=== fft_mag_squared_flat ===
Figure 1. The clock network (fft_mag_squared_flat).
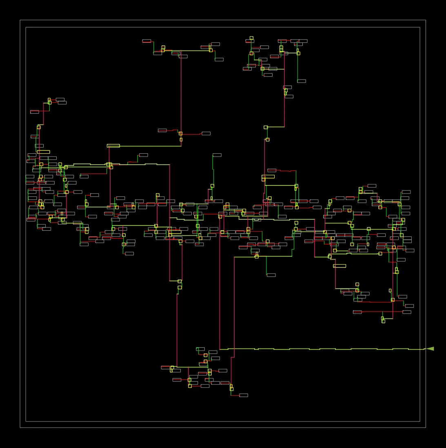
### src/rtl/fft_mag_squared_if.sv
// Stream bundle for fft_mag_squared: complex FFT bins in, unsigned power
// out with bin index and frame markers. slave = the block, master = its peers.
interface fft_mag_squared_if #(
  parameter int IN_W      = 24,
  parameter int FRAME_LEN = 1024
);
  localparam int BIN_W = $clog2(FRAME_LEN);

  logic [2*IN_W-1:0] s_data;
  logic              s_valid;
  logic              s_last;
  logic              s_ready;
  logic [2*IN_W-1:0] m_data;
  logic              m_valid;
  logic              m_last;
  logic [BIN_W-1:0]  m_bin;
  logic              m_ready;
  logic              frame_err;

  modport slave (
    input  s_data, s_valid, s_last, m_ready,
    output s_ready, m_data, m_valid, m_last, m_bin, frame_err
  );

  modport master (
    output s_data, s_valid, s_last, m_ready,
    input  s_ready, m_data, m_valid, m_last, m_bin, frame_err
  );
endinterface

### src/rtl/fft_mag_squared.sv
// Three-stage re^2 + im^2 power pipeline with bin tagging and backpressure.
// Define FFT_MAG_FRAME_CHECK_EN to enable frame-length checking on frame_err.
module fft_mag_squared #(
  parameter int IN_W      = 24,
  parameter int FRAME_LEN = 1024,
  parameter int LATENCY   = 3
) (
  input logic             clk,
  input logic             reset,
  fft_mag_squared_if.slave bus
);
  localparam int PROD_W = 2 * IN_W;
  localparam int BIN_W  = $clog2(FRAME_LEN);
  localparam logic [BIN_W-1:0] LAST_BIN = BIN_W'(FRAME_LEN - 1);

  generate
    if (LATENCY != 3) begin : g_latency_check
      $error("fft_mag_squared: LATENCY is fixed at 3");
    end
  endgenerate

  logic                     adv;
  logic                     accept;
  logic                     at_end;
  logic                     beat_last;
  logic [BIN_W-1:0]         bin_cnt;

  logic                     v1, last1;
  logic [BIN_W-1:0]         bin1;
  logic signed [IN_W-1:0]   re1, im1;

  logic                     v2, last2;
  logic [BIN_W-1:0]         bin2;
  logic signed [PROD_W-1:0] sq_re, sq_im;

  logic                     v3, last3;
  logic [BIN_W-1:0]         bin3;
  logic [PROD_W-1:0]        data3;

  // Everything moves together whenever the output slot is free or being taken.
  assign adv    = !v3 || bus.m_ready;
  assign accept = bus.s_valid && adv;
  assign at_end = (bin_cnt == LAST_BIN);

`ifdef FFT_MAG_FRAME_CHECK_EN
  logic beat_err;
  logic err1, err2, err3;

  assign beat_last = bus.s_last || at_end;
  assign beat_err  = bus.s_last != at_end;
`else
  assign beat_last = bus.s_last;
`endif

  // A frame ends on s_last or on the final bin; both just restart at bin 0.
  always_ff @(posedge clk) begin
    if (reset) begin
      bin_cnt <= '0;
    end else if (accept) begin
      if (bus.s_last || at_end) begin
        bin_cnt <= '0;
      end else begin
        bin_cnt <= bin_cnt + 1'b1;
      end
    end
  end

  always_ff @(posedge clk) begin
    if (reset) begin
      v1    <= 1'b0;
      last1 <= 1'b0;
      bin1  <= '0;
      re1   <= '0;
      im1   <= '0;
      v2    <= 1'b0;
      last2 <= 1'b0;
      bin2  <= '0;
      sq_re <= '0;
      sq_im <= '0;
      v3    <= 1'b0;
      last3 <= 1'b0;
      bin3  <= '0;
      data3 <= '0;
    end else if (adv) begin
      v1    <= accept;
      last1 <= accept && beat_last;
      bin1  <= bin_cnt;
      re1   <= bus.s_data[IN_W-1:0];
      im1   <= bus.s_data[2*IN_W-1:IN_W];

      // Full-width signed squares; the worst case (-2^(IN_W-1))^2 still fits.
      v2    <= v1;
      last2 <= last1;
      bin2  <= bin1;
      sq_re <= PROD_W'(re1) * PROD_W'(re1);
      sq_im <= PROD_W'(im1) * PROD_W'(im1);

      v3    <= v2;
      last3 <= last2;
      bin3  <= bin2;
      data3 <= $unsigned(sq_re) + $unsigned(sq_im);
    end
  end

`ifdef FFT_MAG_FRAME_CHECK_EN
  // The error pulse fires only on the cycle its beat first appears at the output.
  always_ff @(posedge clk) begin
    if (reset) begin
      err1 <= 1'b0;
      err2 <= 1'b0;
      err3 <= 1'b0;
    end else if (adv) begin
      err1 <= accept && beat_err;
      err2 <= err1;
      err3 <= v2 && err2;
    end else begin
      err3 <= 1'b0;
    end
  end

  assign bus.frame_err = err3;
`else
  assign bus.frame_err = 1'b0;
`endif

  assign bus.s_ready = adv;
  assign bus.m_valid = v3;
  assign bus.m_last  = last3;
  assign bus.m_bin   = bin3;
  assign bus.m_data  = data3;
endmodule

### src/flat_wrapper.sv
// flat-port wrapper written by rule: the top's interface ports become plain ports
module fft_mag_squared_flat 
#(
  parameter int IN_W      = 24,
  parameter int FRAME_LEN = 1024,
  parameter int LATENCY   = 3
)
  (clk, reset, bus_s_data, bus_s_valid, bus_s_last, bus_m_ready, bus_s_ready, bus_m_data, bus_m_valid, bus_m_last, bus_m_bin, bus_frame_err);
  fft_mag_squared_if #(.IN_W(IN_W), .FRAME_LEN(FRAME_LEN)) bus_i ();
  input logic clk;
  input logic reset;
  input wire logic [$bits(bus_i.s_data)-1:0] bus_s_data;
  input wire logic [$bits(bus_i.s_valid)-1:0] bus_s_valid;
  input wire logic [$bits(bus_i.s_last)-1:0] bus_s_last;
  input wire logic [$bits(bus_i.m_ready)-1:0] bus_m_ready;
  output wire logic [$bits(bus_i.s_ready)-1:0] bus_s_ready;
  output wire logic [$bits(bus_i.m_data)-1:0] bus_m_data;
  output wire logic [$bits(bus_i.m_valid)-1:0] bus_m_valid;
  output wire logic [$bits(bus_i.m_last)-1:0] bus_m_last;
  output wire logic [$bits(bus_i.m_bin)-1:0] bus_m_bin;
  output wire logic [$bits(bus_i.frame_err)-1:0] bus_frame_err;
  assign bus_i.s_data = bus_s_data;
  assign bus_i.s_valid = bus_s_valid;
  assign bus_i.s_last = bus_s_last;
  assign bus_i.m_ready = bus_m_ready;
  assign bus_s_ready = bus_i.s_ready;
  assign bus_m_data = bus_i.m_data;
  assign bus_m_valid = bus_i.m_valid;
  assign bus_m_last = bus_i.m_last;
  assign bus_m_bin = bus_i.m_bin;
  assign bus_frame_err = bus_i.frame_err;
  fft_mag_squared #(.IN_W(IN_W), .FRAME_LEN(FRAME_LEN), .LATENCY(LATENCY)) u_core (.clk(clk), .reset(reset), .bus(bus_i));
endmodule
### config.mk
export PLATFORM = sky130hd
export DESIGN_NAME = fft_mag_squared_flat
export DESIGN_NICKNAME = d
export VERILOG_FILES = /design/src/rtl/fft_mag_squared_if.sv /design/src/rtl/fft_mag_squared.sv /design/src/flat_wrapper.sv
export SDC_FILE = /design/constraint.sdc
export NUM_CORES = 2
export LEC_CHECK = 0
export CORE_AREA = 5 5 353 355
export CTS_BUF_LIST = sky130_fd_sc_hd__clkbuf_4
export CTS_CLUSTER_DIAMETER = 150
export DETAILED_ROUTE_END_ITERATION = 10
export DIE_AREA = 0 0 358 360
export PLACE_DENSITY = 0.63
export RECOVER_POWER = 50
export SKIP_LAST_GASP = 1
export SYNTH_ARGS = -nofsm -noshare
export SYNTH_HDL_FRONTEND = slang
export SYNTH_SLANG_ARGS = --single-unit
### constraint.sdc
create_clock -name clk -period 9.3 [get_ports clk]
set_input_delay 0.93 -clock clk [delete_from_list [all_inputs] [get_ports clk]]
set_output_delay 0.93 -clock clk [all_outputs]
set_load 0.05 [all_outputs]
==> impl_metrics.ini <==
; flow metrics
[synthesis]
ff_type = dfxtp_1
syn_area_per_cell_um2 = 9.119
synth.cell_area_um2 = 47910

[cts]
clk_pin_slew_ns = 0.07
cts_sinks = 236

[worst_setup_path]
critical_path.max_stage_delay_ns = 0.98
crit_path_start_kind = register

[run_status]
violations = max-capacitance violations, max-slew violations
status = complete, but fails checks

[layout]
final_cell_mix = 1335 x inv_1, 1111 x fa_1, 731 x nand2_1, 335 x ha_1, 288 x a21oi_1
logic_gate_count = 3488
lay_top_count = inv_1

[global_routing]
grt_first_pass_wirelength_mm = 196.1

[timing]
relSlewSlack_pct = -150.0
rsz0062_at_grt = no
slew_viol_final = 424
fin_crit_sh_pct = 87.13

[job]
cap_violations = 7

[pwr]
p_int_mw = 6.278
seqPwrFrac_pct = 11.3

[floorplanning]
dieArea_um2 = 128900
## Picture notes: Figure 1
CLK BUF: 97
clk latency of the worst-skew pair: 0.89 ns


=== pmem_arbiter ===
File: config.mk
export PLATFORM = sky130hd
export DESIGN_NAME = pmem_arbiter
export DESIGN_NICKNAME = d
export VERILOG_FILES = /design/src/rtl/pmem_arbiter_pkg.sv /design/src/rtl/arb_priority_select.sv /design/src/rtl/pmem_arbiter.sv
export SDC_FILE = /design/constraint.sdc
export NUM_CORES = 1
export LEC_CHECK = 0
export CORE_AREA = 4 4 320 322
export DETAILED_ROUTE_END_ITERATION = 10
export DIE_AREA = 0 0 324 326
export GPL_TIMING_DRIVEN = 0
export PLACE_DENSITY = 0.35
export SLEW_MARGIN = 0
export SYNTH_ARGS = -nofsm -noshare
export SYNTH_HDL_FRONTEND = slang
export SYNTH_SLANG_ARGS = --single-unit
File: constraint.sdc
create_clock -name clk -period 2.76 [get_ports clk]
set_input_delay 0.414 -clock clk [delete_from_list [all_inputs] [get_ports clk]]
set_output_delay 0.414 -clock clk [all_outputs]
set_load 0.03 [all_outputs]
File: src/rtl/pmem_arbiter_pkg.sv
// Shared types for the split-cache physical-memory arbiter.
// Holds the line/word types, the arbiter FSM and selector enums, and the
// latched pmem request payload.
package pmem_arbiter_pkg;

  localparam int unsigned WORD_W = 16;
  localparam int unsigned LINE_W = 128;

  typedef logic [WORD_W-1:0] lc3b_word;
  typedef logic [LINE_W-1:0] mem_bus;

  typedef enum logic [1:0] {IDLE, GRANT_I, GRANT_D} arb_state_t;
  typedef enum logic {SEL_I, SEL_D} arb_sel_t;

  // Request presented on the pmem port for the duration of a grant
  typedef struct packed {
    logic     read;
    logic     write;
    lc3b_word address;
    mem_bus   wdata;
  } pmem_req_t;

endpackage

File: src/rtl/arb_priority_select.sv
// Combinational tie-break between the I-cache and D-cache requesters.
// Config macro: ARB_RR_EN (defined = round-robin on ptr, undefined = D wins ties).
// Ports:
//   i_pend, d_pend : requester pending bits
//   ptr            : preferred requester on a tie (round-robin only)
//   sel            : winning requester (don't-care when neither is pending)
module arb_priority_select
  import pmem_arbiter_pkg::*;
(
  input  logic     i_pend,
  input  logic     d_pend,
  input  arb_sel_t ptr,
  output arb_sel_t sel
);

`ifdef ARB_RR_EN
  always_comb begin
    sel = SEL_D;
    if (i_pend && d_pend) sel = ptr;
    else if (i_pend)      sel = SEL_I;
  end
`else
  logic unused_ptr;
  assign unused_ptr = ptr;

  always_comb begin
    sel = SEL_D;
    if (i_pend && !d_pend) sel = SEL_I;
  end
`endif

endmodule

File: src/rtl/pmem_arbiter.sv
// Shares the single physical-memory port between the I-cache and D-cache.
// One line transaction at a time; the winner's request is latched on grant
// and pmem_resp is routed back to the winner only.
// Config macro: ARB_RR_EN (defined = round-robin ties, undefined = D wins ties).
// Ports:
//   clk, rst_n                              : clock, async active-low reset
//   i_read/i_write/i_address/i_wdata        : I-cache request
//   i_resp, i_rdata                         : I-cache completion and read line
//   d_read/d_write/d_address/d_wdata        : D-cache request
//   d_resp, d_rdata                         : D-cache completion and read line
//   pmem_read/pmem_write/pmem_address/pmem_wdata : registered physical request
//   pmem_resp, pmem_rdata                   : physical completion and read line
module pmem_arbiter
  import pmem_arbiter_pkg::*;
(
  input  logic     clk,
  input  logic     rst_n,
  input  logic     i_read,
  input  logic     i_write,
  input  lc3b_word i_address,
  input  mem_bus   i_wdata,
  output logic     i_resp,
  output mem_bus   i_rdata,
  input  logic     d_read,
  input  logic     d_write,
  input  lc3b_word d_address,
  input  mem_bus   d_wdata,
  output logic     d_resp,
  output mem_bus   d_rdata,
  output logic     pmem_read,
  output logic     pmem_write,
  output lc3b_word pmem_address,
  output mem_bus   pmem_wdata,
  input  logic     pmem_resp,
  input  mem_bus   pmem_rdata
);

  arb_state_t state_q, state_d;
  pmem_req_t  req_q, req_d;
  arb_sel_t   sel, ptr;
  logic       i_pend, d_pend;

  assign i_pend = i_read | i_write;
  assign d_pend = d_read | d_write;

  arb_priority_select u_sel (
    .i_pend (i_pend),
    .d_pend (d_pend),
    .ptr    (ptr),
    .sel    (sel)
  );

  // Next-state and request latch; write wins when a cache sets both strobes
  always_comb begin
    state_d = state_q;
    req_d   = req_q;
    case (state_q)
      IDLE: begin
        if (i_pend || d_pend) begin
          if (sel == SEL_I) begin
            state_d = GRANT_I;
            req_d   = '{read: i_read & ~i_write, write: i_write,
                        address: i_address, wdata: i_wdata};
          end else begin
            state_d = GRANT_D;
            req_d   = '{read: d_read & ~d_write, write: d_write,
                        address: d_address, wdata: d_wdata};
          end
        end
      end
      GRANT_I, GRANT_D: begin
        if (pmem_resp) begin
          state_d     = IDLE;
          req_d.read  = 1'b0;
          req_d.write = 1'b0;
        end
      end
      default: state_d = IDLE;
    endcase
  end

  // State and latched request registers
  always_ff @(posedge clk or negedge rst_n) begin
    if (!rst_n) begin
      state_q <= IDLE;
      req_q   <= '0;
    end else begin
      state_q <= state_d;
      req_q   <= req_d;
    end
  end

`ifdef ARB_RR_EN
  // Preferred requester moves to the other side after each completion
  always_ff @(posedge clk or negedge rst_n) begin
    if (!rst_n)      ptr <= SEL_I;
    else if (i_resp) ptr <= SEL_D;
    else if (d_resp) ptr <= SEL_I;
  end
`else
  assign ptr = SEL_I;
`endif

  // Completion is routed combinationally to the granted side only
  assign i_resp = (state_q == GRANT_I) && pmem_resp;
  assign d_resp = (state_q == GRANT_D) && pmem_resp;

  assign i_rdata = pmem_rdata;
  assign d_rdata = pmem_rdata;

  assign pmem_read    = req_q.read;
  assign pmem_write   = req_q.write;
  assign pmem_address = req_q.address;
  assign pmem_wdata   = req_q.wdata;

endmodule

Figure 2. Cells coloured by class (pmem_arbiter).
(1 px per um)
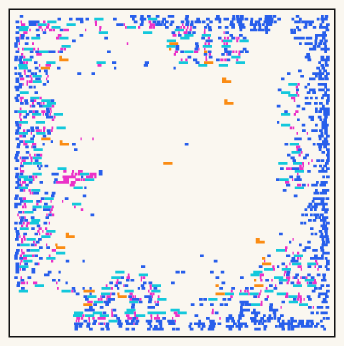
sequential cells -> cyan  # cells 148, share of their area 23%
combinational and other logic -> magenta  # cells 463, share of their area 15%
clock drivers and dummy loads -> orange  # cells 31, share of their area 3.5%
remaining buffers and delay cells -> blue  # cells 1003, share of their area 58%

==> impl_metrics.ini <==
; flow metrics
[layout]
layout.nonclk_buf_share_pct = 52.57
area_growth_pct = 110.7
inverters_excl_clock = 148

[routing]
firstDrtPassIters = 4
vias_per_cell = 3.133
drc_errors = 0

[synthesis]
top_area_share_pct = 44.32
yosysMostFrequentCell = buf_4
edf_count = 0

[run_status]
status = completed

[pwr]
switchingPower_mw = 7.748
p_clk_mw = 2.47

[job]
cap_violations = 0

[cts]
clockRootBuffer = clkbuf_16

[worst_setup_path]
crit_path_end = d_resp
critPathKind = register to primary output

=== spi_master_fifo ===
Figure 3. Wiring by layer (spi_master_fifo).
(1.5 px per um)
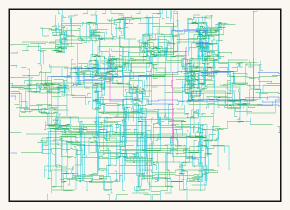
Figure 4. The clock network (spi_master_fifo).
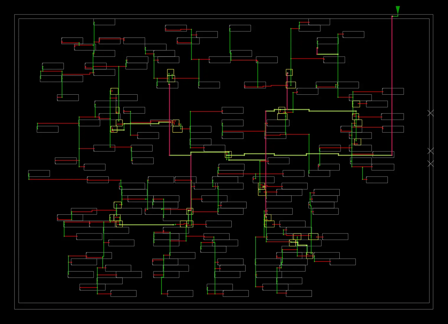
Figure 5. Cells coloured by class (spi_master_fifo).
(1.5 px per um)
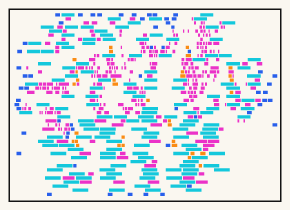
$ cat src/rtl/spi_master_fifo.sv
// SPI master with a TX FIFO, programmable word width, all four CPOL/CPHA modes and full-duplex capture.
// cs_n is low for (2*DATA_W+2)*HALF cycles per word; pushes into a full FIFO are dropped and flagged sticky.
module spi_master_fifo #(
  parameter int DATA_W     = 8,
  parameter int FIFO_DEPTH = 8,
  parameter int DIV_W      = 8,
  parameter int DIV_RESET  = 50
) (
  input  logic                          clk_125mhz,
  input  logic                          reset,
  input  logic                          wr_en,
  input  logic [DATA_W-1:0]             wr_data,
  input  logic                          wr_dc,
  input  logic                          cfg_we,
  input  logic [DIV_W-1:0]              cfg_div,
  input  logic                          cfg_cpol,
  input  logic                          cfg_cpha,
  input  logic                          miso,
  output logic                          sck,
  output logic                          mosi,
  output logic                          cs_n,
  output logic                          dc,
  output logic [DATA_W-1:0]             rx_data,
  output logic                          rx_valid,
  output logic                          busy,
  output logic                          fifo_full,
  output logic                          fifo_empty,
  output logic [$clog2(FIFO_DEPTH):0]   fifo_count,
  output logic                          overflow
);

  localparam int AW = $clog2(FIFO_DEPTH);
  localparam int CW = AW + 1;
  localparam int EW = $clog2(2 * DATA_W) + 1;
  localparam logic [EW-1:0] LAST_EDGE = EW'(2 * DATA_W - 1);

  typedef enum logic [2:0] {ST_IDLE, ST_SETUP, ST_SHIFT, ST_HOLD, ST_GAP} state_t;

  state_t              state_q, state_d;
  logic [DIV_W-1:0]    cnt_q, cnt_d;
  logic [EW-1:0]       edge_q, edge_d;
  logic [DATA_W-1:0]   tx_sr_q, tx_sr_d;
  logic [DATA_W-1:0]   rx_sr_q, rx_sr_d;
  logic                sck_q, sck_d;
  logic                mosi_q, mosi_d;
  logic                cs_n_q, cs_n_d;
  logic                dc_q, dc_d;
  logic [DATA_W-1:0]   rx_data_q, rx_data_d;
  logic                rx_valid_q, rx_valid_d;
  logic [DIV_W-1:0]    div_q, div_d;
  logic                cpol_q, cpol_d;
  logic                cpha_q, cpha_d;
  logic [DIV_W-1:0]    sh_div_q, sh_div_d;
  logic                sh_cpol_q, sh_cpol_d;
  logic                sh_cpha_q, sh_cpha_d;
  logic                overflow_q, overflow_d;
  logic [AW-1:0]       wr_ptr_q, wr_ptr_d;
  logic [AW-1:0]       rd_ptr_q, rd_ptr_d;
  logic [CW-1:0]       count_q, count_d;
  logic                miso_meta_q, miso_sync_q;

  logic [DATA_W:0]     mem [FIFO_DEPTH];
  logic [DATA_W:0]     rd_entry;
  logic                full_w, push, pop, cnt_done, sample_edge;
  logic [DIV_W-1:0]    half;

  assign full_w   = (count_q == CW'(FIFO_DEPTH));
  assign push     = wr_en && !full_w;
  assign pop      = (state_q == ST_IDLE) && (count_q != '0);
  assign rd_entry = mem[rd_ptr_q];
  assign half     = (sh_div_q == '0) ? DIV_W'(1) : sh_div_q;
  assign cnt_done = (cnt_q == half - DIV_W'(1));

  always_ff @(posedge clk_125mhz) begin
    if (push) mem[wr_ptr_q] <= {wr_dc, wr_data};
  end

  always_comb begin
    state_d     = state_q;
    cnt_d       = cnt_q;
    edge_d      = edge_q;
    tx_sr_d     = tx_sr_q;
    rx_sr_d     = rx_sr_q;
    sck_d       = sck_q;
    mosi_d      = mosi_q;
    cs_n_d      = cs_n_q;
    dc_d        = dc_q;
    rx_data_d   = rx_data_q;
    rx_valid_d  = 1'b0;
    div_d       = div_q;
    cpol_d      = cpol_q;
    cpha_d      = cpha_q;
    sh_div_d    = sh_div_q;
    sh_cpol_d   = sh_cpol_q;
    sh_cpha_d   = sh_cpha_q;
    overflow_d  = overflow_q;
    wr_ptr_d    = wr_ptr_q;
    rd_ptr_d    = rd_ptr_q;
    count_d     = count_q;
    sample_edge = 1'b0;

    if (cfg_we) begin
      div_d      = cfg_div;
      cpol_d     = cfg_cpol;
      cpha_d     = cfg_cpha;
      overflow_d = 1'b0;
    end
    if (wr_en && full_w) overflow_d = 1'b1;

    if (push) wr_ptr_d = wr_ptr_q + AW'(1);
    if (pop)  rd_ptr_d = rd_ptr_q + AW'(1);
    case ({push, pop})
      2'b10:   count_d = count_q + CW'(1);
      2'b01:   count_d = count_q - CW'(1);
      default: count_d = count_q;
    endcase

    case (state_q)
      ST_IDLE: begin
        sck_d = sh_cpol_q;
        if (pop) begin
          sh_div_d  = div_q;
          sh_cpol_d = cpol_q;
          sh_cpha_d = cpha_q;
          sck_d     = cpol_q;
          dc_d      = rd_entry[DATA_W];
          cs_n_d    = 1'b0;
          cnt_d     = '0;
          edge_d    = '0;
          rx_sr_d   = '0;
          // CPHA=0 presents the MSB before the first edge; CPHA=1 drives it on the leading edge.
          if (!cpha_q) begin
            mosi_d  = rd_entry[DATA_W-1];
            tx_sr_d = rd_entry[DATA_W-1:0] << 1;
          end else begin
            tx_sr_d = rd_entry[DATA_W-1:0];
          end
          state_d = ST_SETUP;
        end
      end
      ST_SETUP: begin
        if (cnt_done) begin
          cnt_d   = '0;
          state_d = ST_SHIFT;
        end else begin
          cnt_d = cnt_q + DIV_W'(1);
        end
      end
      ST_SHIFT: begin
        if (cnt_done) begin
          cnt_d       = '0;
          sck_d       = ~sck_q;
          edge_d      = edge_q + EW'(1);
          sample_edge = (edge_q[0] == sh_cpha_q);
          if (sample_edge) begin
            rx_sr_d = {rx_sr_q[DATA_W-2:0], miso_sync_q};
          end else if (!(edge_q == LAST_EDGE && !sh_cpha_q)) begin
            mosi_d  = tx_sr_q[DATA_W-1];
            tx_sr_d = tx_sr_q << 1;
          end
          if (edge_q == LAST_EDGE) state_d = ST_HOLD;
        end else begin
          cnt_d = cnt_q + DIV_W'(1);
        end
      end
      ST_HOLD: begin
        if (cnt_done) begin
          cnt_d      = '0;
          cs_n_d     = 1'b1;
          rx_data_d  = rx_sr_q;
          rx_valid_d = 1'b1;
          state_d    = ST_GAP;
        end else begin
          cnt_d = cnt_q + DIV_W'(1);
        end
      end
      ST_GAP: begin
        if (cnt_done) begin
          cnt_d   = '0;
          state_d = ST_IDLE;
        end else begin
          cnt_d = cnt_q + DIV_W'(1);
        end
      end
      default: state_d = ST_IDLE;
    endcase
  end

  always_ff @(posedge clk_125mhz or posedge reset) begin
    if (reset) begin
      state_q     <= ST_IDLE;
      cnt_q       <= '0;
      edge_q      <= '0;
      tx_sr_q     <= '0;
      rx_sr_q     <= '0;
      sck_q       <= 1'b0;
      mosi_q      <= 1'b0;
      cs_n_q      <= 1'b1;
      dc_q        <= 1'b0;
      rx_data_q   <= '0;
      rx_valid_q  <= 1'b0;
      div_q       <= DIV_W'(DIV_RESET);
      cpol_q      <= 1'b0;
      cpha_q      <= 1'b0;
      sh_div_q    <= DIV_W'(DIV_RESET);
      sh_cpol_q   <= 1'b0;
      sh_cpha_q   <= 1'b0;
      overflow_q  <= 1'b0;
      wr_ptr_q    <= '0;
      rd_ptr_q    <= '0;
      count_q     <= '0;
      miso_meta_q <= 1'b0;
      miso_sync_q <= 1'b0;
    end else begin
      state_q     <= state_d;
      cnt_q       <= cnt_d;
      edge_q      <= edge_d;
      tx_sr_q     <= tx_sr_d;
      rx_sr_q     <= rx_sr_d;
      sck_q       <= sck_d;
      mosi_q      <= mosi_d;
      cs_n_q      <= cs_n_d;
      dc_q        <= dc_d;
      rx_data_q   <= rx_data_d;
      rx_valid_q  <= rx_valid_d;
      div_q       <= div_d;
      cpol_q      <= cpol_d;
      cpha_q      <= cpha_d;
      sh_div_q    <= sh_div_d;
      sh_cpol_q   <= sh_cpol_d;
      sh_cpha_q   <= sh_cpha_d;
      overflow_q  <= overflow_d;
      wr_ptr_q    <= wr_ptr_d;
      rd_ptr_q    <= rd_ptr_d;
      count_q     <= count_d;
      miso_meta_q <= miso;
      miso_sync_q <= miso_meta_q;
    end
  end

  assign sck        = sck_q;
  assign mosi       = mosi_q;
  assign cs_n       = cs_n_q;
  assign dc         = dc_q;
  assign rx_data    = rx_data_q;
  assign rx_valid   = rx_valid_q;
  assign overflow   = overflow_q;
  assign fifo_count = count_q;
  assign fifo_full  = full_w;
  assign fifo_empty = (count_q == '0);
  assign busy       = (state_q != ST_IDLE) || (count_q != '0);

endmodule

$ cat config.mk
export PLATFORM = sky130hd
export DESIGN_NAME = spi_master_fifo
export DESIGN_NICKNAME = d
export VERILOG_FILES = /design/src/rtl/spi_master_fifo.sv
export SDC_FILE = /design/constraint.sdc
export NUM_CORES = 1
export LEC_CHECK = 0
export CORE_ASPECT_RATIO = 0.7
export CORE_MARGIN = 1.5
export CORE_UTILIZATION = 30
export CTS_BUF_LIST = sky130_fd_sc_hd__clkbuf_4
export DETAILED_ROUTE_END_ITERATION = 8
export PLACE_DENSITY_LB_ADDON = 0.1
export SLEW_MARGIN = 25
export SYNTH_ARGS = -nofsm -noshare
export SYNTH_HDL_FRONTEND = slang
export SYNTH_SLANG_ARGS = --single-unit
$ cat constraint.sdc
create_clock -name clk_125mhz -period 3.9 [get_ports clk_125mhz]
set_input_delay 0.39 -clock clk_125mhz [delete_from_list [all_inputs] [get_ports clk_125mhz]]
set_output_delay 0.39 -clock clk_125mhz [all_outputs]
set_load 0.05 [all_outputs]
==> impl_metrics.ini <==
; flow metrics
[global_routing]
grt_max_degree = 39
overflow = 0
use_met1_pct = 19.05
grt_use_total_pct = 13.36

[layout]
inverters_excl_clock = 16

[timing]
slew_viol_final = 0
tightest_slew_ns = 0.9381
fin_crit_sh_pct = 82.19
worst_slack_ns = 0.6946

[pwr]
comb-power_mw = 1.88
sw_frac_of_total_pct = 39.25

[cts]
cts_tree = built
clk_pin_slew_ns = 0.16

[routing]
drc_errors = 3

[synthesis]
edf_count = 72
xor_share_pct = 2.261

[worst_setup_path]
cp.required_ns = 3.51

[run_status]
status = complete, but fails checks
violations = design-rule violations
About Figure 3:
metal 1 -> green  # wire length 7100 um
metal 4 -> magenta  # wire length 178 um
metal 2 -> cyan  # wire length 6350 um
metal 3 -> blue  # wire length 577 um

About Figure 4:
CTS buffer count: 17
CLK BUF: 17
clk latency of the worst-skew pair: 0.56 ns
registers: 150

About Figure 5:
combinational and other logic -> magenta  # cells 294, share of their area 33%
remaining buffers and delay cells -> blue  # cells 57, share of their area 7.4%
clock drivers and dummy loads -> orange  # cells 32, share of their area 3.6%
sequential cells -> cyan  # cells 150, share of their area 56%
Core ar.: 21620 um^2
post-route cell area: 7669 um^2
Seq area share: 53.76%
cell row count: 45


=== bresenham_line_engine ===
$ cat src/rtl/line_pkg.sv
// Shared types and constants for the Bresenham line engine.
// Optional feature macro used by the engine: LINE_CLIP_EN.
package line_pkg;

  localparam int LINE_WIDTH = 13;

  // The error term needs two bits more than a coordinate to hold err - dy
  // without wrapping.
  function automatic int errWidth(input int w);
    return w + 2;
  endfunction

  localparam int LINE_ERR_W = errWidth(LINE_WIDTH);

  typedef enum logic [1:0] {
    IDLE  = 2'd0,
    SETUP = 2'd1,
    DRAW  = 2'd2
  } line_state_e;

  localparam logic YSTEP_POS = 1'b0;
  localparam logic YSTEP_NEG = 1'b1;

endpackage

$ cat src/rtl/line_setup.sv
// Combinational line setup: octant folding (steep swap), endpoint ordering
// along the major axis, deltas and minor-axis step direction.
module line_setup
  import line_pkg::*;
#(
  parameter int WIDTH = LINE_WIDTH
) (
  input  logic signed [WIDTH-1:0] x0_i,
  input  logic signed [WIDTH-1:0] y0_i,
  input  logic signed [WIDTH-1:0] x1_i,
  input  logic signed [WIDTH-1:0] y1_i,
  output logic                    steep_o,
  output logic signed [WIDTH-1:0] majStart_o,
  output logic signed [WIDTH-1:0] minStart_o,
  output logic signed [WIDTH-1:0] majEnd_o,
  output logic        [WIDTH:0]   dx_o,
  output logic        [WIDTH:0]   dy_o,
  output logic                    ystep_o
);

  logic        [WIDTH:0]   x0e, y0e, x1e, y1e;
  logic        [WIDTH:0]   adx, ady;
  logic        [WIDTH:0]   majStartE, majEndE, minStartE, minEndE;
  logic signed [WIDTH-1:0] a0, b0, a1, b1;
  logic signed [WIDTH-1:0] minEnd;
  logic                    swapped;

  // Magnitudes are taken as unsigned WIDTH+1 values: the true difference of
  // two WIDTH-bit signed numbers always fits, so modular subtraction is exact.
  always_comb begin
    x0e = {x0_i[WIDTH-1], x0_i};
    y0e = {y0_i[WIDTH-1], y0_i};
    x1e = {x1_i[WIDTH-1], x1_i};
    y1e = {y1_i[WIDTH-1], y1_i};
    adx = (x1_i >= x0_i) ? (x1e - x0e) : (x0e - x1e);
    ady = (y1_i >= y0_i) ? (y1e - y0e) : (y0e - y1e);

    steep_o = (ady > adx);
    if (steep_o) begin
      a0 = y0_i;
      b0 = x0_i;
      a1 = y1_i;
      b1 = x1_i;
    end else begin
      a0 = x0_i;
      b0 = y0_i;
      a1 = x1_i;
      b1 = y1_i;
    end

    swapped    = (a0 > a1);
    majStart_o = swapped ? a1 : a0;
    majEnd_o   = swapped ? a0 : a1;
    minStart_o = swapped ? b1 : b0;
    minEnd     = swapped ? b0 : b1;

    majStartE = {majStart_o[WIDTH-1], majStart_o};
    majEndE   = {majEnd_o[WIDTH-1], majEnd_o};
    minStartE = {minStart_o[WIDTH-1], minStart_o};
    minEndE   = {minEnd[WIDTH-1], minEnd};

    dx_o    = majEndE - majStartE;
    ystep_o = (minStart_o < minEnd) ? YSTEP_POS : YSTEP_NEG;
    dy_o    = (minEnd >= minStart_o) ? (minEndE - minStartE) : (minStartE - minEndE);
  end

endmodule

$ cat src/rtl/bresenham_line_engine.sv
// Sequential Bresenham rasteriser: accepts one line per handshake, folds it
// into the first octant in SETUP, then streams one pixel per cycle with
// back-pressure. Define LINE_CLIP_EN to skip off-screen pixels.
module bresenham_line_engine
  import line_pkg::*;
#(
  parameter int WIDTH    = LINE_WIDTH,
  parameter int SCREEN_W = 640,
  parameter int SCREEN_H = 480
) (
  input  logic                    clk,
  input  logic                    rst_n,
  input  logic                    in_valid,
  output logic                    in_ready,
  input  logic signed [WIDTH-1:0] x0,
  input  logic signed [WIDTH-1:0] y0,
  input  logic signed [WIDTH-1:0] x1,
  input  logic signed [WIDTH-1:0] y1,
  output logic                    pix_valid,
  input  logic                    pix_ready,
  output logic signed [WIDTH-1:0] pix_x,
  output logic signed [WIDTH-1:0] pix_y,
  output logic                    pix_last,
  output logic                    busy,
  output logic                    line_done
);

  localparam int ERR_W = errWidth(WIDTH);
  localparam logic [WIDTH-1:0] ONE = WIDTH'(1);

`ifdef LINE_CLIP_EN
  localparam bit CLIP_ON = 1'b1;
`else
  localparam bit CLIP_ON = 1'b0;
`endif

  line_state_e             state_q;
  logic signed [WIDTH-1:0] epX0_q, epY0_q, epX1_q, epY1_q;
  logic                    steep_q, ystep_q;
  logic signed [WIDTH-1:0] x_q, y_q, xEnd_q;
  logic        [WIDTH:0]   dx_q, dy_q;
  logic signed [ERR_W-1:0] err_q;
  logic                    pixValid_q, pixLast_q;
  logic signed [WIDTH-1:0] pixX_q, pixY_q;
  logic                    inReady_q, busy_q, lineDone_q;

  logic                    suSteep, suYstep;
  logic signed [WIDTH-1:0] suMajStart, suMinStart, suMajEnd;
  logic        [WIDTH:0]   suDx, suDy;

  logic signed [ERR_W-1:0] errDec_d, err_d, errInit_d;
  logic signed [WIDTH-1:0] x_d, y_d;
  logic signed [WIDTH-1:0] setupPixX_d, setupPixY_d, stepPixX_d, stepPixY_d;
  logic                    setupShow_d, stepShow_d, advance_d;

  function automatic logic onScreen(input logic signed [WIDTH-1:0] px,
                                    input logic signed [WIDTH-1:0] py);
    return (int'(px) >= 0) && (int'(px) < SCREEN_W) &&
           (int'(py) >= 0) && (int'(py) < SCREEN_H);
  endfunction

  line_setup #(.WIDTH(WIDTH)) u_setup (
    .x0_i       (epX0_q),
    .y0_i       (epY0_q),
    .x1_i       (epX1_q),
    .y1_i       (epY1_q),
    .steep_o    (suSteep),
    .majStart_o (suMajStart),
    .minStart_o (suMinStart),
    .majEnd_o   (suMajEnd),
    .dx_o       (suDx),
    .dy_o       (suDy),
    .ystep_o    (suYstep)
  );

  // Next Bresenham step, first pixel of a fresh line, and clip visibility.
  always_comb begin
    errDec_d = err_q - $signed({1'b0, dy_q});
    err_d    = errDec_d;
    y_d      = y_q;
    if (errDec_d[ERR_W-1]) begin
      err_d = errDec_d + $signed({1'b0, dx_q});
      y_d   = (ystep_q == YSTEP_NEG) ? (y_q - ONE) : (y_q + ONE);
    end
    x_d = x_q + ONE;

    errInit_d   = $signed({1'b0, suDx >> 1});
    setupPixX_d = suSteep ? suMinStart : suMajStart;
    setupPixY_d = suSteep ? suMajStart : suMinStart;
    stepPixX_d  = steep_q ? y_d : x_d;
    stepPixY_d  = steep_q ? x_d : y_d;

    setupShow_d = CLIP_ON ? onScreen(setupPixX_d, setupPixY_d) : 1'b1;
    stepShow_d  = CLIP_ON ? onScreen(stepPixX_d, stepPixY_d) : 1'b1;

    advance_d = pix_ready || !pixValid_q;
  end

  // Control FSM; every output is registered so downstream sees clean timing.
  always_ff @(posedge clk or negedge rst_n) begin
    if (!rst_n) begin
      state_q    <= IDLE;
      epX0_q     <= '0;
      epY0_q     <= '0;
      epX1_q     <= '0;
      epY1_q     <= '0;
      steep_q    <= 1'b0;
      ystep_q    <= YSTEP_POS;
      x_q        <= '0;
      y_q        <= '0;
      xEnd_q     <= '0;
      dx_q       <= '0;
      dy_q       <= '0;
      err_q      <= '0;
      pixValid_q <= 1'b0;
      pixLast_q  <= 1'b0;
      pixX_q     <= '0;
      pixY_q     <= '0;
      inReady_q  <= 1'b1;
      busy_q     <= 1'b0;
      lineDone_q <= 1'b0;
    end else begin
      lineDone_q <= 1'b0;
      case (state_q)
        IDLE: begin
          if (in_valid && inReady_q) begin
            epX0_q    <= x0;
            epY0_q    <= y0;
            epX1_q    <= x1;
            epY1_q    <= y1;
            inReady_q <= 1'b0;
            busy_q    <= 1'b1;
            state_q   <= SETUP;
          end
        end
        SETUP: begin
          steep_q    <= suSteep;
          ystep_q    <= suYstep;
          x_q        <= suMajStart;
          y_q        <= suMinStart;
          xEnd_q     <= suMajEnd;
          dx_q       <= suDx;
          dy_q       <= suDy;
          err_q      <= errInit_d;
          pixX_q     <= setupPixX_d;
          pixY_q     <= setupPixY_d;
          pixValid_q <= setupShow_d;
          pixLast_q  <= (suMajStart == suMajEnd) && setupShow_d;
          state_q    <= DRAW;
        end
        DRAW: begin
          if (advance_d) begin
            if (x_q == xEnd_q) begin
              pixValid_q <= 1'b0;
              pixLast_q  <= 1'b0;
              lineDone_q <= 1'b1;
              inReady_q  <= 1'b1;
              busy_q     <= 1'b0;
              state_q    <= IDLE;
            end else begin
              x_q        <= x_d;
              y_q        <= y_d;
              err_q      <= err_d;
              pixX_q     <= stepPixX_d;
              pixY_q     <= stepPixY_d;
              pixValid_q <= stepShow_d;
              pixLast_q  <= (x_d == xEnd_q) && stepShow_d;
            end
          end
        end
        default: begin
          pixValid_q <= 1'b0;
          pixLast_q  <= 1'b0;
          inReady_q  <= 1'b1;
          busy_q     <= 1'b0;
          state_q    <= IDLE;
        end
      endcase
    end
  end

  assign in_ready  = inReady_q;
  assign pix_valid = pixValid_q;
  assign pix_x     = pixX_q;
  assign pix_y     = pixY_q;
  assign pix_last  = pixLast_q;
  assign busy      = busy_q;
  assign line_done = lineDone_q;

endmodule

$ cat config.mk
export PLATFORM = sky130hd
export DESIGN_NAME = bresenham_line_engine
export DESIGN_NICKNAME = d
export VERILOG_FILES = /design/src/rtl/line_pkg.sv /design/src/rtl/line_setup.sv /design/src/rtl/bresenham_line_engine.sv
export SDC_FILE = /design/constraint.sdc
export NUM_CORES = 1
export LEC_CHECK = 0
export ABC_AREA = 1
export CORE_AREA = 3 3 176 178
export CTS_CLUSTER_DIAMETER = 30
export CTS_CLUSTER_SIZE = 10
export DETAILED_ROUTE_END_ITERATION = 8
export DIE_AREA = 0 0 179 181
export GPL_TIMING_DRIVEN = 1
export PLACE_DENSITY = 0.72
export SYNTH_ARGS = -nofsm -noshare
export SYNTH_HDL_FRONTEND = slang
export SYNTH_SLANG_ARGS = --single-unit
$ cat constraint.sdc
create_clock -name clk -period 9.8 [get_ports clk]
set_input_delay 2.45 -clock clk [delete_from_list [all_inputs] [get_ports clk]]
set_output_delay 2.45 -clock clk [all_outputs]
set_load 0.1 [all_outputs]
Figure 6. Cell area per tile (bresenham_line_engine).
(2 px per um) 18 x 18 tiles, from black (low) to pale yellow (high), 0 to 100% covered.
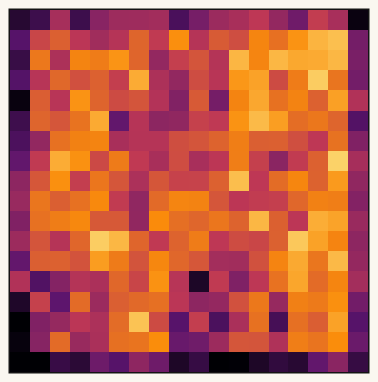
nearly empty tiles = 1.5%
mean over tiles = 53%
tiles over 75% full = 14%
Core ar.: 29560 um^2
Util after Layout: 60.09%
fp_density: 53.45%

==> impl_metrics.ini <==
; flow metrics
[synthesis]
ys_chip_area_um2 = 15800
topCellsByArea = dfrtp_1 27%, nand2_1 13%, ha_1 11%
synthAoiAreaFrac_pct = 21.63

[routing]
drt_iter0_markers = 1587

[global_routing]
grt_first_pass_wirelength_mm = 87.13
grt_use_total_pct = 34.98
overflow = 0

[worst_setup_path]
critical_path.max_stage_delay_ns = 0.54
crit_family = AND-OR/OR-AND gates
cp.arrival_ns = 9.56

[layout]
inverters_excl_clock = 295
antenna_cells = 0

[placed_design]
place_area_um2 = 17070

[timing]
fin_crit_sh_pct = 93.65

[min_path]
worstHoldEndpoint = err_q[8]$_DFFE_PN0P_

[run_status]
status = completed
Figure 7. Cells coloured by class (bresenham_line_engine).
(1.5 px per um)
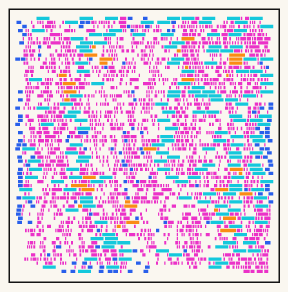
sequential cells -> cyan  # cells 169, share of their area 24%
clock drivers and dummy loads -> orange  # cells 32, share of their area 3.7%
combinational and other logic -> magenta  # cells 2038, share of their area 65%
remaining buffers and delay cells -> blue  # cells 131, share of their area 7.1%
post-route cell area: 17760 um^2
Seq area share: 23.81%
cell row count: 63


=== sram_arbiter_flat ===
Figure 8. The clock network (sram_arbiter_flat).
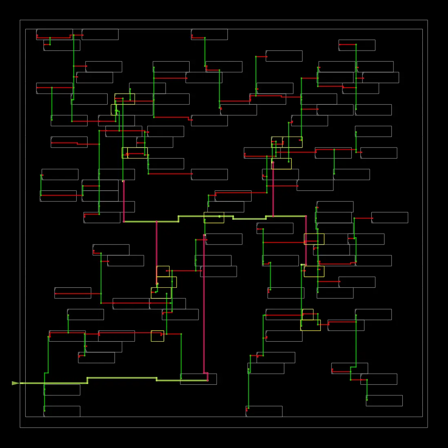
Figure 9. Cell area per tile (sram_arbiter_flat).
(4 px per um) 10 x 10 tiles, from black (low) to pale yellow (high), 0 to 100% covered.
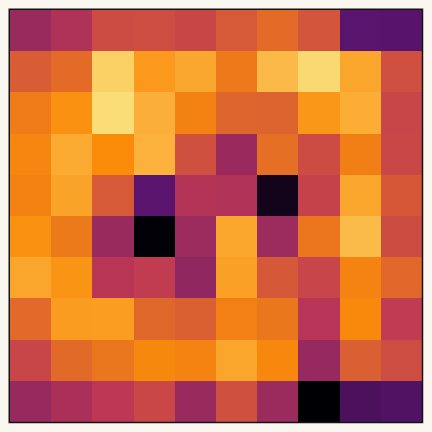
**config.mk**
```make
export PLATFORM = sky130hd
export DESIGN_NAME = sram_arbiter_flat
export DESIGN_NICKNAME = d
export VERILOG_FILES = /design/src/rtl/sram_arb_pkg.sv /design/src/rtl/sram_arb_if.sv /design/src/rtl/sram_access_timer.sv /design/src/rtl/sram_arbiter.sv /design/src/flat_wrapper.sv
export SDC_FILE = /design/constraint.sdc
export NUM_CORES = 1
export LEC_CHECK = 0
export ABC_AREA = 1
export CAP_MARGIN = 20
export CORE_UTILIZATION = 42
export DETAILED_ROUTE_END_ITERATION = 6
export GPL_ROUTABILITY_DRIVEN = 0
export PLACE_DENSITY = 0.82
export SKIP_CTS_REPAIR_TIMING = 1
export SLEW_MARGIN = 10
export SYNTH_ARGS = -nofsm -noshare
export SYNTH_HDL_FRONTEND = slang
export SYNTH_SLANG_ARGS = --single-unit
```
**constraint.sdc**
```tcl
create_clock -name MCLK -period 2.4 [get_ports MCLK]
set_clock_uncertainty 0.2 [all_clocks]
set_input_delay 0.72 -clock MCLK [delete_from_list [all_inputs] [get_ports MCLK]]
set_output_delay 0.72 -clock MCLK [all_outputs]
set_load 0.03 [all_outputs]
```
**src/rtl/sram_arb_pkg.sv**
```systemverilog
// sram_arbiter shared types and default timing.
// SRAM_ARB_STARVE_GUARD_EN enables the read starvation guard.
package sram_arb_pkg;

    localparam int SRAM_DW = 32;
    localparam int HALF_DW = 16;
    localparam int CNT_W   = 8;

    typedef struct packed {
        int unsigned we_cycles;
        int unsigned rd_cycles;
    } sram_timing_t;

    // 20 ns MCLK against a 55 ns SRAM
    localparam sram_timing_t DEF_TIMING = '{we_cycles: 2, rd_cycles: 3};

    typedef enum logic [2:0] {
        ST_IDLE      = 3'd0,
        ST_WR_SETUP  = 3'd1,
        ST_WR_STROBE = 3'd2,
        ST_WR_HOLD   = 3'd3,
        ST_RD_ACCESS = 3'd4,
        ST_RD_DONE   = 3'd5
    } arb_state_e;

    // Timer load value for an interval of n cycles (terminal count at 0)
    function automatic logic [CNT_W-1:0] cnt_load(input int n);
        if (n <= 1) return '0;
        return CNT_W'(n - 1);
    endfunction

endpackage

```
**src/rtl/sram_arb_if.sv**
```systemverilog
// Requester and SRAM-pin bundle for sram_arbiter.
// slave = arbiter side, master = requesters/pads side.
interface sram_arb_if #(
    parameter int ADDR_W = 18
);
    import sram_arb_pkg::*;

    logic                wr_req;
    logic [ADDR_W-1:0]   wr_addr;
    logic [SRAM_DW-1:0]  wr_data;
    logic                wr_ack;
    logic                rd_req;
    logic [ADDR_W-1:0]   rd_addr;
    logic [SRAM_DW-1:0]  rd_data;
    logic                rd_ack;
    logic [ADDR_W-1:0]   sram_addr;
    logic                sram_ce1_n;
    logic                sram_ce2_n;
    logic                sram_ub_n;
    logic                sram_lb_n;
    logic                sram_we_n;
    logic                sram_oe_n;
    logic [SRAM_DW-1:0]  data_out;
    logic                data_oe;
    logic [SRAM_DW-1:0]  data_in;
    logic                busy;

    modport slave (
        input  wr_req, wr_addr, wr_data,
        input  rd_req, rd_addr, data_in,
        output wr_ack, rd_data, rd_ack,
        output sram_addr, sram_ce1_n, sram_ce2_n,
        output sram_ub_n, sram_lb_n, sram_we_n, sram_oe_n,
        output data_out, data_oe, busy
    );

    modport master (
        output wr_req, wr_addr, wr_data,
        output rd_req, rd_addr, data_in,
        input  wr_ack, rd_data, rd_ack,
        input  sram_addr, sram_ce1_n, sram_ce2_n,
        input  sram_ub_n, sram_lb_n, sram_we_n, sram_oe_n,
        input  data_out, data_oe, busy
    );

endinterface

```
**src/rtl/sram_access_timer.sv**
```systemverilog
// Loadable down-counter with terminal-count flag.
// Shared by the write-strobe and read-access intervals.
module sram_access_timer
    import sram_arb_pkg::*;
(
    input  logic             MCLK,
    input  logic             reset_n,
    input  logic             i_load,
    input  logic [CNT_W-1:0] i_load_val,
    input  logic             i_dec,
    output logic             o_tc
);

    logic [CNT_W-1:0] r_count;

    // Load has priority; decrement saturates at zero
    always_ff @(posedge MCLK or negedge reset_n) begin
        if (!reset_n)
            r_count <= '0;
        else if (i_load)
            r_count <= i_load_val;
        else if (i_dec && r_count != '0)
            r_count <= r_count - 1'b1;
    end

    assign o_tc = (r_count == '0);

endmodule

```
**src/rtl/sram_arbiter.sv**
```systemverilog
// Two-requester async SRAM arbiter and strobe sequencer.
// SRAM_ARB_STARVE_GUARD_EN: force a pending read after MAX_WR_RUN writes.
module sram_arbiter
    import sram_arb_pkg::*;
#(
    parameter int ADDR_W     = 18,
    parameter int WE_CYCLES  = DEF_TIMING.we_cycles,
    parameter int RD_CYCLES  = DEF_TIMING.rd_cycles,
    parameter int MAX_WR_RUN = 16
) (
    input  logic     MCLK,
    input  logic     reset_n,
    sram_arb_if.slave bus
);

`ifdef SRAM_ARB_STARVE_GUARD_EN
    localparam bit GUARD_EN = 1'b1;
`else
    localparam bit GUARD_EN = 1'b0;
`endif

    arb_state_e         r_state;
    arb_state_e         w_state_nxt;
    logic [ADDR_W-1:0]  r_addr;
    logic [SRAM_DW-1:0] r_wdata;
    logic [SRAM_DW-1:0] r_rd_data;
    logic [4:0]         r_wr_run;

    logic               w_load;
    logic [CNT_W-1:0]   w_load_val;
    logic               w_dec;
    logic               w_tc;
    logic               w_wr_grant;
    logic               w_rd_grant;
    logic               w_capture;
    logic               w_guard;
    logic               w_wr_phase;
    logic               w_access;

    assign w_guard = GUARD_EN && (int'(r_wr_run) >= MAX_WR_RUN);

    // Next-state, grant and timer control
    always_comb begin
        w_state_nxt = r_state;
        w_load      = 1'b0;
        w_load_val  = '0;
        w_dec       = 1'b0;
        w_wr_grant  = 1'b0;
        w_rd_grant  = 1'b0;
        w_capture   = 1'b0;
        unique case (r_state)
            ST_IDLE: begin
                if (bus.rd_req && (!bus.wr_req || w_guard)) begin
                    w_rd_grant  = 1'b1;
                    w_load      = 1'b1;
                    w_load_val  = cnt_load(RD_CYCLES);
                    w_state_nxt = ST_RD_ACCESS;
                end else if (bus.wr_req) begin
                    w_wr_grant  = 1'b1;
                    w_state_nxt = ST_WR_SETUP;
                end
            end
            ST_WR_SETUP: begin
                w_load      = 1'b1;
                w_load_val  = cnt_load(WE_CYCLES);
                w_state_nxt = ST_WR_STROBE;
            end
            ST_WR_STROBE: begin
                if (w_tc) w_state_nxt = ST_WR_HOLD;
                else      w_dec       = 1'b1;
            end
            ST_WR_HOLD: w_state_nxt = ST_IDLE;
            ST_RD_ACCESS: begin
                if (w_tc) begin
                    w_capture   = 1'b1;
                    w_state_nxt = ST_RD_DONE;
                end else begin
                    w_dec = 1'b1;
                end
            end
            ST_RD_DONE: w_state_nxt = ST_IDLE;
            default:    w_state_nxt = ST_IDLE;
        endcase
    end

    sram_access_timer u_timer (
        .MCLK       (MCLK),
        .reset_n    (reset_n),
        .i_load     (w_load),
        .i_load_val (w_load_val),
        .i_dec      (w_dec),
        .o_tc       (w_tc)
    );

    // State register
    always_ff @(posedge MCLK or negedge reset_n) begin
        if (!reset_n) r_state <= ST_IDLE;
        else          r_state <= w_state_nxt;
    end

    // Latch address and write data on grant
    always_ff @(posedge MCLK or negedge reset_n) begin
        if (!reset_n) begin
            r_addr  <= '0;
            r_wdata <= '0;
        end else if (w_wr_grant) begin
            r_addr  <= bus.wr_addr;
            r_wdata <= bus.wr_data;
        end else if (w_rd_grant) begin
            r_addr  <= bus.rd_addr;
        end
    end

    // Sample pad data on the last access cycle; hold until next read
    always_ff @(posedge MCLK or negedge reset_n) begin
        if (!reset_n)       r_rd_data <= '0;
        else if (w_capture) r_rd_data <= bus.data_in;
    end

    // Consecutive write-grant run length, saturating
    always_ff @(posedge MCLK or negedge reset_n) begin
        if (!reset_n)
            r_wr_run <= '0;
        else if (w_rd_grant)
            r_wr_run <= '0;
        else if (w_wr_grant && r_wr_run != 5'h1f)
            r_wr_run <= r_wr_run + 5'd1;
    end

    assign w_wr_phase = (r_state == ST_WR_SETUP)
                     || (r_state == ST_WR_STROBE)
                     || (r_state == ST_WR_HOLD);
    assign w_access   = w_wr_phase || (r_state == ST_RD_ACCESS);

    assign bus.sram_ce1_n = !w_access;
    assign bus.sram_ce2_n = !w_access;
    assign bus.sram_ub_n  = !w_access;
    assign bus.sram_lb_n  = !w_access;
    assign bus.sram_we_n  = !(r_state == ST_WR_STROBE);
    assign bus.sram_oe_n  = !(r_state == ST_RD_ACCESS);
    assign bus.data_oe    = w_wr_phase;
    assign bus.wr_ack     = (r_state == ST_WR_HOLD);
    assign bus.rd_ack     = (r_state == ST_RD_DONE);
    assign bus.busy       = (r_state != ST_IDLE);
    assign bus.sram_addr  = r_addr;
    assign bus.data_out   = {r_wdata[SRAM_DW-1:HALF_DW],
                             r_wdata[HALF_DW-1:0]};
    assign bus.rd_data    = r_rd_data;

endmodule
```
**src/flat_wrapper.sv**
```systemverilog
// flat-port wrapper written by rule: the top's interface ports become plain ports
module sram_arbiter_flat import sram_arb_pkg::*;
#(
    parameter int ADDR_W     = 18,
    parameter int WE_CYCLES  = DEF_TIMING.we_cycles,
    parameter int RD_CYCLES  = DEF_TIMING.rd_cycles,
    parameter int MAX_WR_RUN = 16
)
  (MCLK, reset_n, bus_wr_req, bus_wr_addr, bus_wr_data, bus_rd_req, bus_rd_addr, bus_data_in, bus_wr_ack, bus_rd_data, bus_rd_ack, bus_sram_addr, bus_sram_ce1_n, bus_sram_ce2_n, bus_sram_ub_n, bus_sram_lb_n, bus_sram_we_n, bus_sram_oe_n, bus_data_out, bus_data_oe, bus_busy);
  sram_arb_if #(.ADDR_W(ADDR_W)) bus_i ();
  input  logic MCLK;
  input  logic reset_n;
  input wire logic [$bits(bus_i.wr_req)-1:0] bus_wr_req;
  input wire logic [$bits(bus_i.wr_addr)-1:0] bus_wr_addr;
  input wire logic [$bits(bus_i.wr_data)-1:0] bus_wr_data;
  input wire logic [$bits(bus_i.rd_req)-1:0] bus_rd_req;
  input wire logic [$bits(bus_i.rd_addr)-1:0] bus_rd_addr;
  input wire logic [$bits(bus_i.data_in)-1:0] bus_data_in;
  output wire logic [$bits(bus_i.wr_ack)-1:0] bus_wr_ack;
  output wire logic [$bits(bus_i.rd_data)-1:0] bus_rd_data;
  output wire logic [$bits(bus_i.rd_ack)-1:0] bus_rd_ack;
  output wire logic [$bits(bus_i.sram_addr)-1:0] bus_sram_addr;
  output wire logic [$bits(bus_i.sram_ce1_n)-1:0] bus_sram_ce1_n;
  output wire logic [$bits(bus_i.sram_ce2_n)-1:0] bus_sram_ce2_n;
  output wire logic [$bits(bus_i.sram_ub_n)-1:0] bus_sram_ub_n;
  output wire logic [$bits(bus_i.sram_lb_n)-1:0] bus_sram_lb_n;
  output wire logic [$bits(bus_i.sram_we_n)-1:0] bus_sram_we_n;
  output wire logic [$bits(bus_i.sram_oe_n)-1:0] bus_sram_oe_n;
  output wire logic [$bits(bus_i.data_out)-1:0] bus_data_out;
  output wire logic [$bits(bus_i.data_oe)-1:0] bus_data_oe;
  output wire logic [$bits(bus_i.busy)-1:0] bus_busy;
  assign bus_i.wr_req = bus_wr_req;
  assign bus_i.wr_addr = bus_wr_addr;
  assign bus_i.wr_data = bus_wr_data;
  assign bus_i.rd_req = bus_rd_req;
  assign bus_i.rd_addr = bus_rd_addr;
  assign bus_i.data_in = bus_data_in;
  assign bus_wr_ack = bus_i.wr_ack;
  assign bus_rd_data = bus_i.rd_data;
  assign bus_rd_ack = bus_i.rd_ack;
  assign bus_sram_addr = bus_i.sram_addr;
  assign bus_sram_ce1_n = bus_i.sram_ce1_n;
  assign bus_sram_ce2_n = bus_i.sram_ce2_n;
  assign bus_sram_ub_n = bus_i.sram_ub_n;
  assign bus_sram_lb_n = bus_i.sram_lb_n;
  assign bus_sram_we_n = bus_i.sram_we_n;
  assign bus_sram_oe_n = bus_i.sram_oe_n;
  assign bus_data_out = bus_i.data_out;
  assign bus_data_oe = bus_i.data_oe;
  assign bus_busy = bus_i.busy;
  sram_arbiter #(.ADDR_W(ADDR_W), .WE_CYCLES(WE_CYCLES), .RD_CYCLES(RD_CYCLES), .MAX_WR_RUN(MAX_WR_RUN)) u_core (.MCLK(MCLK), .reset_n(reset_n), .bus(bus_i));
endmodule
```
==> impl_metrics.ini <==
; flow metrics
[floorplanning]
ioPinCount = 196
dieArea_um2 = 10600

[timing]
fin_setup_tns_ns = 0
relSlewSlack_pct = 68.16

[worst_setup_path]
crit_path_start_kind = register

[pwr]
clockPowerShare_pct = 10.0
top_power_group = combinational cells
powerDensity_nw_per_um2 = 1442
seq_cell_power_mw = 2.79

[cts]
cts_tree = built
ctsHtreeMaxLevel = 3
cts_sinks = 93

[global_routing]
overflow = 0
grt_first_pass_wirelength_mm = 17.72

[synthesis]
ys_warn_count = 0
netlist_instances = 494

[layout]
clk_share_pct = 2.707
final_util_pct = 66.85

[run_status]
status = completed
Notes on Figure 8 above:
clk latency of the worst-skew pair: 0.34 ns
CLK BUF: 12
registers: 93

Notes on Figure 9 above:
tiles over 75% full = 24%
nearly empty tiles = 2.0%
mean over tiles = 60%
fullest tile = 93%


=== mem_req_ctrl ===
Figure 10. Ports around the boundary (mem_req_ctrl).
(2 px per um) Pins as bars across the die edge, other pins in grey.
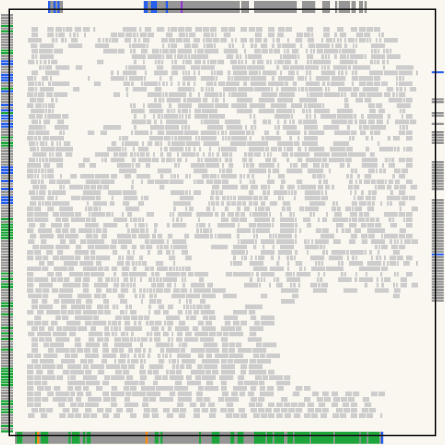
Figure 11. The clock network (mem_req_ctrl).
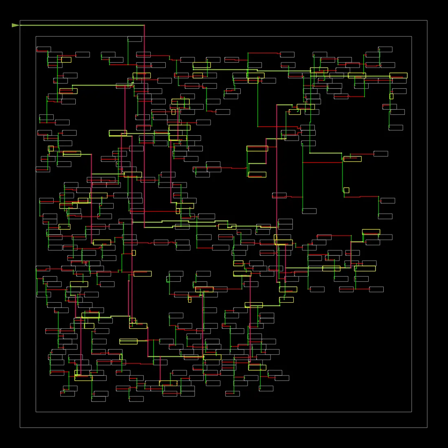
File: config.mk
export PLATFORM = sky130hd
export DESIGN_NAME = mem_req_ctrl
export DESIGN_NICKNAME = d
export VERILOG_FILES = /design/src/rtl/mem_req_ctrl.sv
export SDC_FILE = /design/constraint.sdc
export NUM_CORES = 1
export LEC_CHECK = 0
export CAP_MARGIN = 20
export CORE_MARGIN = 8
export CORE_UTILIZATION = 42
export DETAILED_ROUTE_END_ITERATION = 8
export PLACE_DENSITY = 0.74
export SYNTH_ARGS = -nofsm -noshare
export SYNTH_HDL_FRONTEND = slang
export SYNTH_SLANG_ARGS = --single-unit
File: constraint.sdc
create_clock -name clk -period 4.4 [get_ports clk]
set_clock_uncertainty 0.05 [all_clocks]
set_input_delay 0.44 -clock clk [delete_from_list [all_inputs] [get_ports clk]]
set_output_delay 0.44 -clock clk [all_outputs]
set_load 0.03 [all_outputs]
File: src/rtl/mem_req_ctrl.sv
// mem_req_ctrl
//   Initiator side of the data-memory port. Accepts one core load/store
//   (byte/half/word) at a time, turns it into a line-wide memory access held
//   for MEM_LATENCY cycles, then returns a one-cycle response carrying the
//   aligned, sign- or zero-extended load data or an error flag.
//
// Handshake: a request transfers on a rising edge where req_valid && req_ready.
//   req_ready is high only in IDLE. While busy, req_valid is ignored, and the
//   requester keeps it asserted until it sees req_ready. resp_valid is a
//   single-cycle pulse with no backpressure.
//
// Ports
//   clk, reset                 clock, synchronous active-high reset
//   req_valid/req_ready        core request handshake
//   req_addr, req_wr           byte address, 0 = load / 1 = store
//   req_size, req_unsigned     00 byte, 01 half, 10 word, 11 illegal; zero-extend loads
//   req_wdata                  right-aligned store data
//   resp_valid/rdata/err       response pulse, load result, misaligned/illegal flag
//   mem_addr, mem_op_rd_wr     line-aligned address, 0 = read / 1 = write
//   mem_op_en                  high for the whole access
//   mem_wr_data, mem_wr_keep   line-positioned store data and bit-granular byte mask
//   mem_rd_data                line read data
//   state (internal, enum)     FSM state, visible to bound checkers
module mem_req_ctrl #(
  parameter int ADDR_SIZE   = 32,
  parameter int WD_SIZE     = 128,
  parameter int REG_SIZE    = 32,
  parameter int MEM_LATENCY = 4
) (
  input  logic                 clk,
  input  logic                 reset,
  input  logic                 req_valid,
  output logic                 req_ready,
  input  logic [ADDR_SIZE-1:0] req_addr,
  input  logic                 req_wr,
  input  logic [1:0]           req_size,
  input  logic                 req_unsigned,
  input  logic [REG_SIZE-1:0]  req_wdata,
  output logic                 resp_valid,
  output logic [REG_SIZE-1:0]  resp_rdata,
  output logic                 resp_err,
  output logic [ADDR_SIZE-1:0] mem_addr,
  output logic                 mem_op_rd_wr,
  output logic                 mem_op_en,
  output logic [WD_SIZE-1:0]   mem_wr_data,
  output logic [WD_SIZE-1:0]   mem_wr_keep,
  input  logic [WD_SIZE-1:0]   mem_rd_data
);

  localparam int OFF_W = $clog2(WD_SIZE/8);
  localparam int CNT_W = (MEM_LATENCY > 1) ? $clog2(MEM_LATENCY) : 1;

  typedef enum logic [1:0] {IDLE, ACCESS, RESP} state_t;

  state_t state, state_nxt;

  logic [CNT_W-1:0]   cnt;
  logic [OFF_W-1:0]   off_q;
  logic               wr_q;
  logic [1:0]         size_q;
  logic               uns_q;
  logic               err_q;
  logic [WD_SIZE-1:0] line_q;

  logic [OFF_W-1:0]    req_off;
  logic                req_err;
  logic [REG_SIZE-1:0] size_mask;
  logic [WD_SIZE-1:0]  lane_data;
  logic [WD_SIZE-1:0]  lane_keep;
  logic [31:0]         rd_lane;
  logic [REG_SIZE-1:0] load_val;

  assign req_off = req_addr[OFF_W-1:0];

  // Alignment check; aligned accesses can never straddle a line.
  always_comb begin
    req_err = 1'b0;
    case (req_size)
      2'b00:   req_err = 1'b0;
      2'b01:   req_err = req_off[0];
      2'b10:   req_err = |req_off[1:0];
      default: req_err = 1'b1;
    endcase
  end

  // Store data/keep: mask to the access width, then move to byte lane OFF.
  always_comb begin
    size_mask = '0;
    case (req_size)
      2'b00:   size_mask = REG_SIZE'(8'hFF);
      2'b01:   size_mask = REG_SIZE'(16'hFFFF);
      default: size_mask = REG_SIZE'(32'hFFFF_FFFF);
    endcase
  end

  assign lane_data = WD_SIZE'(req_wdata & size_mask) << {req_off, 3'b000};
  assign lane_keep = WD_SIZE'(size_mask) << {req_off, 3'b000};

  // FSM state register
  always_ff @(posedge clk) begin
    if (reset) state <= IDLE;
    else       state <= state_nxt;
  end

  // FSM next state and handshake outputs
  always_comb begin
    state_nxt  = state;
    req_ready  = 1'b0;
    mem_op_en  = 1'b0;
    resp_valid = 1'b0;
    case (state)
      IDLE: begin
        req_ready = 1'b1;
        if (req_valid) state_nxt = req_err ? RESP : ACCESS;
      end
      ACCESS: begin
        mem_op_en = 1'b1;
        if (cnt == '0) state_nxt = RESP;
      end
      RESP: begin
        resp_valid = 1'b1;
        state_nxt  = IDLE;
      end
      default: state_nxt = IDLE;
    endcase
  end

  // Request latch, memory-side registers and latency counter.
  // Memory-side outputs are only reloaded for accesses that go to memory,
  // so they keep their last values across errored requests.
  always_ff @(posedge clk) begin
    if (reset) begin
      cnt          <= '0;
      off_q        <= '0;
      wr_q         <= 1'b0;
      size_q       <= 2'b00;
      uns_q        <= 1'b0;
      err_q        <= 1'b0;
      line_q       <= '0;
      mem_addr     <= '0;
      mem_op_rd_wr <= 1'b0;
      mem_wr_data  <= '0;
      mem_wr_keep  <= '0;
    end else begin
      case (state)
        IDLE: begin
          if (req_valid) begin
            off_q  <= req_off;
            wr_q   <= req_wr;
            size_q <= req_size;
            uns_q  <= req_unsigned;
            err_q  <= req_err;
            if (!req_err) begin
              cnt          <= CNT_W'(MEM_LATENCY - 1);
              mem_addr     <= {req_addr[ADDR_SIZE-1:OFF_W], {OFF_W{1'b0}}};
              mem_op_rd_wr <= req_wr;
              mem_wr_data  <= req_wr ? lane_data : '0;
              mem_wr_keep  <= req_wr ? lane_keep : '0;
            end
          end
        end
        ACCESS: begin
          cnt <= cnt - 1'b1;
          if (cnt == '0 && !wr_q) line_q <= mem_rd_data;
        end
        default: ;
      endcase
    end
  end

  // Load result: bytes starting at OFF, extended from the access's top bit.
  assign rd_lane = 32'(line_q >> {off_q, 3'b000});

  always_comb begin
    load_val = '0;
    case (size_q)
      2'b00:   load_val = uns_q ? REG_SIZE'(rd_lane[7:0])
                                : {{(REG_SIZE-8){rd_lane[7]}}, rd_lane[7:0]};
      2'b01:   load_val = uns_q ? REG_SIZE'(rd_lane[15:0])
                                : {{(REG_SIZE-16){rd_lane[15]}}, rd_lane[15:0]};
      default: load_val = REG_SIZE'(rd_lane);
    endcase
  end

  assign resp_rdata = (resp_valid && !err_q && !wr_q) ? load_val : '0;
  assign resp_err   = resp_valid && err_q;

endmodule

==> impl_metrics.ini <==
; flow metrics
[run_status]
status = completed

[synthesis]
yosys.cell_types.count = 58
top_area_share_pct = 38.83
ys_sh_adder_pct = 0.07728
yosys_cells = 1799
ys_warn_count = 0
netlist_instances = 1799

[floorplanning]
ioPinCount = 524
fp.dieW_um = 212.3

[placed_design]
pre_cts_slack_ns = 0.8949
dpl.cell_count = 2615

[cts]
clk_path_buf_depth = 3
cts_buffers = 36
clockRootBuffer = clkbuf_16

[routing]
wl_met1_mm = 24.79
wl_per_cell_um = 24.33

[pwr]
p_comb_share_pct = 15.7
finalPower_mw = 7.216

[job]
tool_warnings = 29

[layout]
area_growth_pct = 35.98
stdcell_area_um2 = 22020

[timing]
finalWorstPathRequiredPeriod_ns = 4.127
fin_crit_sh_pct = 93.79

[worst_setup_path]
cp.arrival_ns = 3.64
cp_num_cells = 7
rr_worst_depth = 7

[global_routing]
grt_max_degree = 116
About Figure 10:
mem_wr_keep -> green  # pins 128, direction output, edge 88 bottom, 40 left
req_size -> orange  # pins 2, direction input, edge bottom
mem_addr -> blue  # pins 32, direction output, edge 20 left, 9 top, 2 right, 1 bottom
resp_err -> purple  # pins 1, direction output, edge top

About Figure 11:
registers: 314
clk latency of the worst-skew pair: 0.56 ns


=== caxi4interconnect_sync_fifo_ctrl_flat ===
$ cat src/rtl/caxi4interconnect_sync_fifo_ctrl_if.sv
// rtl/caxi4interconnect_sync_fifo_ctrl_if.sv - push/pop and RAM-port bundle for the sync FIFO controller
//
// Purpose: groups the push side (wrValid/wrReady/wrData), the pop side
// (rdValid/rdReady/rdData), the occupancy count and the dual-port RAM
// signals (fifoWrAddr/fifoWrite/fifoWrData, fifoRdAddr/fifoRdData).
// Modports:
//   master - the FIFO controller: takes push requests, pop acks and RAM read
//            data; drives handshakes, head data, count and RAM controls.
//   slave  - the surrounding logic (producer, consumer and RAM).
interface caxi4interconnect_sync_fifo_ctrl_if #(
  parameter int FIFO_AWIDTH = 9,
  parameter int FIFO_WIDTH  = 8
);
  logic                   wrValid;
  logic                   wrReady;
  logic [FIFO_WIDTH-1:0]  wrData;
  logic                   rdValid;
  logic                   rdReady;
  logic [FIFO_WIDTH-1:0]  rdData;
  logic [FIFO_AWIDTH:0]   fifoCount;
  logic [FIFO_AWIDTH-1:0] fifoWrAddr;
  logic                   fifoWrite;
  logic [FIFO_WIDTH-1:0]  fifoWrData;
  logic [FIFO_AWIDTH-1:0] fifoRdAddr;
  logic [FIFO_WIDTH-1:0]  fifoRdData;

  modport master (
    input  wrValid, wrData, rdReady, fifoRdData,
    output wrReady, rdValid, rdData, fifoCount,
           fifoWrAddr, fifoWrite, fifoWrData, fifoRdAddr
  );

  modport slave (
    output wrValid, wrData, rdReady, fifoRdData,
    input  wrReady, rdValid, rdData, fifoCount,
           fifoWrAddr, fifoWrite, fifoWrData, fifoRdAddr
  );
endinterface

$ cat src/rtl/caxi4interconnect_sync_fifo_ctrl.sv
// rtl/caxi4interconnect_sync_fifo_ctrl.sv - FWFT controller for a sync-write/sync-read dual-port RAM
//
// Purpose: manages write/read pointers into an external RAM with read latency
// L = 1 + HI_FREQ, prefetching RAM words through an L-stage valid pipe into a
// small output buffer so the pop side is first-word-fall-through at one word
// per cycle.
// Ports:
//   HCLK     - clock, rising edge
//   sysReset - synchronous active-high reset
//   bus      - master modport: push/pop handshakes, fifoCount, RAM port
module caxi4interconnect_sync_fifo_ctrl #(
  parameter int FIFO_AWIDTH = 9,
  parameter int FIFO_WIDTH  = 8,
  parameter int HI_FREQ     = 0
) (
  input  logic                               HCLK,
  input  logic                               sysReset,
  caxi4interconnect_sync_fifo_ctrl_if.master bus
);
  localparam int FIFO_DEPTH = 1 << FIFO_AWIDTH;
  localparam int L          = 1 + HI_FREQ;
  localparam int BUF_DEPTH  = L + 1;
  localparam int CW         = $clog2(BUF_DEPTH + 1);

  localparam logic [FIFO_AWIDTH-1:0] PTR_ONE = 1;
  localparam logic [FIFO_AWIDTH:0]   CNT_ONE = 1;

  logic [FIFO_AWIDTH-1:0]          wr_ptr;
  logic [FIFO_AWIDTH-1:0]          rd_ptr;
  logic [FIFO_AWIDTH:0]            ram_count;
  logic [FIFO_AWIDTH:0]            fifo_count;
  logic [L-1:0]                    pipe_q;
  logic [L:0]                      pipe_shift;
  logic [CW-1:0]                   in_flight;
  logic [CW-1:0]                   buf_count;
  logic [CW-1:0]                   buf_wr_idx;
  logic [CW:0]                     credit_used;
  logic [BUF_DEPTH*FIFO_WIDTH-1:0] buf_q;
  logic                            wr_ready;
  logic                            push;
  logic                            pop;
  logic                            rd_valid;
  logic                            rd_issue;
  logic                            pipe_exit;

  // wrReady depends only on the registered count and reset, so a pop at full
  // does not let a push through in the same cycle.
  assign wr_ready  = !sysReset && (fifo_count < (FIFO_AWIDTH+1)'(FIFO_DEPTH));
  assign push      = bus.wrValid && wr_ready;
  assign rd_valid  = (buf_count != '0);
  assign pop       = rd_valid && bus.rdReady;

  assign in_flight = CW'($countones(pipe_q));
  assign pipe_exit = pipe_q[L-1];

  // Every issued read owns a buffer slot until popped. A pop this cycle frees
  // a slot, which is what lets the steady state issue one read per cycle.
  assign credit_used = {1'b0, in_flight} + {1'b0, buf_count} - {{CW{1'b0}}, pop};
  assign rd_issue    = (ram_count != '0) && (credit_used < (CW+1)'(BUF_DEPTH));

  assign pipe_shift  = {pipe_q, rd_issue};

  // Landing slot for the RAM word leaving the pipe: just past the last valid
  // entry, after any pop has shifted the buffer down by one.
  assign buf_wr_idx  = buf_count - {{(CW-1){1'b0}}, pop};

  always_ff @(posedge HCLK) begin
    if (sysReset) begin
      wr_ptr     <= '0;
      rd_ptr     <= '0;
      ram_count  <= '0;
      fifo_count <= '0;
      pipe_q     <= '0;
      buf_count  <= '0;
      buf_q      <= '0;
    end else begin
      if (push)     wr_ptr <= wr_ptr + PTR_ONE;
      if (rd_issue) rd_ptr <= rd_ptr + PTR_ONE;

      case ({push, rd_issue})
        2'b10:   ram_count <= ram_count + CNT_ONE;
        2'b01:   ram_count <= ram_count - CNT_ONE;
        default: ram_count <= ram_count;
      endcase

      case ({push, pop})
        2'b10:   fifo_count <= fifo_count + CNT_ONE;
        2'b01:   fifo_count <= fifo_count - CNT_ONE;
        default: fifo_count <= fifo_count;
      endcase

      pipe_q    <= pipe_shift[L-1:0];
      buf_count <= buf_count + CW'(pipe_exit) - CW'(pop);

      // Head lives in slot 0; popping shifts the buffer down one word.
      if (pop) buf_q <= {{FIFO_WIDTH{1'b0}}, buf_q[BUF_DEPTH*FIFO_WIDTH-1:FIFO_WIDTH]};
      if (pipe_exit) buf_q[buf_wr_idx*FIFO_WIDTH +: FIFO_WIDTH] <= bus.fifoRdData;
    end
  end

  assign bus.wrReady    = wr_ready;
  assign bus.rdValid    = rd_valid;
  assign bus.rdData     = buf_q[FIFO_WIDTH-1:0];
  assign bus.fifoCount  = fifo_count;
  assign bus.fifoWrAddr = wr_ptr;
  assign bus.fifoWrite  = push;
  assign bus.fifoWrData = bus.wrData;
  assign bus.fifoRdAddr = rd_ptr;
endmodule
$ cat src/flat_wrapper.sv
// flat-port wrapper written by rule: the top's interface ports become plain ports
module caxi4interconnect_sync_fifo_ctrl_flat 
#(
  parameter int FIFO_AWIDTH = 9,
  parameter int FIFO_WIDTH  = 8,
  parameter int HI_FREQ     = 0
)
  (HCLK, sysReset, bus_wrValid, bus_wrData, bus_rdReady, bus_fifoRdData, bus_wrReady, bus_rdValid, bus_rdData, bus_fifoCount, bus_fifoWrAddr, bus_fifoWrite, bus_fifoWrData, bus_fifoRdAddr);
  caxi4interconnect_sync_fifo_ctrl_if #(.FIFO_AWIDTH(FIFO_AWIDTH), .FIFO_WIDTH(FIFO_WIDTH)) bus_i ();
  input  logic HCLK;
  input  logic sysReset;
  input wire logic [$bits(bus_i.wrValid)-1:0] bus_wrValid;
  input wire logic [$bits(bus_i.wrData)-1:0] bus_wrData;
  input wire logic [$bits(bus_i.rdReady)-1:0] bus_rdReady;
  input wire logic [$bits(bus_i.fifoRdData)-1:0] bus_fifoRdData;
  output wire logic [$bits(bus_i.wrReady)-1:0] bus_wrReady;
  output wire logic [$bits(bus_i.rdValid)-1:0] bus_rdValid;
  output wire logic [$bits(bus_i.rdData)-1:0] bus_rdData;
  output wire logic [$bits(bus_i.fifoCount)-1:0] bus_fifoCount;
  output wire logic [$bits(bus_i.fifoWrAddr)-1:0] bus_fifoWrAddr;
  output wire logic [$bits(bus_i.fifoWrite)-1:0] bus_fifoWrite;
  output wire logic [$bits(bus_i.fifoWrData)-1:0] bus_fifoWrData;
  output wire logic [$bits(bus_i.fifoRdAddr)-1:0] bus_fifoRdAddr;
  assign bus_i.wrValid = bus_wrValid;
  assign bus_i.wrData = bus_wrData;
  assign bus_i.rdReady = bus_rdReady;
  assign bus_i.fifoRdData = bus_fifoRdData;
  assign bus_wrReady = bus_i.wrReady;
  assign bus_rdValid = bus_i.rdValid;
  assign bus_rdData = bus_i.rdData;
  assign bus_fifoCount = bus_i.fifoCount;
  assign bus_fifoWrAddr = bus_i.fifoWrAddr;
  assign bus_fifoWrite = bus_i.fifoWrite;
  assign bus_fifoWrData = bus_i.fifoWrData;
  assign bus_fifoRdAddr = bus_i.fifoRdAddr;
  caxi4interconnect_sync_fifo_ctrl #(.FIFO_AWIDTH(FIFO_AWIDTH), .FIFO_WIDTH(FIFO_WIDTH), .HI_FREQ(HI_FREQ)) u_core (.HCLK(HCLK), .sysReset(sysReset), .bus(bus_i));
endmodule
$ cat config.mk
export PLATFORM = sky130hd
export DESIGN_NAME = caxi4interconnect_sync_fifo_ctrl_flat
export DESIGN_NICKNAME = d
export VERILOG_FILES = /design/src/rtl/caxi4interconnect_sync_fifo_ctrl_if.sv /design/src/rtl/caxi4interconnect_sync_fifo_ctrl.sv /design/src/flat_wrapper.sv
export SDC_FILE = /design/constraint.sdc
export NUM_CORES = 1
export LEC_CHECK = 0
export CORE_ASPECT_RATIO = 1.2
export CORE_MARGIN = 5
export CORE_UTILIZATION = 40
export DETAILED_ROUTE_END_ITERATION = 8
export HOLD_SLACK_MARGIN = 0.1
export REMOVE_ABC_BUFFERS = 1
export SLEW_MARGIN = 10
export SYNTH_ARGS = -nofsm -noshare
export SYNTH_HDL_FRONTEND = slang
export SYNTH_SLANG_ARGS = --single-unit
$ cat constraint.sdc
create_clock -name HCLK -period 7 [get_ports HCLK]
set_input_delay 2.1 -clock HCLK [delete_from_list [all_inputs] [get_ports HCLK]]
set_output_delay 2.1 -clock HCLK [all_outputs]
set_load 0.01 [all_outputs]
==> impl_metrics.ini <==
; flow metrics
[global_routing]
overflow = 0
busiest_layer = met2

[worst_setup_path]
r2r_start = u_core.buf_count[1]$_SDFF_PP0_
crit_path_start_kind = primary input
path_buffers = 3
ff2ff_setup_slack_ns = 2.39

[synthesis]
edf_count = 0
ys_seq_share_pct = 35.31
ys_chip_area_um2 = 3232
async_flop_share_pct = 0
topCellsByArea = dfxtp_1 35%, ha_1 9.7%, nor2_1 6.6%

[min_path]
min-delay-start = u_core.buf_q[9]$_SDFF_PP0_
worstHoldEndpoint = u_core.buf_q[9]$_SDFF_PP0_

[pwr]
finalPower_mw = 1.707
p_comb_share_pct = 56.8

[cts]
post_cts_resized = 0
clkLatencyLatePin_ns = 0.33

[layout]
comb_area_um2 = 1881
clk_share_pct = 5.042
n_clock_buffer = 11
logic_gate_count = 288
final_cell_mix = 57 x nor2_1, 57 x dfxtp_1, 49 x clkdlybuf4s50_1, 34 x nand2_1, 33 x a21oi_1
drive_gt1_share_pct = 6.588

[routing]
dr_wl_met2_mm = 3.209
wl_per_cell_um = 12.85

[timing]
final_hold_viol_count = 0

[run_status]
status = completed
Figure 12. Ports around the boundary (caxi4interconnect_sync_fifo_ctrl_flat).
(3 px per um) Pins as bars across the die edge, other pins in grey.
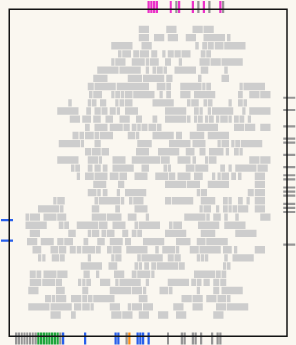
bus_wrValid -> orange  # pins 1, direction input, edge bottom
bus_fifoRdAddr -> magenta  # pins 9, direction output, edge top
bus_fifoCount -> blue  # pins 10, direction output, edge 8 bottom, 2 left
bus_wrData -> green  # pins 8, direction input, edge bottom
all pins by edge = 36 bottom, 16 right, 13 top, 2 left

Figure 13. Cell area per tile (caxi4interconnect_sync_fifo_ctrl_flat).
(3 px per um) 9 x 11 tiles, from black (low) to pale yellow (high), 0 to 100% covered.
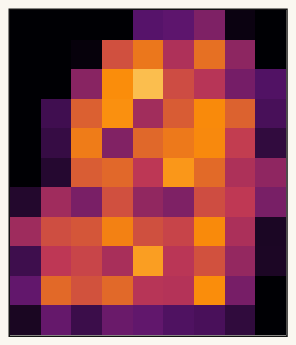
nearly empty tiles = 16%
emptiest ninth of the die = upper left
mean over tiles = 38%
fullest tile = 86%
tiles over 75% full = 6.1%
Core ar.: 8018 um^2
Util after Layout: 48.60%
fp_density: 40.31%

Figure 14. Wiring by layer (caxi4interconnect_sync_fifo_ctrl_flat).
(2 px per um)
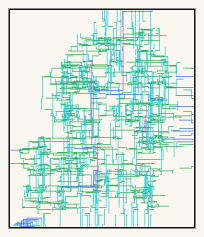
metal 3 -> blue  # wire length 246 um
metal 4 -> magenta  # wire length 123 um
metal 1 -> green  # wire length 3100 um
metal 2 -> cyan  # wire length 3210 um


=== inventory_restock ===
## config.mk

```make
export PLATFORM = sky130hd
export DESIGN_NAME = inventory_restock
export DESIGN_NICKNAME = d
export VERILOG_FILES = /design/src/rtl/inventory_pkg.sv /design/src/rtl/stock_ram.sv /design/src/rtl/inventory_restock.sv
export SDC_FILE = /design/constraint.sdc
export NUM_CORES = 1
export LEC_CHECK = 0
export CAP_MARGIN = 20
export CORE_UTILIZATION = 50
export CTS_BUF_LIST = sky130_fd_sc_hd__clkbuf_16
export CTS_CLUSTER_SIZE = 28
export DETAILED_ROUTE_END_ITERATION = 8
export GPL_TIMING_DRIVEN = 0
export MAX_ROUTING_LAYER = met4
export PLACE_DENSITY = 0.77
export SYNTH_ARGS = -nofsm -noshare
export SYNTH_HDL_FRONTEND = slang
export SYNTH_SLANG_ARGS = --single-unit
```

## constraint.sdc

```tcl
create_clock -name clk -period 4.8 [get_ports clk]
set_clock_uncertainty 0.05 [all_clocks]
set_input_delay 0.72 -clock clk [delete_from_list [all_inputs] [get_ports clk]]
set_output_delay 0.72 -clock clk [all_outputs]
set_load 0.03 [all_outputs]
```

## src/rtl/inventory_pkg.sv

```systemverilog
// Shared types and defaults for the vending-machine stock store (restock and dispense sides).
// Latency: n/a (declarations only).
// Backpressure: n/a.
package inventory_pkg;

    localparam int DEF_NUM_PRODUCTS = 4;
    localparam int DEF_PW           = 2;
    localparam int DEF_SW           = 4;
    localparam int DEF_MAX_STOCK    = 10;
    localparam int DEF_INIT_STOCK   = 10;

    typedef logic [DEF_SW-1:0] stock_t;
    typedef logic [DEF_PW-1:0] product_t;

    typedef enum logic [2:0] {
        INIT  = 3'd0,
        IDLE  = 3'd1,
        READ  = 3'd2,
        WRITE = 3'd3,
        DONE  = 3'd4,
        FILL  = 3'd5
    } state_t;

endpackage

```

## src/rtl/stock_ram.sv

```systemverilog
// Per-product stock RAM: one write port, two registered read ports, read-before-write.
// Latency: 1 cycle on both read ports; writes land at the clock edge.
// Backpressure: none, accepts a write and two reads every cycle.
module stock_ram #(
    parameter int DEPTH = 4,
    parameter int AW    = 2,
    parameter int DW    = 4
) (
    input  logic          clk,
    input  logic          rst,
    input  logic          we,
    input  logic [AW-1:0] waddr,
    input  logic [DW-1:0] wdata,
    input  logic [AW-1:0] raddr_a,
    output logic [DW-1:0] rdata_a,
    input  logic [AW-1:0] raddr_b,
    output logic [DW-1:0] rdata_b
);

    logic [DW-1:0] mem [DEPTH];

    // Storage array: no reset, contents are rebuilt by the owner's init sweep.
    always_ff @(posedge clk) begin
        if (we && (int'(waddr) < DEPTH)) begin
            mem[waddr] <= wdata;
        end
    end

    // Registered reads sample the array before any same-edge write; unmapped slots read 0.
    always_ff @(posedge clk or negedge rst) begin
        if (!rst) begin
            rdata_a <= '0;
            rdata_b <= '0;
        end else begin
            rdata_a <= (int'(raddr_a) < DEPTH) ? mem[raddr_a] : '0;
            rdata_b <= (int'(raddr_b) < DEPTH) ? mem[raddr_b] : '0;
        end
    end

endmodule

```

## src/rtl/inventory_restock.sv

```systemverilog
// Restock engine: adds operator quantities to per-slot stock, saturating at capacity; bulk refill.
// Latency: handshake at T, done pulse at T+3, ready again at T+4; sweeps take NUM_PRODUCTS cycles.
// Backpressure: restock_ready is high only in IDLE; one request in flight at a time.
module inventory_restock
    import inventory_pkg::*;
#(
    parameter int NUM_PRODUCTS = DEF_NUM_PRODUCTS,
    parameter int PW           = DEF_PW,
    parameter int SW           = DEF_SW,
    parameter int MAX_STOCK    = DEF_MAX_STOCK,
    parameter int INIT_STOCK   = DEF_INIT_STOCK
) (
    input  logic                    clk,
    input  logic                    rst,
    input  logic                    restock_valid,
    output logic                    restock_ready,
    input  logic [PW-1:0]           restock_product,
    input  logic [SW-1:0]           restock_qty,
    input  logic                    refill_all,
    output logic                    done,
    output logic [SW-1:0]           accepted,
    output logic [SW-1:0]           overflow,
    output logic                    err,
    input  logic [PW-1:0]           rd_product,
    output logic [SW-1:0]           rd_stock,
    output logic [NUM_PRODUCTS-1:0] full_mask
);

    localparam logic [SW-1:0] MAX_V     = SW'(MAX_STOCK);
    localparam logic [SW-1:0] INIT_V    = SW'(INIT_STOCK);
    localparam logic [PW-1:0] LAST_ADDR = PW'(NUM_PRODUCTS - 1);

    state_t        state;
    state_t        state_nxt;
    logic [PW-1:0] sweep_addr;
    logic          sweep_last;
    logic [PW-1:0] cap_product;
    logic [SW-1:0] cap_qty;
    logic          prod_ok;

    logic [SW-1:0] cur_stock;
    logic [SW:0]   sum;
    logic [SW-1:0] new_stock;
    logic [SW-1:0] add_acc;
    logic [SW-1:0] add_ovf;

    logic          ram_we;
    logic [PW-1:0] ram_waddr;
    logic [SW-1:0] ram_wdata;

    assign sweep_last    = (sweep_addr == LAST_ADDR);
    assign prod_ok       = (int'(cap_product) < NUM_PRODUCTS);
    assign restock_ready = (state == IDLE);
    assign done          = (state == DONE);

    // Port a follows the captured slot so the value is ready in WRITE; port b serves the display.
    stock_ram #(
        .DEPTH (NUM_PRODUCTS),
        .AW    (PW),
        .DW    (SW)
    ) u_ram (
        .clk     (clk),
        .rst     (rst),
        .we      (ram_we),
        .waddr   (ram_waddr),
        .wdata   (ram_wdata),
        .raddr_a (cap_product),
        .rdata_a (cur_stock),
        .raddr_b (rd_product),
        .rdata_b (rd_stock)
    );

    // Saturating add done one bit wider so the carry is never lost before clamping.
    always_comb begin
        sum       = {1'b0, cur_stock} + {1'b0, cap_qty};
        new_stock = (sum > {1'b0, MAX_V}) ? MAX_V : sum[SW-1:0];
        add_acc   = new_stock - cur_stock;
        add_ovf   = SW'(sum - {1'b0, new_stock});
    end

    // Next-state decode; a pending restock outranks refill_all.
    always_comb begin
        state_nxt = state;
        case (state)
            INIT:    if (sweep_last) state_nxt = IDLE;
            IDLE: begin
                if (restock_valid)   state_nxt = READ;
                else if (refill_all) state_nxt = FILL;
            end
            READ:    state_nxt = WRITE;
            WRITE:   state_nxt = DONE;
            DONE:    state_nxt = IDLE;
            FILL:    if (sweep_last) state_nxt = DONE;
            default: state_nxt = INIT;
        endcase
    end

    // Single RAM write port shared by the sweeps and the restock update.
    always_comb begin
        ram_we    = 1'b0;
        ram_waddr = sweep_addr;
        ram_wdata = INIT_V;
        case (state)
            INIT: ram_we = 1'b1;
            FILL: begin
                ram_we    = 1'b1;
                ram_wdata = MAX_V;
            end
            WRITE: begin
                ram_we    = prod_ok;
                ram_waddr = cap_product;
                ram_wdata = new_stock;
            end
            default: ram_we = 1'b0;
        endcase
    end

    // State register; reset always restarts the init sweep.
    always_ff @(posedge clk or negedge rst) begin
        if (!rst) state <= INIT;
        else      state <= state_nxt;
    end

    // Sweep address walks all slots and rewinds so the next sweep starts at slot 0.
    always_ff @(posedge clk or negedge rst) begin
        if (!rst) begin
            sweep_addr <= '0;
        end else if ((state == INIT) || (state == FILL)) begin
            sweep_addr <= sweep_last ? '0 : sweep_addr + 1'b1;
        end
    end

    // Request capture on the IDLE handshake.
    always_ff @(posedge clk or negedge rst) begin
        if (!rst) begin
            cap_product <= '0;
            cap_qty     <= '0;
        end else if ((state == IDLE) && restock_valid) begin
            cap_product <= restock_product;
            cap_qty     <= restock_qty;
        end
    end

    // Per-request results, held until the next restock completes.
    always_ff @(posedge clk or negedge rst) begin
        if (!rst) begin
            accepted <= '0;
            overflow <= '0;
            err      <= 1'b0;
        end else if (state == WRITE) begin
            if (prod_ok) begin
                accepted <= add_acc;
                overflow <= add_ovf;
                err      <= 1'b0;
            end else begin
                accepted <= '0;
                overflow <= cap_qty;
                err      <= 1'b1;
            end
        end
    end

    // Full flags track every RAM write so they never need a separate scan.
    always_ff @(posedge clk or negedge rst) begin
        if (!rst) begin
            full_mask <= '0;
        end else begin
            for (int i = 0; i < NUM_PRODUCTS; i++) begin
                if (ram_we && (ram_waddr == PW'(i))) begin
                    full_mask[i] <= (ram_wdata == MAX_V);
                end
            end
        end
    end

endmodule
```

Figure 15. The clock network (inventory_restock).
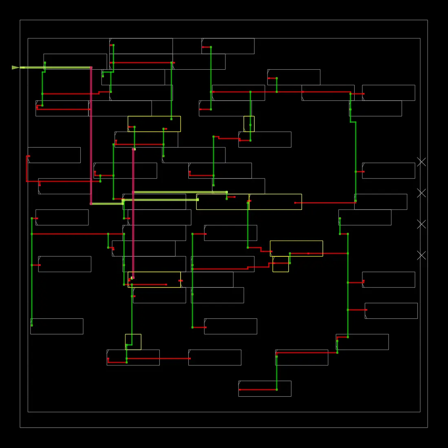
registers: 47
CLK BUF: 5
CTS buffer count: 5
TritonCTS sink count: 47

==> impl_metrics.ini <==
; flow metrics
[run_status]
status = complete, but fails checks
violations = design-rule violations

[global_routing]
met3_usage_pct = 3.561
grt_first_pass_wirelength_mm = 7.438

[worst_setup_path]
critical_path.max_stage_delay_ns = 0.49
cp_max_fo = 6

[routing]
dr_wl_met2_mm = 2.284
vias_per_cell = 5.593
wl_per_cell_um = 15.82
drc_errors = 4
routed_wl_mm = 4.509
vias = 1594

[job]
tool_warnings = 26

[synthesis]
ys_warn_count = 0
ff_type = dfrtp_1
fp_nets = 218
top_area_share_pct = 32.39

[floorplanning]
die_h_um = 71.21
core-area_um2 = 4474

[timing]
relSlewSlack_pct = 46.53

[cts]
post_cts_resized = 0

[layout]
layout.nonclk_buf_share_pct = 12.03
area_growth_pct = 20.69
regArea_um2 = 1256

[pwr]
seq_cell_power_uw = 660
Figure 16. Cells coloured by class (inventory_restock).
(4 px per um)
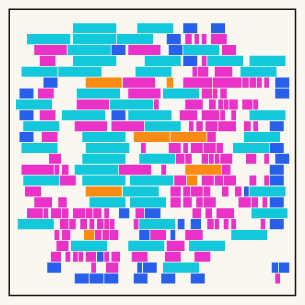
sequential cells -> cyan  # cells 47, share of their area 44%
remaining buffers and delay cells -> blue  # cells 39, share of their area 12%
clock drivers and dummy loads -> orange  # cells 8, share of their area 5.1%
combinational and other logic -> magenta  # cells 139, share of their area 38%


=== pixel_buffer_unit ===
<file path="src/rtl/pixel_buffer_unit.sv">
// Pixel buffer between shader and frame buffer: small in-order FIFO plus an
// output register that drives a req/ack write port, with frame counting.
module pixel_buffer_unit #(
    parameter int PIXEL_W    = 19,
    parameter int COLOR_W    = 24,
    parameter int DEPTH      = 8,
    parameter int NUM_PIXELS = 307200
) (
    input  logic                       clk,
    input  logic                       rst,
    input  logic                       pb_we,
    input  logic [PIXEL_W+COLOR_W-1:0] pb_data_in,
    output logic                       pb_full,
    output logic                       fb_wr_req,
    output logic [PIXEL_W-1:0]         fb_wr_addr,
    output logic [COLOR_W-1:0]         fb_wr_data,
    input  logic                       fb_wr_ack,
    output logic                       frame_done,
    output logic [PIXEL_W-1:0]         pixel_cnt,
    output logic                       overflow,
    output logic                       bad_pixel
);

    localparam int DW    = PIXEL_W + COLOR_W;
    localparam int SLOTS = DEPTH - 1;
    localparam int PW    = (SLOTS > 1) ? $clog2(SLOTS) : 1;
    localparam int CW    = $clog2(DEPTH);

    localparam logic [PIXEL_W-1:0] NUM_PIX   = PIXEL_W'(NUM_PIXELS);
    localparam logic [PIXEL_W-1:0] LAST_PIX  = PIXEL_W'(NUM_PIXELS - 1);
    localparam logic [PW-1:0]      LAST_SLOT = PW'(SLOTS - 1);
    localparam logic [CW-1:0]      FULL_CNT  = CW'(SLOTS);

    if (DEPTH < 2 || (DEPTH & (DEPTH - 1)) != 0) begin : g_bad_depth
        $error("pixel_buffer_unit: DEPTH must be a power of 2 and >= 2");
    end

    typedef enum logic {
        IDLE = 1'b0,
        BUSY = 1'b1
    } state_t;

    state_t               state_q, state_d;
    logic [DW-1:0]        out_q, out_d;
    logic [DW-1:0]        mem_q [SLOTS];
    logic [PW-1:0]        wr_ptr_q, wr_ptr_d;
    logic [PW-1:0]        rd_ptr_q, rd_ptr_d;
    logic [CW-1:0]        fifo_cnt_q, fifo_cnt_d;
    logic [PIXEL_W-1:0]   pixel_cnt_q, pixel_cnt_d;
    logic                 frame_done_q, frame_done_d;
    logic                 overflow_q, overflow_d;
    logic                 bad_pixel_q, bad_pixel_d;

    logic [PIXEL_W-1:0]   pix_id;
    logic                 id_ok;
    logic                 busy;
    logic                 accept;
    logic                 ack_fire;
    logic                 out_free;
    logic                 fifo_empty;
    logic                 push;
    logic                 pop;
    logic                 bypass;

    // Full means every FIFO slot is used and the output register holds a pixel.
    assign pix_id     = pb_data_in[DW-1 -: PIXEL_W];
    assign id_ok      = (pix_id < NUM_PIX);
    assign busy       = (state_q == BUSY);
    assign fifo_empty = (fifo_cnt_q == '0);
    assign pb_full    = busy && (fifo_cnt_q == FULL_CNT);
    assign accept     = pb_we && !pb_full && id_ok;
    assign ack_fire   = busy && fb_wr_ack;
    assign out_free   = !busy || fb_wr_ack;

    // The output register refills from the FIFO head first; a new write only
    // bypasses the FIFO when there is nothing older waiting.
    assign pop    = out_free && !fifo_empty;
    assign bypass = out_free && fifo_empty && accept;
    assign push   = accept && !bypass;

    always_comb begin
        state_d = state_q;
        out_d   = out_q;
        case (state_q)
            IDLE: begin
                if (pop) begin
                    out_d   = mem_q[rd_ptr_q];
                    state_d = BUSY;
                end else if (bypass) begin
                    out_d   = pb_data_in;
                    state_d = BUSY;
                end
            end
            BUSY: begin
                if (fb_wr_ack) begin
                    if (pop) begin
                        out_d = mem_q[rd_ptr_q];
                    end else if (bypass) begin
                        out_d = pb_data_in;
                    end else begin
                        state_d = IDLE;
                    end
                end
            end
            default: state_d = IDLE;
        endcase
    end

    always_comb begin
        wr_ptr_d   = wr_ptr_q;
        rd_ptr_d   = rd_ptr_q;
        fifo_cnt_d = fifo_cnt_q;
        if (push) begin
            wr_ptr_d = (wr_ptr_q == LAST_SLOT) ? '0 : wr_ptr_q + PW'(1);
        end
        if (pop) begin
            rd_ptr_d = (rd_ptr_q == LAST_SLOT) ? '0 : rd_ptr_q + PW'(1);
        end
        case ({push, pop})
            2'b10:   fifo_cnt_d = fifo_cnt_q + CW'(1);
            2'b01:   fifo_cnt_d = fifo_cnt_q - CW'(1);
            default: fifo_cnt_d = fifo_cnt_q;
        endcase
    end

    always_comb begin
        pixel_cnt_d  = pixel_cnt_q;
        frame_done_d = 1'b0;
        overflow_d   = overflow_q || (pb_we && pb_full);
        bad_pixel_d  = bad_pixel_q || (pb_we && !id_ok);
        if (ack_fire) begin
            if (pixel_cnt_q == LAST_PIX) begin
                pixel_cnt_d  = '0;
                frame_done_d = 1'b1;
            end else begin
                pixel_cnt_d = pixel_cnt_q + PIXEL_W'(1);
            end
        end
    end

    always_ff @(posedge clk) begin
        if (rst) begin
            state_q      <= IDLE;
            out_q        <= '0;
            wr_ptr_q     <= '0;
            rd_ptr_q     <= '0;
            fifo_cnt_q   <= '0;
            pixel_cnt_q  <= '0;
            frame_done_q <= 1'b0;
            overflow_q   <= 1'b0;
            bad_pixel_q  <= 1'b0;
        end else begin
            state_q      <= state_d;
            out_q        <= out_d;
            wr_ptr_q     <= wr_ptr_d;
            rd_ptr_q     <= rd_ptr_d;
            fifo_cnt_q   <= fifo_cnt_d;
            pixel_cnt_q  <= pixel_cnt_d;
            frame_done_q <= frame_done_d;
            overflow_q   <= overflow_d;
            bad_pixel_q  <= bad_pixel_d;
        end
    end

    // Storage needs no reset: the pointers and count decide what is valid.
    always_ff @(posedge clk) begin
        if (!rst && push) begin
            mem_q[wr_ptr_q] <= pb_data_in;
        end
    end

    assign fb_wr_req  = busy;
    assign fb_wr_addr = out_q[DW-1 -: PIXEL_W];
    assign fb_wr_data = out_q[COLOR_W-1:0];
    assign frame_done = frame_done_q;
    assign pixel_cnt  = pixel_cnt_q;
    assign overflow   = overflow_q;
    assign bad_pixel  = bad_pixel_q;

endmodule

</file>
<file path="config.mk">
export PLATFORM = sky130hd
export DESIGN_NAME = pixel_buffer_unit
export DESIGN_NICKNAME = d
export VERILOG_FILES = /design/src/rtl/pixel_buffer_unit.sv
export SDC_FILE = /design/constraint.sdc
export NUM_CORES = 1
export LEC_CHECK = 0
export CAP_MARGIN = 20
export CORE_UTILIZATION = 53
export DETAILED_ROUTE_END_ITERATION = 10
export PLACE_DENSITY = 0.73
export SLEW_MARGIN = 15
export SYNTH_ARGS = -nofsm -noshare
export SYNTH_HDL_FRONTEND = slang
export SYNTH_SLANG_ARGS = --single-unit
</file>
<file path="constraint.sdc">
create_clock -name clk -period 20.2 [get_ports clk]
set_input_delay 3.03 -clock clk [delete_from_list [all_inputs] [get_ports clk]]
set_output_delay 3.03 -clock clk [all_outputs]
set_load 0.02 [all_outputs]
</file>
==> impl_metrics.ini <==
; flow metrics
[routing]
highest_layer = met4
firstDrtPassIters = 5
dr_wl_met2_mm = 15.81

[synthesis]
yosysMostFrequentCell = edfxtp_1
edf_count = 301
yosys.cell_types.count = 50
synth-simple-area-share_pct = 6.808

[timing]
fin_setup_tns_ns = 0
worst_slack_ns = 14.08

[pwr]
p_comb_share_pct = 19.4

[placed_design]
pre_cts_slack_ns = 13.59

[min_path]
min-delay-start = overflow$_SDFF_PP0_

[worst_setup_path]
r2r_start = fifo_cnt_q[2]$_SDFFE_PP0P_
critical_path.max_stage_delay_ns = 0.65
cp_slowest_cell = clkdlybuf4s50_1

[run_status]
status = completed

[global_routing]
met3_usage_pct = 4.048

[layout]
largestClassByArea = flip-flops and latches
Figure 17. Ports around the boundary (pixel_buffer_unit).
(2 px per um) Pins as bars across the die edge, other pins in grey.
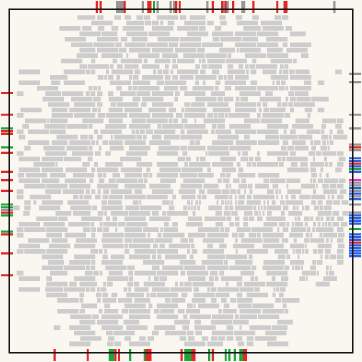
fb_wr_req -> magenta  # pins 1, direction output, edge right
pb_data_in -> red  # pins 43, direction input, edge 15 top, 13 bottom, 12 left, 3 right
pixel_cnt -> blue  # pins 19, direction output, edge right
fb_wr_data -> green  # pins 24, direction output, edge 15 bottom, 6 left, 2 right, 1 top
all pins by edge = 37 right, 30 top, 28 bottom, 19 left
Die W: 171.0 um
Die Span Y: 171.0 um
Port Buffers: 113

Figure 18. Cells coloured by class (pixel_buffer_unit).
(1.5 px per um)
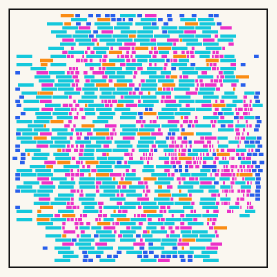
combinational and other logic -> magenta  # cells 502, share of their area 25%
sequential cells -> cyan  # cells 379, share of their area 61%
clock drivers and dummy loads -> orange  # cells 74, share of their area 7.1%
remaining buffers and delay cells -> blue  # cells 135, share of their area 7.5%
cell row count: 61
Util after Layout: 64.20%

Figure 19. Wiring by layer (pixel_buffer_unit).
(1.5 px per um)
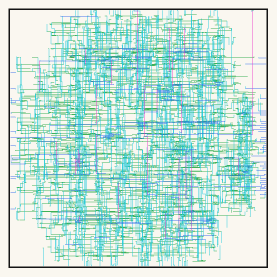
metal 4 -> magenta  # wire length 660 um
metal 2 -> cyan  # wire length 15800 um
metal 1 -> green  # wire length 13700 um
metal 3 -> blue  # wire length 2030 um
final WL: 32.20 mm
routed len/inst: 21.92 um
total global-route track usage: 22.46%
Vias: 8920


=== wb_line_sched ===
Figure 20. The clock network (wb_line_sched).
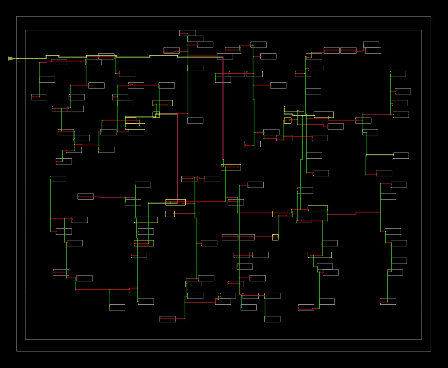
Figure 21. Cell area per tile (wb_line_sched).
(2 px per um) 19 x 16 tiles, from black (low) to pale yellow (high), 0 to 100% covered.
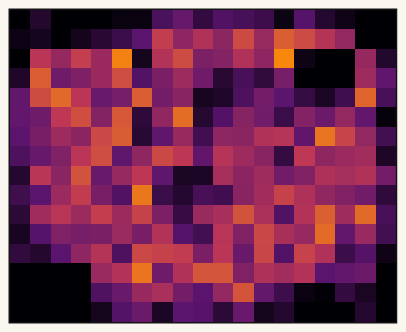
File: config.mk
export PLATFORM = sky130hd
export DESIGN_NAME = wb_line_sched
export DESIGN_NICKNAME = d
export VERILOG_FILES = /design/src/rtl/wb_line_sched.sv
export SDC_FILE = /design/constraint.sdc
export NUM_CORES = 1
export LEC_CHECK = 0
export CAP_MARGIN = 20
export CORE_ASPECT_RATIO = 0.8
export CORE_MARGIN = 4
export CORE_UTILIZATION = 25
export CTS_CLUSTER_DIAMETER = 60
export DETAILED_ROUTE_END_ITERATION = 12
export GPL_TIMING_DRIVEN = 1
export MAX_ROUTING_LAYER = met4
export PLACE_DENSITY = 0.46
export SKIP_CTS_REPAIR_TIMING = 1
export SYNTH_ARGS = -nofsm -noshare
export SYNTH_HDL_FRONTEND = slang
export SYNTH_SLANG_ARGS = --single-unit
File: constraint.sdc
create_clock -name clk -period 3.4 [get_ports clk]
set_clock_uncertainty 0.15 [all_clocks]
set_input_delay 0.68 -clock clk [delete_from_list [all_inputs] [get_ports clk]]
set_output_delay 0.68 -clock clk [all_outputs]
set_load 0.05 [all_outputs]
File: src/rtl/wb_line_sched.sv
// wb_line_sched: walks write2control across an output tile one line at a time.
// Latches a tile descriptor, issues conf_input per line, waits for the
// writeback handshake (req rise, then req fall with idle), then steps each
// MAC slice address by the line stride.
module wb_line_sched #(
  parameter int X_MAC        = 4,
  parameter int ADDR_LEN     = 13,
  parameter int MAX_LINE_LEN = 10,
  parameter int LINE_CNT_LEN = 8
) (
  input  logic                      clk,
  input  logic                      rst,
  input  logic                      cfg_start,
  input  logic [ADDR_LEN*X_MAC-1:0] cfg_base_addr,
  input  logic [ADDR_LEN-1:0]       cfg_stride,
  input  logic [LINE_CNT_LEN-1:0]   cfg_num_lines,
  input  logic [MAX_LINE_LEN-1:0]   cfg_linelen,
  input  logic [1:0]                cfg_valid_mac,
  input  logic                      cfg_pooled,
  input  logic [4:0]                cfg_shift_len,
  input  logic                      abort,
  output logic [ADDR_LEN*X_MAC-1:0] wc_st_addr,
  output logic [MAX_LINE_LEN-1:0]   wc_linelen,
  output logic [1:0]                wc_valid_mac,
  output logic                      wc_pooled,
  output logic [4:0]                wc_shift_len,
  output logic                      wc_conf_input,
  input  logic                      wc_req,
  input  logic                      wc_idle,
  output logic                      busy,
  output logic [LINE_CNT_LEN-1:0]   line_idx,
  output logic                      done,
  output logic                      aborted,
  output logic                      cfg_err
);

  typedef enum logic [2:0] {
    S_IDLE,
    S_ISSUE,
    S_WAIT_ACK,
    S_WAIT_DONE,
    S_NEXT,
    S_FIN
  } state_t;

  state_t                  state;
  logic                    abort_pending;
  logic [ADDR_LEN-1:0]     stride_q;
  logic [LINE_CNT_LEN-1:0] lines_left;

  // Tile sequencer: single registered FSM, all outputs registered.
  always_ff @(posedge clk) begin
    if (rst) begin
      state         <= S_IDLE;
      abort_pending <= 1'b0;
      stride_q      <= '0;
      lines_left    <= '0;
      wc_st_addr    <= '0;
      wc_linelen    <= '0;
      wc_valid_mac  <= '0;
      wc_pooled     <= 1'b0;
      wc_shift_len  <= '0;
      wc_conf_input <= 1'b0;
      busy          <= 1'b0;
      line_idx      <= '0;
      done          <= 1'b0;
      aborted       <= 1'b0;
      cfg_err       <= 1'b0;
    end else begin
      wc_conf_input <= 1'b0;
      done          <= 1'b0;
      aborted       <= 1'b0;
      cfg_err       <= 1'b0;

      if (abort && state != S_IDLE) abort_pending <= 1'b1;

      unique case (state)
        S_IDLE: begin
          if (cfg_start) begin
            if (cfg_num_lines == '0 || cfg_linelen == '0) begin
              cfg_err <= 1'b1;
            end else begin
              stride_q     <= cfg_stride;
              lines_left   <= cfg_num_lines;
              wc_st_addr   <= cfg_base_addr;
              wc_linelen   <= cfg_linelen;
              wc_valid_mac <= cfg_valid_mac;
              wc_pooled    <= cfg_pooled;
              wc_shift_len <= cfg_shift_len;
              busy         <= 1'b1;
              line_idx     <= '0;
              state        <= S_ISSUE;
            end
          end
        end
        S_ISSUE: begin
          wc_conf_input <= 1'b1;
          state         <= S_WAIT_ACK;
        end
        S_WAIT_ACK: begin
          if (wc_req) state <= S_WAIT_DONE;
        end
        S_WAIT_DONE: begin
          if (!wc_req && wc_idle) state <= S_NEXT;
        end
        S_NEXT: begin
          // A live abort in this cycle ends the tile just like a pending one.
          if (abort_pending || abort || lines_left == LINE_CNT_LEN'(1)) begin
            state <= S_FIN;
          end else begin
            for (int unsigned i = 0; i < X_MAC; i++) begin
              wc_st_addr[i*ADDR_LEN +: ADDR_LEN] <=
                wc_st_addr[i*ADDR_LEN +: ADDR_LEN] + stride_q;
            end
            line_idx   <= line_idx + 1'b1;
            lines_left <= lines_left - 1'b1;
            state      <= S_ISSUE;
          end
        end
        S_FIN: begin
          done          <= 1'b1;
          aborted       <= abort_pending;
          busy          <= 1'b0;
          abort_pending <= 1'b0;
          state         <= S_IDLE;
        end
        default: state <= S_IDLE;
      endcase
    end
  end

endmodule
==> impl_metrics.ini <==
; flow metrics
[routing]
met3_length_mm = 1.235
drt_iter0_markers = 228

[synthesis]
fp_nets = 1001
synthAoiAreaFrac_pct = 28.13
netlist_instances = 849
synth.comb.largest_family = AND-OR/OR-AND gates
synth-simple-area-share_pct = 20.49
edf_count = 0

[run_status]
status = completed

[worst_setup_path]
startpoint = stride_q[0]$_SDFFE_PP0P_
rr_worst_depth = 8
crit_family = AND-OR/OR-AND gates

[layout]
layout.nonclk_buf_share_pct = 21.19
largest-register = wc_st_addr

[floorplanning]
tapCellCount = 357

[cts]
cts_buffers = 9

[pwr]
clockPowerShare_pct = 29.6
powerDensity_nw_per_um2 = 436.4
## Picture notes: Figure 20
clk latency of the worst-skew pair: 0.36 ns
CLK BUF: 10

## Picture notes: Figure 21
emptiest ninth of the die = lower left
mean over tiles = 30%
nearly empty tiles = 12%
fullest tile = 74%
Core ar.: 26590 um^2
fp_density: 25.72%
Util after Layout: 35.39%


=== puf_eval_sequencer_flat ===
Figure 22. The clock network (puf_eval_sequencer_flat).
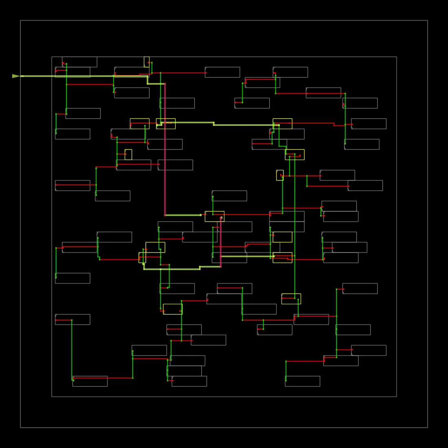
`src/rtl/puf_eval_if.sv`:
```
// Handshake/data bundle between the PUF evaluation sequencer and its environment
// (system request side plus oscillator/mux/counter array side).
interface puf_eval_if #(
    parameter int NBITS = 8,
    parameter int SEL_W = 3,
    parameter int CW    = 8
) ();
    logic             start;
    logic             abort;
    logic [SEL_W-1:0] chal;
    logic [CW-1:0]    count_a;
    logic [CW-1:0]    count_b;
    logic             ro_en;
    logic             cnt_clr;
    logic [SEL_W-1:0] sel_a;
    logic [SEL_W-1:0] sel_b;
    logic             busy;
    logic [NBITS-1:0] resp;
    logic             resp_valid;
    logic             tie_seen;

    modport master (
        output start, abort, chal, count_a, count_b,
        input  ro_en, cnt_clr, sel_a, sel_b, busy, resp, resp_valid, tie_seen
    );

    modport slave (
        input  start, abort, chal, count_a, count_b,
        output ro_en, cnt_clr, sel_a, sel_b, busy, resp, resp_valid, tie_seen
    );
endinterface

```
`src/rtl/puf_eval_sequencer.sv`:
```
// Ring-oscillator PUF evaluation sequencer: walks challenge-derived oscillator pairs,
// gates/clears/samples the counters and builds an NBITS response. Macro PUF_MAJORITY_EN
// enables three-pass majority voting per bit.
module puf_eval_sequencer #(
    parameter int NBITS  = 8,
    parameter int SEL_W  = 3,
    parameter int CW     = 8,
    parameter int WINDOW = 64,
    parameter int HOLD   = 4
) (
    input  logic       clk,
    input  logic       rst_n,
    puf_eval_if.slave  bus
);
    localparam int K_W   = (NBITS > 1) ? $clog2(NBITS) : 1;
    localparam int CNT_W = $clog2(WINDOW + HOLD + 1);

    localparam logic [2:0] S_IDLE    = 3'd0;
    localparam logic [2:0] S_CLEAR   = 3'd1;
    localparam logic [2:0] S_COUNT   = 3'd2;
    localparam logic [2:0] S_HOLD    = 3'd3;
    localparam logic [2:0] S_SAMPLE  = 3'd4;
    localparam logic [2:0] S_COMPARE = 3'd5;
    localparam logic [2:0] S_DONE    = 3'd6;

    logic [2:0]       state_q, state_d;
    logic [CNT_W-1:0] cnt_q, cnt_d;
    logic [K_W-1:0]   k_q, k_d;
    logic [SEL_W-1:0] chal_q, chal_d;
    logic [NBITS-1:0] work_q, work_d;
    logic             tie_acc_q, tie_acc_d;
    logic [CW-1:0]    a_q, a_d;
    logic [CW-1:0]    b_q, b_d;
    logic [NBITS-1:0] resp_q, resp_d;
    logic             tie_seen_q, tie_seen_d;
    logic             ro_en_q, ro_en_d;
    logic             cnt_clr_q, cnt_clr_d;
    logic             busy_q, busy_d;
    logic             resp_valid_q, resp_valid_d;
    logic [SEL_W-1:0] sel_a_q, sel_a_d;
    logic [SEL_W-1:0] sel_b_q, sel_b_d;

    logic             gt;
    logic             eq;
    logic             bit_val;
    logic             last_meas;

`ifdef PUF_MAJORITY_EN
    logic [1:0]       pass_q, pass_d;
    logic [1:0]       vote_q, vote_d;
    logic [1:0]       vote_sum;
`endif

    always_comb begin
        state_d      = state_q;
        cnt_d        = cnt_q;
        k_d          = k_q;
        chal_d       = chal_q;
        work_d       = work_q;
        tie_acc_d    = tie_acc_q;
        a_d          = a_q;
        b_d          = b_q;
        resp_d       = resp_q;
        tie_seen_d   = tie_seen_q;

        gt           = (a_q > b_q);
        eq           = (a_q == b_q);
        bit_val      = gt;
        last_meas    = 1'b1;
`ifdef PUF_MAJORITY_EN
        pass_d       = pass_q;
        vote_d       = vote_q;
        vote_sum     = vote_q + {1'b0, gt};
        bit_val      = (vote_sum >= 2'd2);
        last_meas    = (pass_q == 2'd2);
`endif

        case (state_q)
            S_IDLE: begin
                if (bus.start && !bus.abort) begin
                    chal_d    = bus.chal;
                    k_d       = '0;
                    work_d    = '0;
                    tie_acc_d = 1'b0;
`ifdef PUF_MAJORITY_EN
                    pass_d    = 2'd0;
                    vote_d    = 2'd0;
`endif
                    state_d   = S_CLEAR;
                end
            end
            S_CLEAR: begin
                cnt_d   = CNT_W'(WINDOW - 1);
                state_d = S_COUNT;
            end
            S_COUNT: begin
                if (cnt_q == '0) begin
                    cnt_d   = CNT_W'(HOLD - 1);
                    state_d = S_HOLD;
                end else begin
                    cnt_d = cnt_q - CNT_W'(1);
                end
            end
            S_HOLD: begin
                if (cnt_q == '0) begin
                    state_d = S_SAMPLE;
                end else begin
                    cnt_d = cnt_q - CNT_W'(1);
                end
            end
            S_SAMPLE: begin
                a_d     = bus.count_a;
                b_d     = bus.count_b;
                state_d = S_COMPARE;
            end
            S_COMPARE: begin
                tie_acc_d = tie_acc_q | eq;
`ifdef PUF_MAJORITY_EN
                if (!last_meas) begin
                    pass_d  = pass_q + 2'd1;
                    vote_d  = vote_sum;
                    state_d = S_CLEAR;
                end else begin
                    pass_d  = 2'd0;
                    vote_d  = 2'd0;
                end
`endif
                if (last_meas) begin
                    work_d[k_q] = bit_val;
                    if (k_q == K_W'(NBITS - 1)) begin
                        // Publish on entry to DONE so resp is already valid alongside the pulse.
                        resp_d     = work_d;
                        tie_seen_d = tie_acc_d;
                        state_d    = S_DONE;
                    end else begin
                        k_d     = k_q + K_W'(1);
                        state_d = S_CLEAR;
                    end
                end
            end
            S_DONE: begin
                state_d = S_IDLE;
            end
            default: begin
                state_d = S_IDLE;
            end
        endcase

        // Abort overrides everything, including the publish of a finishing evaluation.
        if (bus.abort && (state_q != S_IDLE)) begin
            state_d    = S_IDLE;
            resp_d     = resp_q;
            tie_seen_d = tie_seen_q;
        end

        ro_en_d      = (state_d == S_COUNT);
        cnt_clr_d    = (state_d == S_CLEAR);
        busy_d       = (state_d != S_IDLE);
        resp_valid_d = (state_d == S_DONE);
        sel_a_d      = chal_d + SEL_W'(k_d);
        sel_b_d      = sel_a_d + SEL_W'(1);
    end

    always_ff @(posedge clk or negedge rst_n) begin
        if (!rst_n) begin
            state_q      <= S_IDLE;
            cnt_q        <= '0;
            k_q          <= '0;
            chal_q       <= '0;
            work_q       <= '0;
            tie_acc_q    <= 1'b0;
            a_q          <= '0;
            b_q          <= '0;
            resp_q       <= '0;
            tie_seen_q   <= 1'b0;
            ro_en_q      <= 1'b0;
            cnt_clr_q    <= 1'b0;
            busy_q       <= 1'b0;
            resp_valid_q <= 1'b0;
            sel_a_q      <= '0;
            sel_b_q      <= '0;
        end else begin
            state_q      <= state_d;
            cnt_q        <= cnt_d;
            k_q          <= k_d;
            chal_q       <= chal_d;
            work_q       <= work_d;
            tie_acc_q    <= tie_acc_d;
            a_q          <= a_d;
            b_q          <= b_d;
            resp_q       <= resp_d;
            tie_seen_q   <= tie_seen_d;
            ro_en_q      <= ro_en_d;
            cnt_clr_q    <= cnt_clr_d;
            busy_q       <= busy_d;
            resp_valid_q <= resp_valid_d;
            sel_a_q      <= sel_a_d;
            sel_b_q      <= sel_b_d;
        end
    end

`ifdef PUF_MAJORITY_EN
    always_ff @(posedge clk or negedge rst_n) begin
        if (!rst_n) begin
            pass_q <= 2'd0;
            vote_q <= 2'd0;
        end else begin
            pass_q <= pass_d;
            vote_q <= vote_d;
        end
    end
`endif

    assign bus.ro_en      = ro_en_q;
    assign bus.cnt_clr    = cnt_clr_q;
    assign bus.sel_a      = sel_a_q;
    assign bus.sel_b      = sel_b_q;
    assign bus.busy       = busy_q;
    assign bus.resp       = resp_q;
    assign bus.resp_valid = resp_valid_q;
    assign bus.tie_seen   = tie_seen_q;
endmodule

```
`src/flat_wrapper.sv`:
```
// flat-port wrapper written by rule: the top's interface ports become plain ports
module puf_eval_sequencer_flat 
#(
    parameter int NBITS  = 8,
    parameter int SEL_W  = 3,
    parameter int CW     = 8,
    parameter int WINDOW = 64,
    parameter int HOLD   = 4
)
  (clk, rst_n, bus_start, bus_abort, bus_chal, bus_count_a, bus_count_b, bus_ro_en, bus_cnt_clr, bus_sel_a, bus_sel_b, bus_busy, bus_resp, bus_resp_valid, bus_tie_seen);
  puf_eval_if #(.NBITS(NBITS), .SEL_W(SEL_W), .CW(CW)) bus_i ();
  input  logic clk;
  input  logic rst_n;
  input wire logic [$bits(bus_i.start)-1:0] bus_start;
  input wire logic [$bits(bus_i.abort)-1:0] bus_abort;
  input wire logic [$bits(bus_i.chal)-1:0] bus_chal;
  input wire logic [$bits(bus_i.count_a)-1:0] bus_count_a;
  input wire logic [$bits(bus_i.count_b)-1:0] bus_count_b;
  output wire logic [$bits(bus_i.ro_en)-1:0] bus_ro_en;
  output wire logic [$bits(bus_i.cnt_clr)-1:0] bus_cnt_clr;
  output wire logic [$bits(bus_i.sel_a)-1:0] bus_sel_a;
  output wire logic [$bits(bus_i.sel_b)-1:0] bus_sel_b;
  output wire logic [$bits(bus_i.busy)-1:0] bus_busy;
  output wire logic [$bits(bus_i.resp)-1:0] bus_resp;
  output wire logic [$bits(bus_i.resp_valid)-1:0] bus_resp_valid;
  output wire logic [$bits(bus_i.tie_seen)-1:0] bus_tie_seen;
  assign bus_i.start = bus_start;
  assign bus_i.abort = bus_abort;
  assign bus_i.chal = bus_chal;
  assign bus_i.count_a = bus_count_a;
  assign bus_i.count_b = bus_count_b;
  assign bus_ro_en = bus_i.ro_en;
  assign bus_cnt_clr = bus_i.cnt_clr;
  assign bus_sel_a = bus_i.sel_a;
  assign bus_sel_b = bus_i.sel_b;
  assign bus_busy = bus_i.busy;
  assign bus_resp = bus_i.resp;
  assign bus_resp_valid = bus_i.resp_valid;
  assign bus_tie_seen = bus_i.tie_seen;
  puf_eval_sequencer #(.NBITS(NBITS), .SEL_W(SEL_W), .CW(CW), .WINDOW(WINDOW), .HOLD(HOLD)) u_core (.clk(clk), .rst_n(rst_n), .bus(bus_i));
endmodule
```
`config.mk`:
```
export PLATFORM = sky130hd
export DESIGN_NAME = puf_eval_sequencer_flat
export DESIGN_NICKNAME = d
export VERILOG_FILES = /design/src/rtl/puf_eval_if.sv /design/src/rtl/puf_eval_sequencer.sv /design/src/flat_wrapper.sv
export SDC_FILE = /design/constraint.sdc
export NUM_CORES = 1
export LEC_CHECK = 0
export ABC_AREA = 1
export ABC_CLOCK_PERIOD_IN_PS = 6350
export CAP_MARGIN = 20
export CELL_PAD_IN_SITES_DETAIL_PLACEMENT = 2
export CELL_PAD_IN_SITES_GLOBAL_PLACEMENT = 2
export CORE_MARGIN = 8
export CORE_UTILIZATION = 35
export DETAILED_ROUTE_END_ITERATION = 10
export PLACE_DENSITY_LB_ADDON = 0.1
export SETUP_SLACK_MARGIN = 0.1
export SLEW_MARGIN = 20
export SYNTH_ARGS = -nofsm -noshare
export SYNTH_HDL_FRONTEND = slang
export SYNTH_SLANG_ARGS = --single-unit
```
`constraint.sdc`:
```
create_clock -name clk -period 6.35 [get_ports clk]
set_clock_uncertainty 0.1 [all_clocks]
set_input_delay 1.905 -clock clk [delete_from_list [all_inputs] [get_ports clk]]
set_output_delay 1.905 -clock clk [all_outputs]
set_load 0.05 [all_outputs]
```
==> impl_metrics.ini <==
; flow metrics
[routing]
wl_per_cell_um = 15.45

[layout]
stdcell_area_um2 = 3605
final_cells = 497
final_cell_mix = 91 x nand2_1, 60 x dfrtp_1, 48 x inv_1, 40 x clkdlybuf4s50_1, 26 x nor2_1
comb_area_um2 = 1215

[worst_setup_path]
r2r_start = u_core.k_q[0]$_DFF_PN0_
cp.required_ns = 6.46
startpoint = bus_abort

[job]
tool_warnings = 27

[run_status]
status = completed

[synthesis]
topCellsByArea = dfrtp_1 51%, nand2_1 12%, inv_1 6.1%

[global_routing]
grt_use_total_pct = 14.52

[placed_design]
dpl.cell_count = 483

[pwr]
switchingPower_uw = 461.9

[min_path]
whs_path_depth = 2
About Figure 22:
P_clk: 288 uW
clk latency of the worst-skew pair: 0.33 ns
registers: 60


=== segment_scan_driver ===
--- config.mk ---
export PLATFORM = sky130hd
export DESIGN_NAME = segment_scan_driver
export DESIGN_NICKNAME = d
export VERILOG_FILES = /design/src/rtl/segment_scan_driver.sv
export SDC_FILE = /design/constraint.sdc
export NUM_CORES = 1
export LEC_CHECK = 0
export ABC_AREA = 0
export ABC_CLOCK_PERIOD_IN_PS = 17400
export CELL_PAD_IN_SITES_DETAIL_PLACEMENT = 1
export CELL_PAD_IN_SITES_GLOBAL_PLACEMENT = 2
export CORE_MARGIN = 1.5
export CORE_UTILIZATION = 35
export DETAILED_ROUTE_END_ITERATION = 6
export PLACE_DENSITY = 0.8
export SYNTH_ARGS = -nofsm -noshare
export SYNTH_HDL_FRONTEND = slang
export SYNTH_SLANG_ARGS = --single-unit
--- constraint.sdc ---
create_clock -name clk -period 17.4 [get_ports clk]
set_input_delay 4.35 -clock clk [delete_from_list [all_inputs] [get_ports clk]]
set_output_delay 4.35 -clock clk [all_outputs]
set_load 0.1 [all_outputs]
--- src/rtl/segment_scan_driver.sv ---
// Six-digit 16-segment multiplexed display driver. A shadow buffer is filled over a
// valid/ready handshake and swapped into the scanned display buffer only at a frame boundary.
//
// state   | meaning
// --------+---------------------------------------------------------------
// FILL    | accepting code words into the shadow buffer at wr_ptr
// PENDING | shadow frame complete, waiting for the scan to wrap 5->0 to commit
module segment_scan_driver #(
   parameter int CLK_DIV    = 1000,
   parameter int NUM_DIGITS = 6
) (
   input  logic        clk,
   input  logic        rst,
   input  logic        in_valid,
   output logic        in_ready,
   input  logic [15:0] in_segment,
   input  logic        in_found,
   output logic [15:0] seg_out,
   output logic [5:0]  dig_sel,
   output logic        frame_done
);

   localparam logic [15:0] DIV_LAST = 16'(CLK_DIV - 1);
   localparam logic [15:0] DIV_PRE  = 16'(CLK_DIV - 2);
   localparam logic [2:0]  LAST_DIG = 3'(NUM_DIGITS - 1);

   typedef enum logic {
      FILL    = 1'b0,
      PENDING = 1'b1
   } wr_state_t;

   wr_state_t   state_q, state_d;
   logic [2:0]  wr_ptr_q, wr_ptr_d;
   logic [2:0]  idx_q, idx_d;
   logic [15:0] cnt_q, cnt_d;
   logic [15:0] shadow_q  [NUM_DIGITS];
   logic [15:0] display_q [NUM_DIGITS];
   logic [15:0] seg_q;
   logic [5:0]  dig_q;
   logic        frame_q;
   logic        run_q;
   logic        blank_q;

   logic        tick;
   logic        wrap;
   logic        accept;
   logic        commit;
   logic [15:0] wr_data;

   always_comb begin
      tick     = (cnt_q == DIV_LAST);
      wrap     = run_q && (idx_q == LAST_DIG);
      accept   = in_valid && (state_q == FILL);
      commit   = tick && wrap && (state_q == PENDING);
      wr_data  = in_found ? in_segment : 16'h0000;
      cnt_d    = tick ? 16'd0 : cnt_q + 16'd1;
      state_d  = state_q;
      wr_ptr_d = wr_ptr_q;
      idx_d    = idx_q;
      if (accept) begin
         if (wr_ptr_q == LAST_DIG) begin
            wr_ptr_d = 3'd0;
            state_d  = PENDING;
         end else begin
            wr_ptr_d = wr_ptr_q + 3'd1;
         end
      end
      if (commit) begin
         state_d = FILL;
      end
      // The first tick after reset shows digit 0 rather than advancing past it.
      if (tick && run_q) begin
         idx_d = wrap ? 3'd0 : idx_q + 3'd1;
      end
   end

   always_ff @(posedge clk or posedge rst) begin
      if (rst) begin
         state_q  <= FILL;
         wr_ptr_q <= 3'd0;
         idx_q    <= 3'd0;
         cnt_q    <= 16'd0;
         seg_q    <= 16'h0000;
         dig_q    <= 6'b000000;
         frame_q  <= 1'b0;
         run_q    <= 1'b0;
         blank_q  <= 1'b0;
         for (int i = 0; i < NUM_DIGITS; i++) begin
            shadow_q[i]  <= 16'h0000;
            display_q[i] <= 16'h0000;
         end
      end else begin
         state_q  <= state_d;
         wr_ptr_q <= wr_ptr_d;
         idx_q    <= idx_d;
         cnt_q    <= cnt_d;
         blank_q  <= tick;
         // Look one cycle ahead so the registered pulse lines up with the commit tick.
         frame_q  <= (cnt_q == DIV_PRE) && wrap && (state_d == PENDING);
         if (accept) begin
            shadow_q[wr_ptr_q] <= wr_data;
         end
         if (commit) begin
            for (int i = 0; i < NUM_DIGITS; i++) begin
               display_q[i] <= shadow_q[i];
            end
         end
         if (tick) begin
            run_q <= 1'b1;
            seg_q <= commit ? shadow_q[0] : display_q[idx_d];
            dig_q <= 6'b000000;
         end else if (blank_q) begin
            dig_q <= 6'd1 << idx_q;
         end
      end
   end

   assign in_ready   = (state_q == FILL);
   assign seg_out    = seg_q;
   assign dig_sel    = dig_q;
   assign frame_done = frame_q;

endmodule

==> impl_metrics.ini <==
; flow metrics
[run_status]
status = completed

[min_path]
min-delay-start = cnt_q[15]$_DFF_PP0_
hp-class = register to register

[cts]
cts_tree = built
post_cts_resized = 0
clk_pin_slew_ns = 0.06

[timing]
fin_setup_tns_ns = 0
tightest_slew_ns = 1.178
final_hold_viol_count = 0
worst_slack_ns = 10.83
finalWorstPathRequiredPeriod_ns = 6.573

[worst_setup_path]
critPathKind = register to primary output
cp.required_ns = 13.05
crit_path_start_kind = register

[synthesis]
mux_area_share_pct = 16.71
ys_sh_adder_pct = 0.8855

[routing]
wl_met1_mm = 11.01

[layout]
area_growth_pct = 17.80
comb_share_pct = 31.73
drive_gt1_share_pct = 21.79

[floorplanning]
die_h_um = 171.1
tapCellCount = 378

[global_routing]
overflow = 0
grt_use_total_pct = 16.34
Figure 23. The clock network (segment_scan_driver).
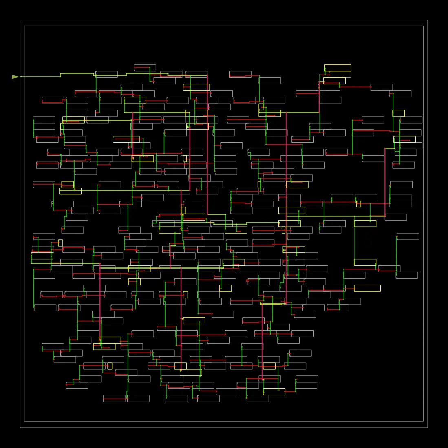
CTS buffer count: 26
clk latency of the worst-skew pair: 0.55 ns
P_clk: 588 uW
TritonCTS sink count: 240

Figure 24. Cells coloured by class (segment_scan_driver).
(1.5 px per um)
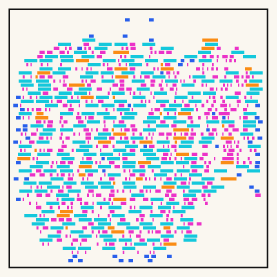
sequential cells -> cyan  # cells 240, share of their area 54%
remaining buffers and delay cells -> blue  # cells 53, share of their area 4.5%
clock drivers and dummy loads -> orange  # cells 47, share of their area 8.3%
combinational and other logic -> magenta  # cells 541, share of their area 33%
Seq area share: 51.55%
Core ar.: 27780 um^2
post-route cell area: 11650 um^2
Util after Layout: 41.94%
cell row count: 61



==> layout pictures side by side <==
Cell area per tile.
Plate I
(2 px per um) 17 x 17 tiles, from black (low) to pale yellow (high), 0 to 100% covered.
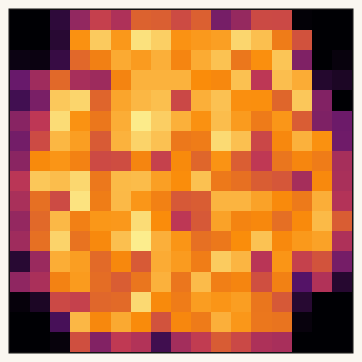
Plate II
(2 px per um) 21 x 21 tiles, from black (low) to pale yellow (high), 0 to 100% covered.
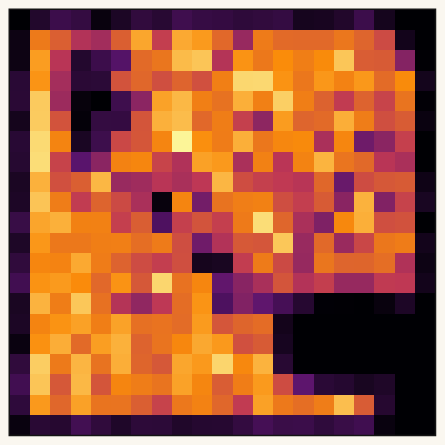
Plate III
(2 px per um) 18 x 13 tiles, from black (low) to pale yellow (high), 0 to 100% covered.
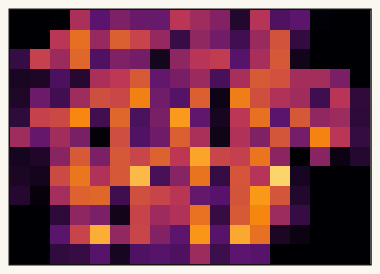
Plate IV
(2 px per um) 17 x 17 tiles, from black (low) to pale yellow (high), 0 to 100% covered.
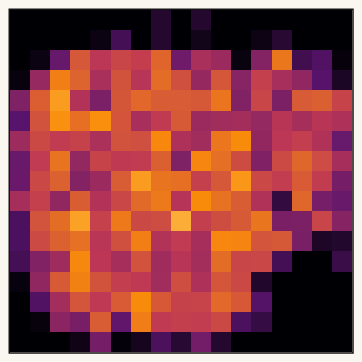
Plate V
(1 px per um) 32 x 33 tiles, from black (low) to pale yellow (high), 0 to 100% covered.
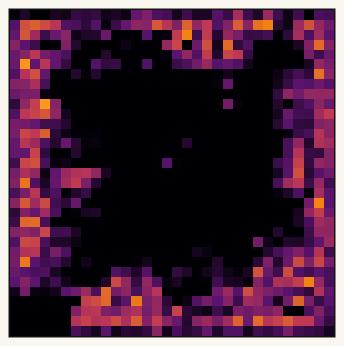
Plate VI
(1 px per um) 36 x 36 tiles, from black (low) to pale yellow (high), 0 to 100% covered.
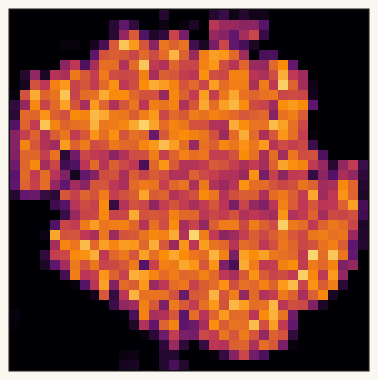
For segment_scan_driver, see Plate IV.
For fft_mag_squared_flat, see Plate VI.
For pmem_arbiter, see Plate V.
For pixel_buffer_unit, see Plate I.
For mem_req_ctrl, see Plate II.
For spi_master_fifo, see Plate III.

Key to Plate II:
nearly empty tiles = 9.8%
mean over tiles = 47%
densest ninth of the die = top centre
tiles over 75% full = 18%
fullest tile = 98%


==> layout pictures side by side <==
Ports around the boundary.
picture 1
(2 px per um) Pins as bars across the die edge, other pins in grey.
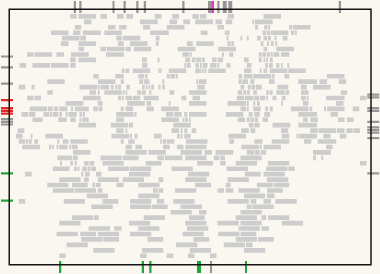
picture 2
(2 px per um) Pins as bars across the die edge, other pins in grey.
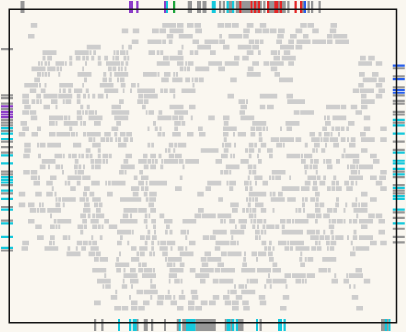
picture 3
(3 px per um) Pins as bars across the die edge, other pins in grey.
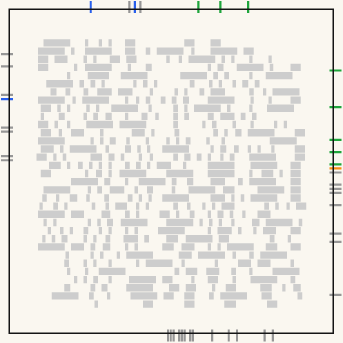
picture 4
(6 px per um) Pins as bars across the die edge, other pins in grey.
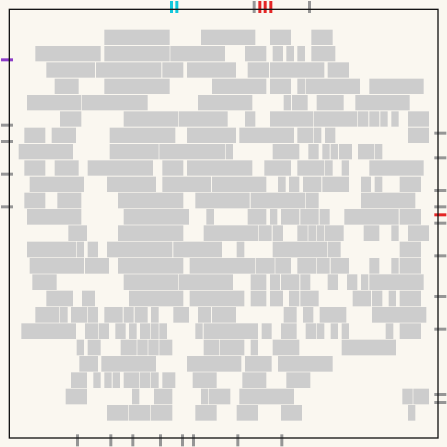
picture 5
(2 px per um) Pins as bars across the die edge, other pins in grey.
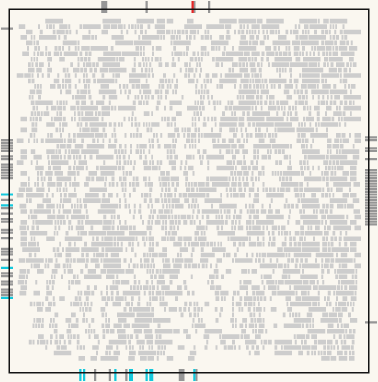
picture 6
(2 px per um) Pins as bars across the die edge, other pins in grey.
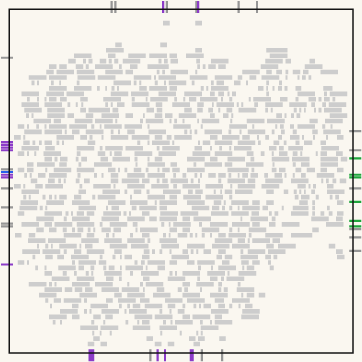
- wb_line_sched = picture 2
- bresenham_line_engine = picture 5
- puf_eval_sequencer_flat = picture 3
- segment_scan_driver = picture 6
- inventory_restock = picture 4
- spi_master_fifo = picture 1

Power is estimated from default activity; no workload was simulated.
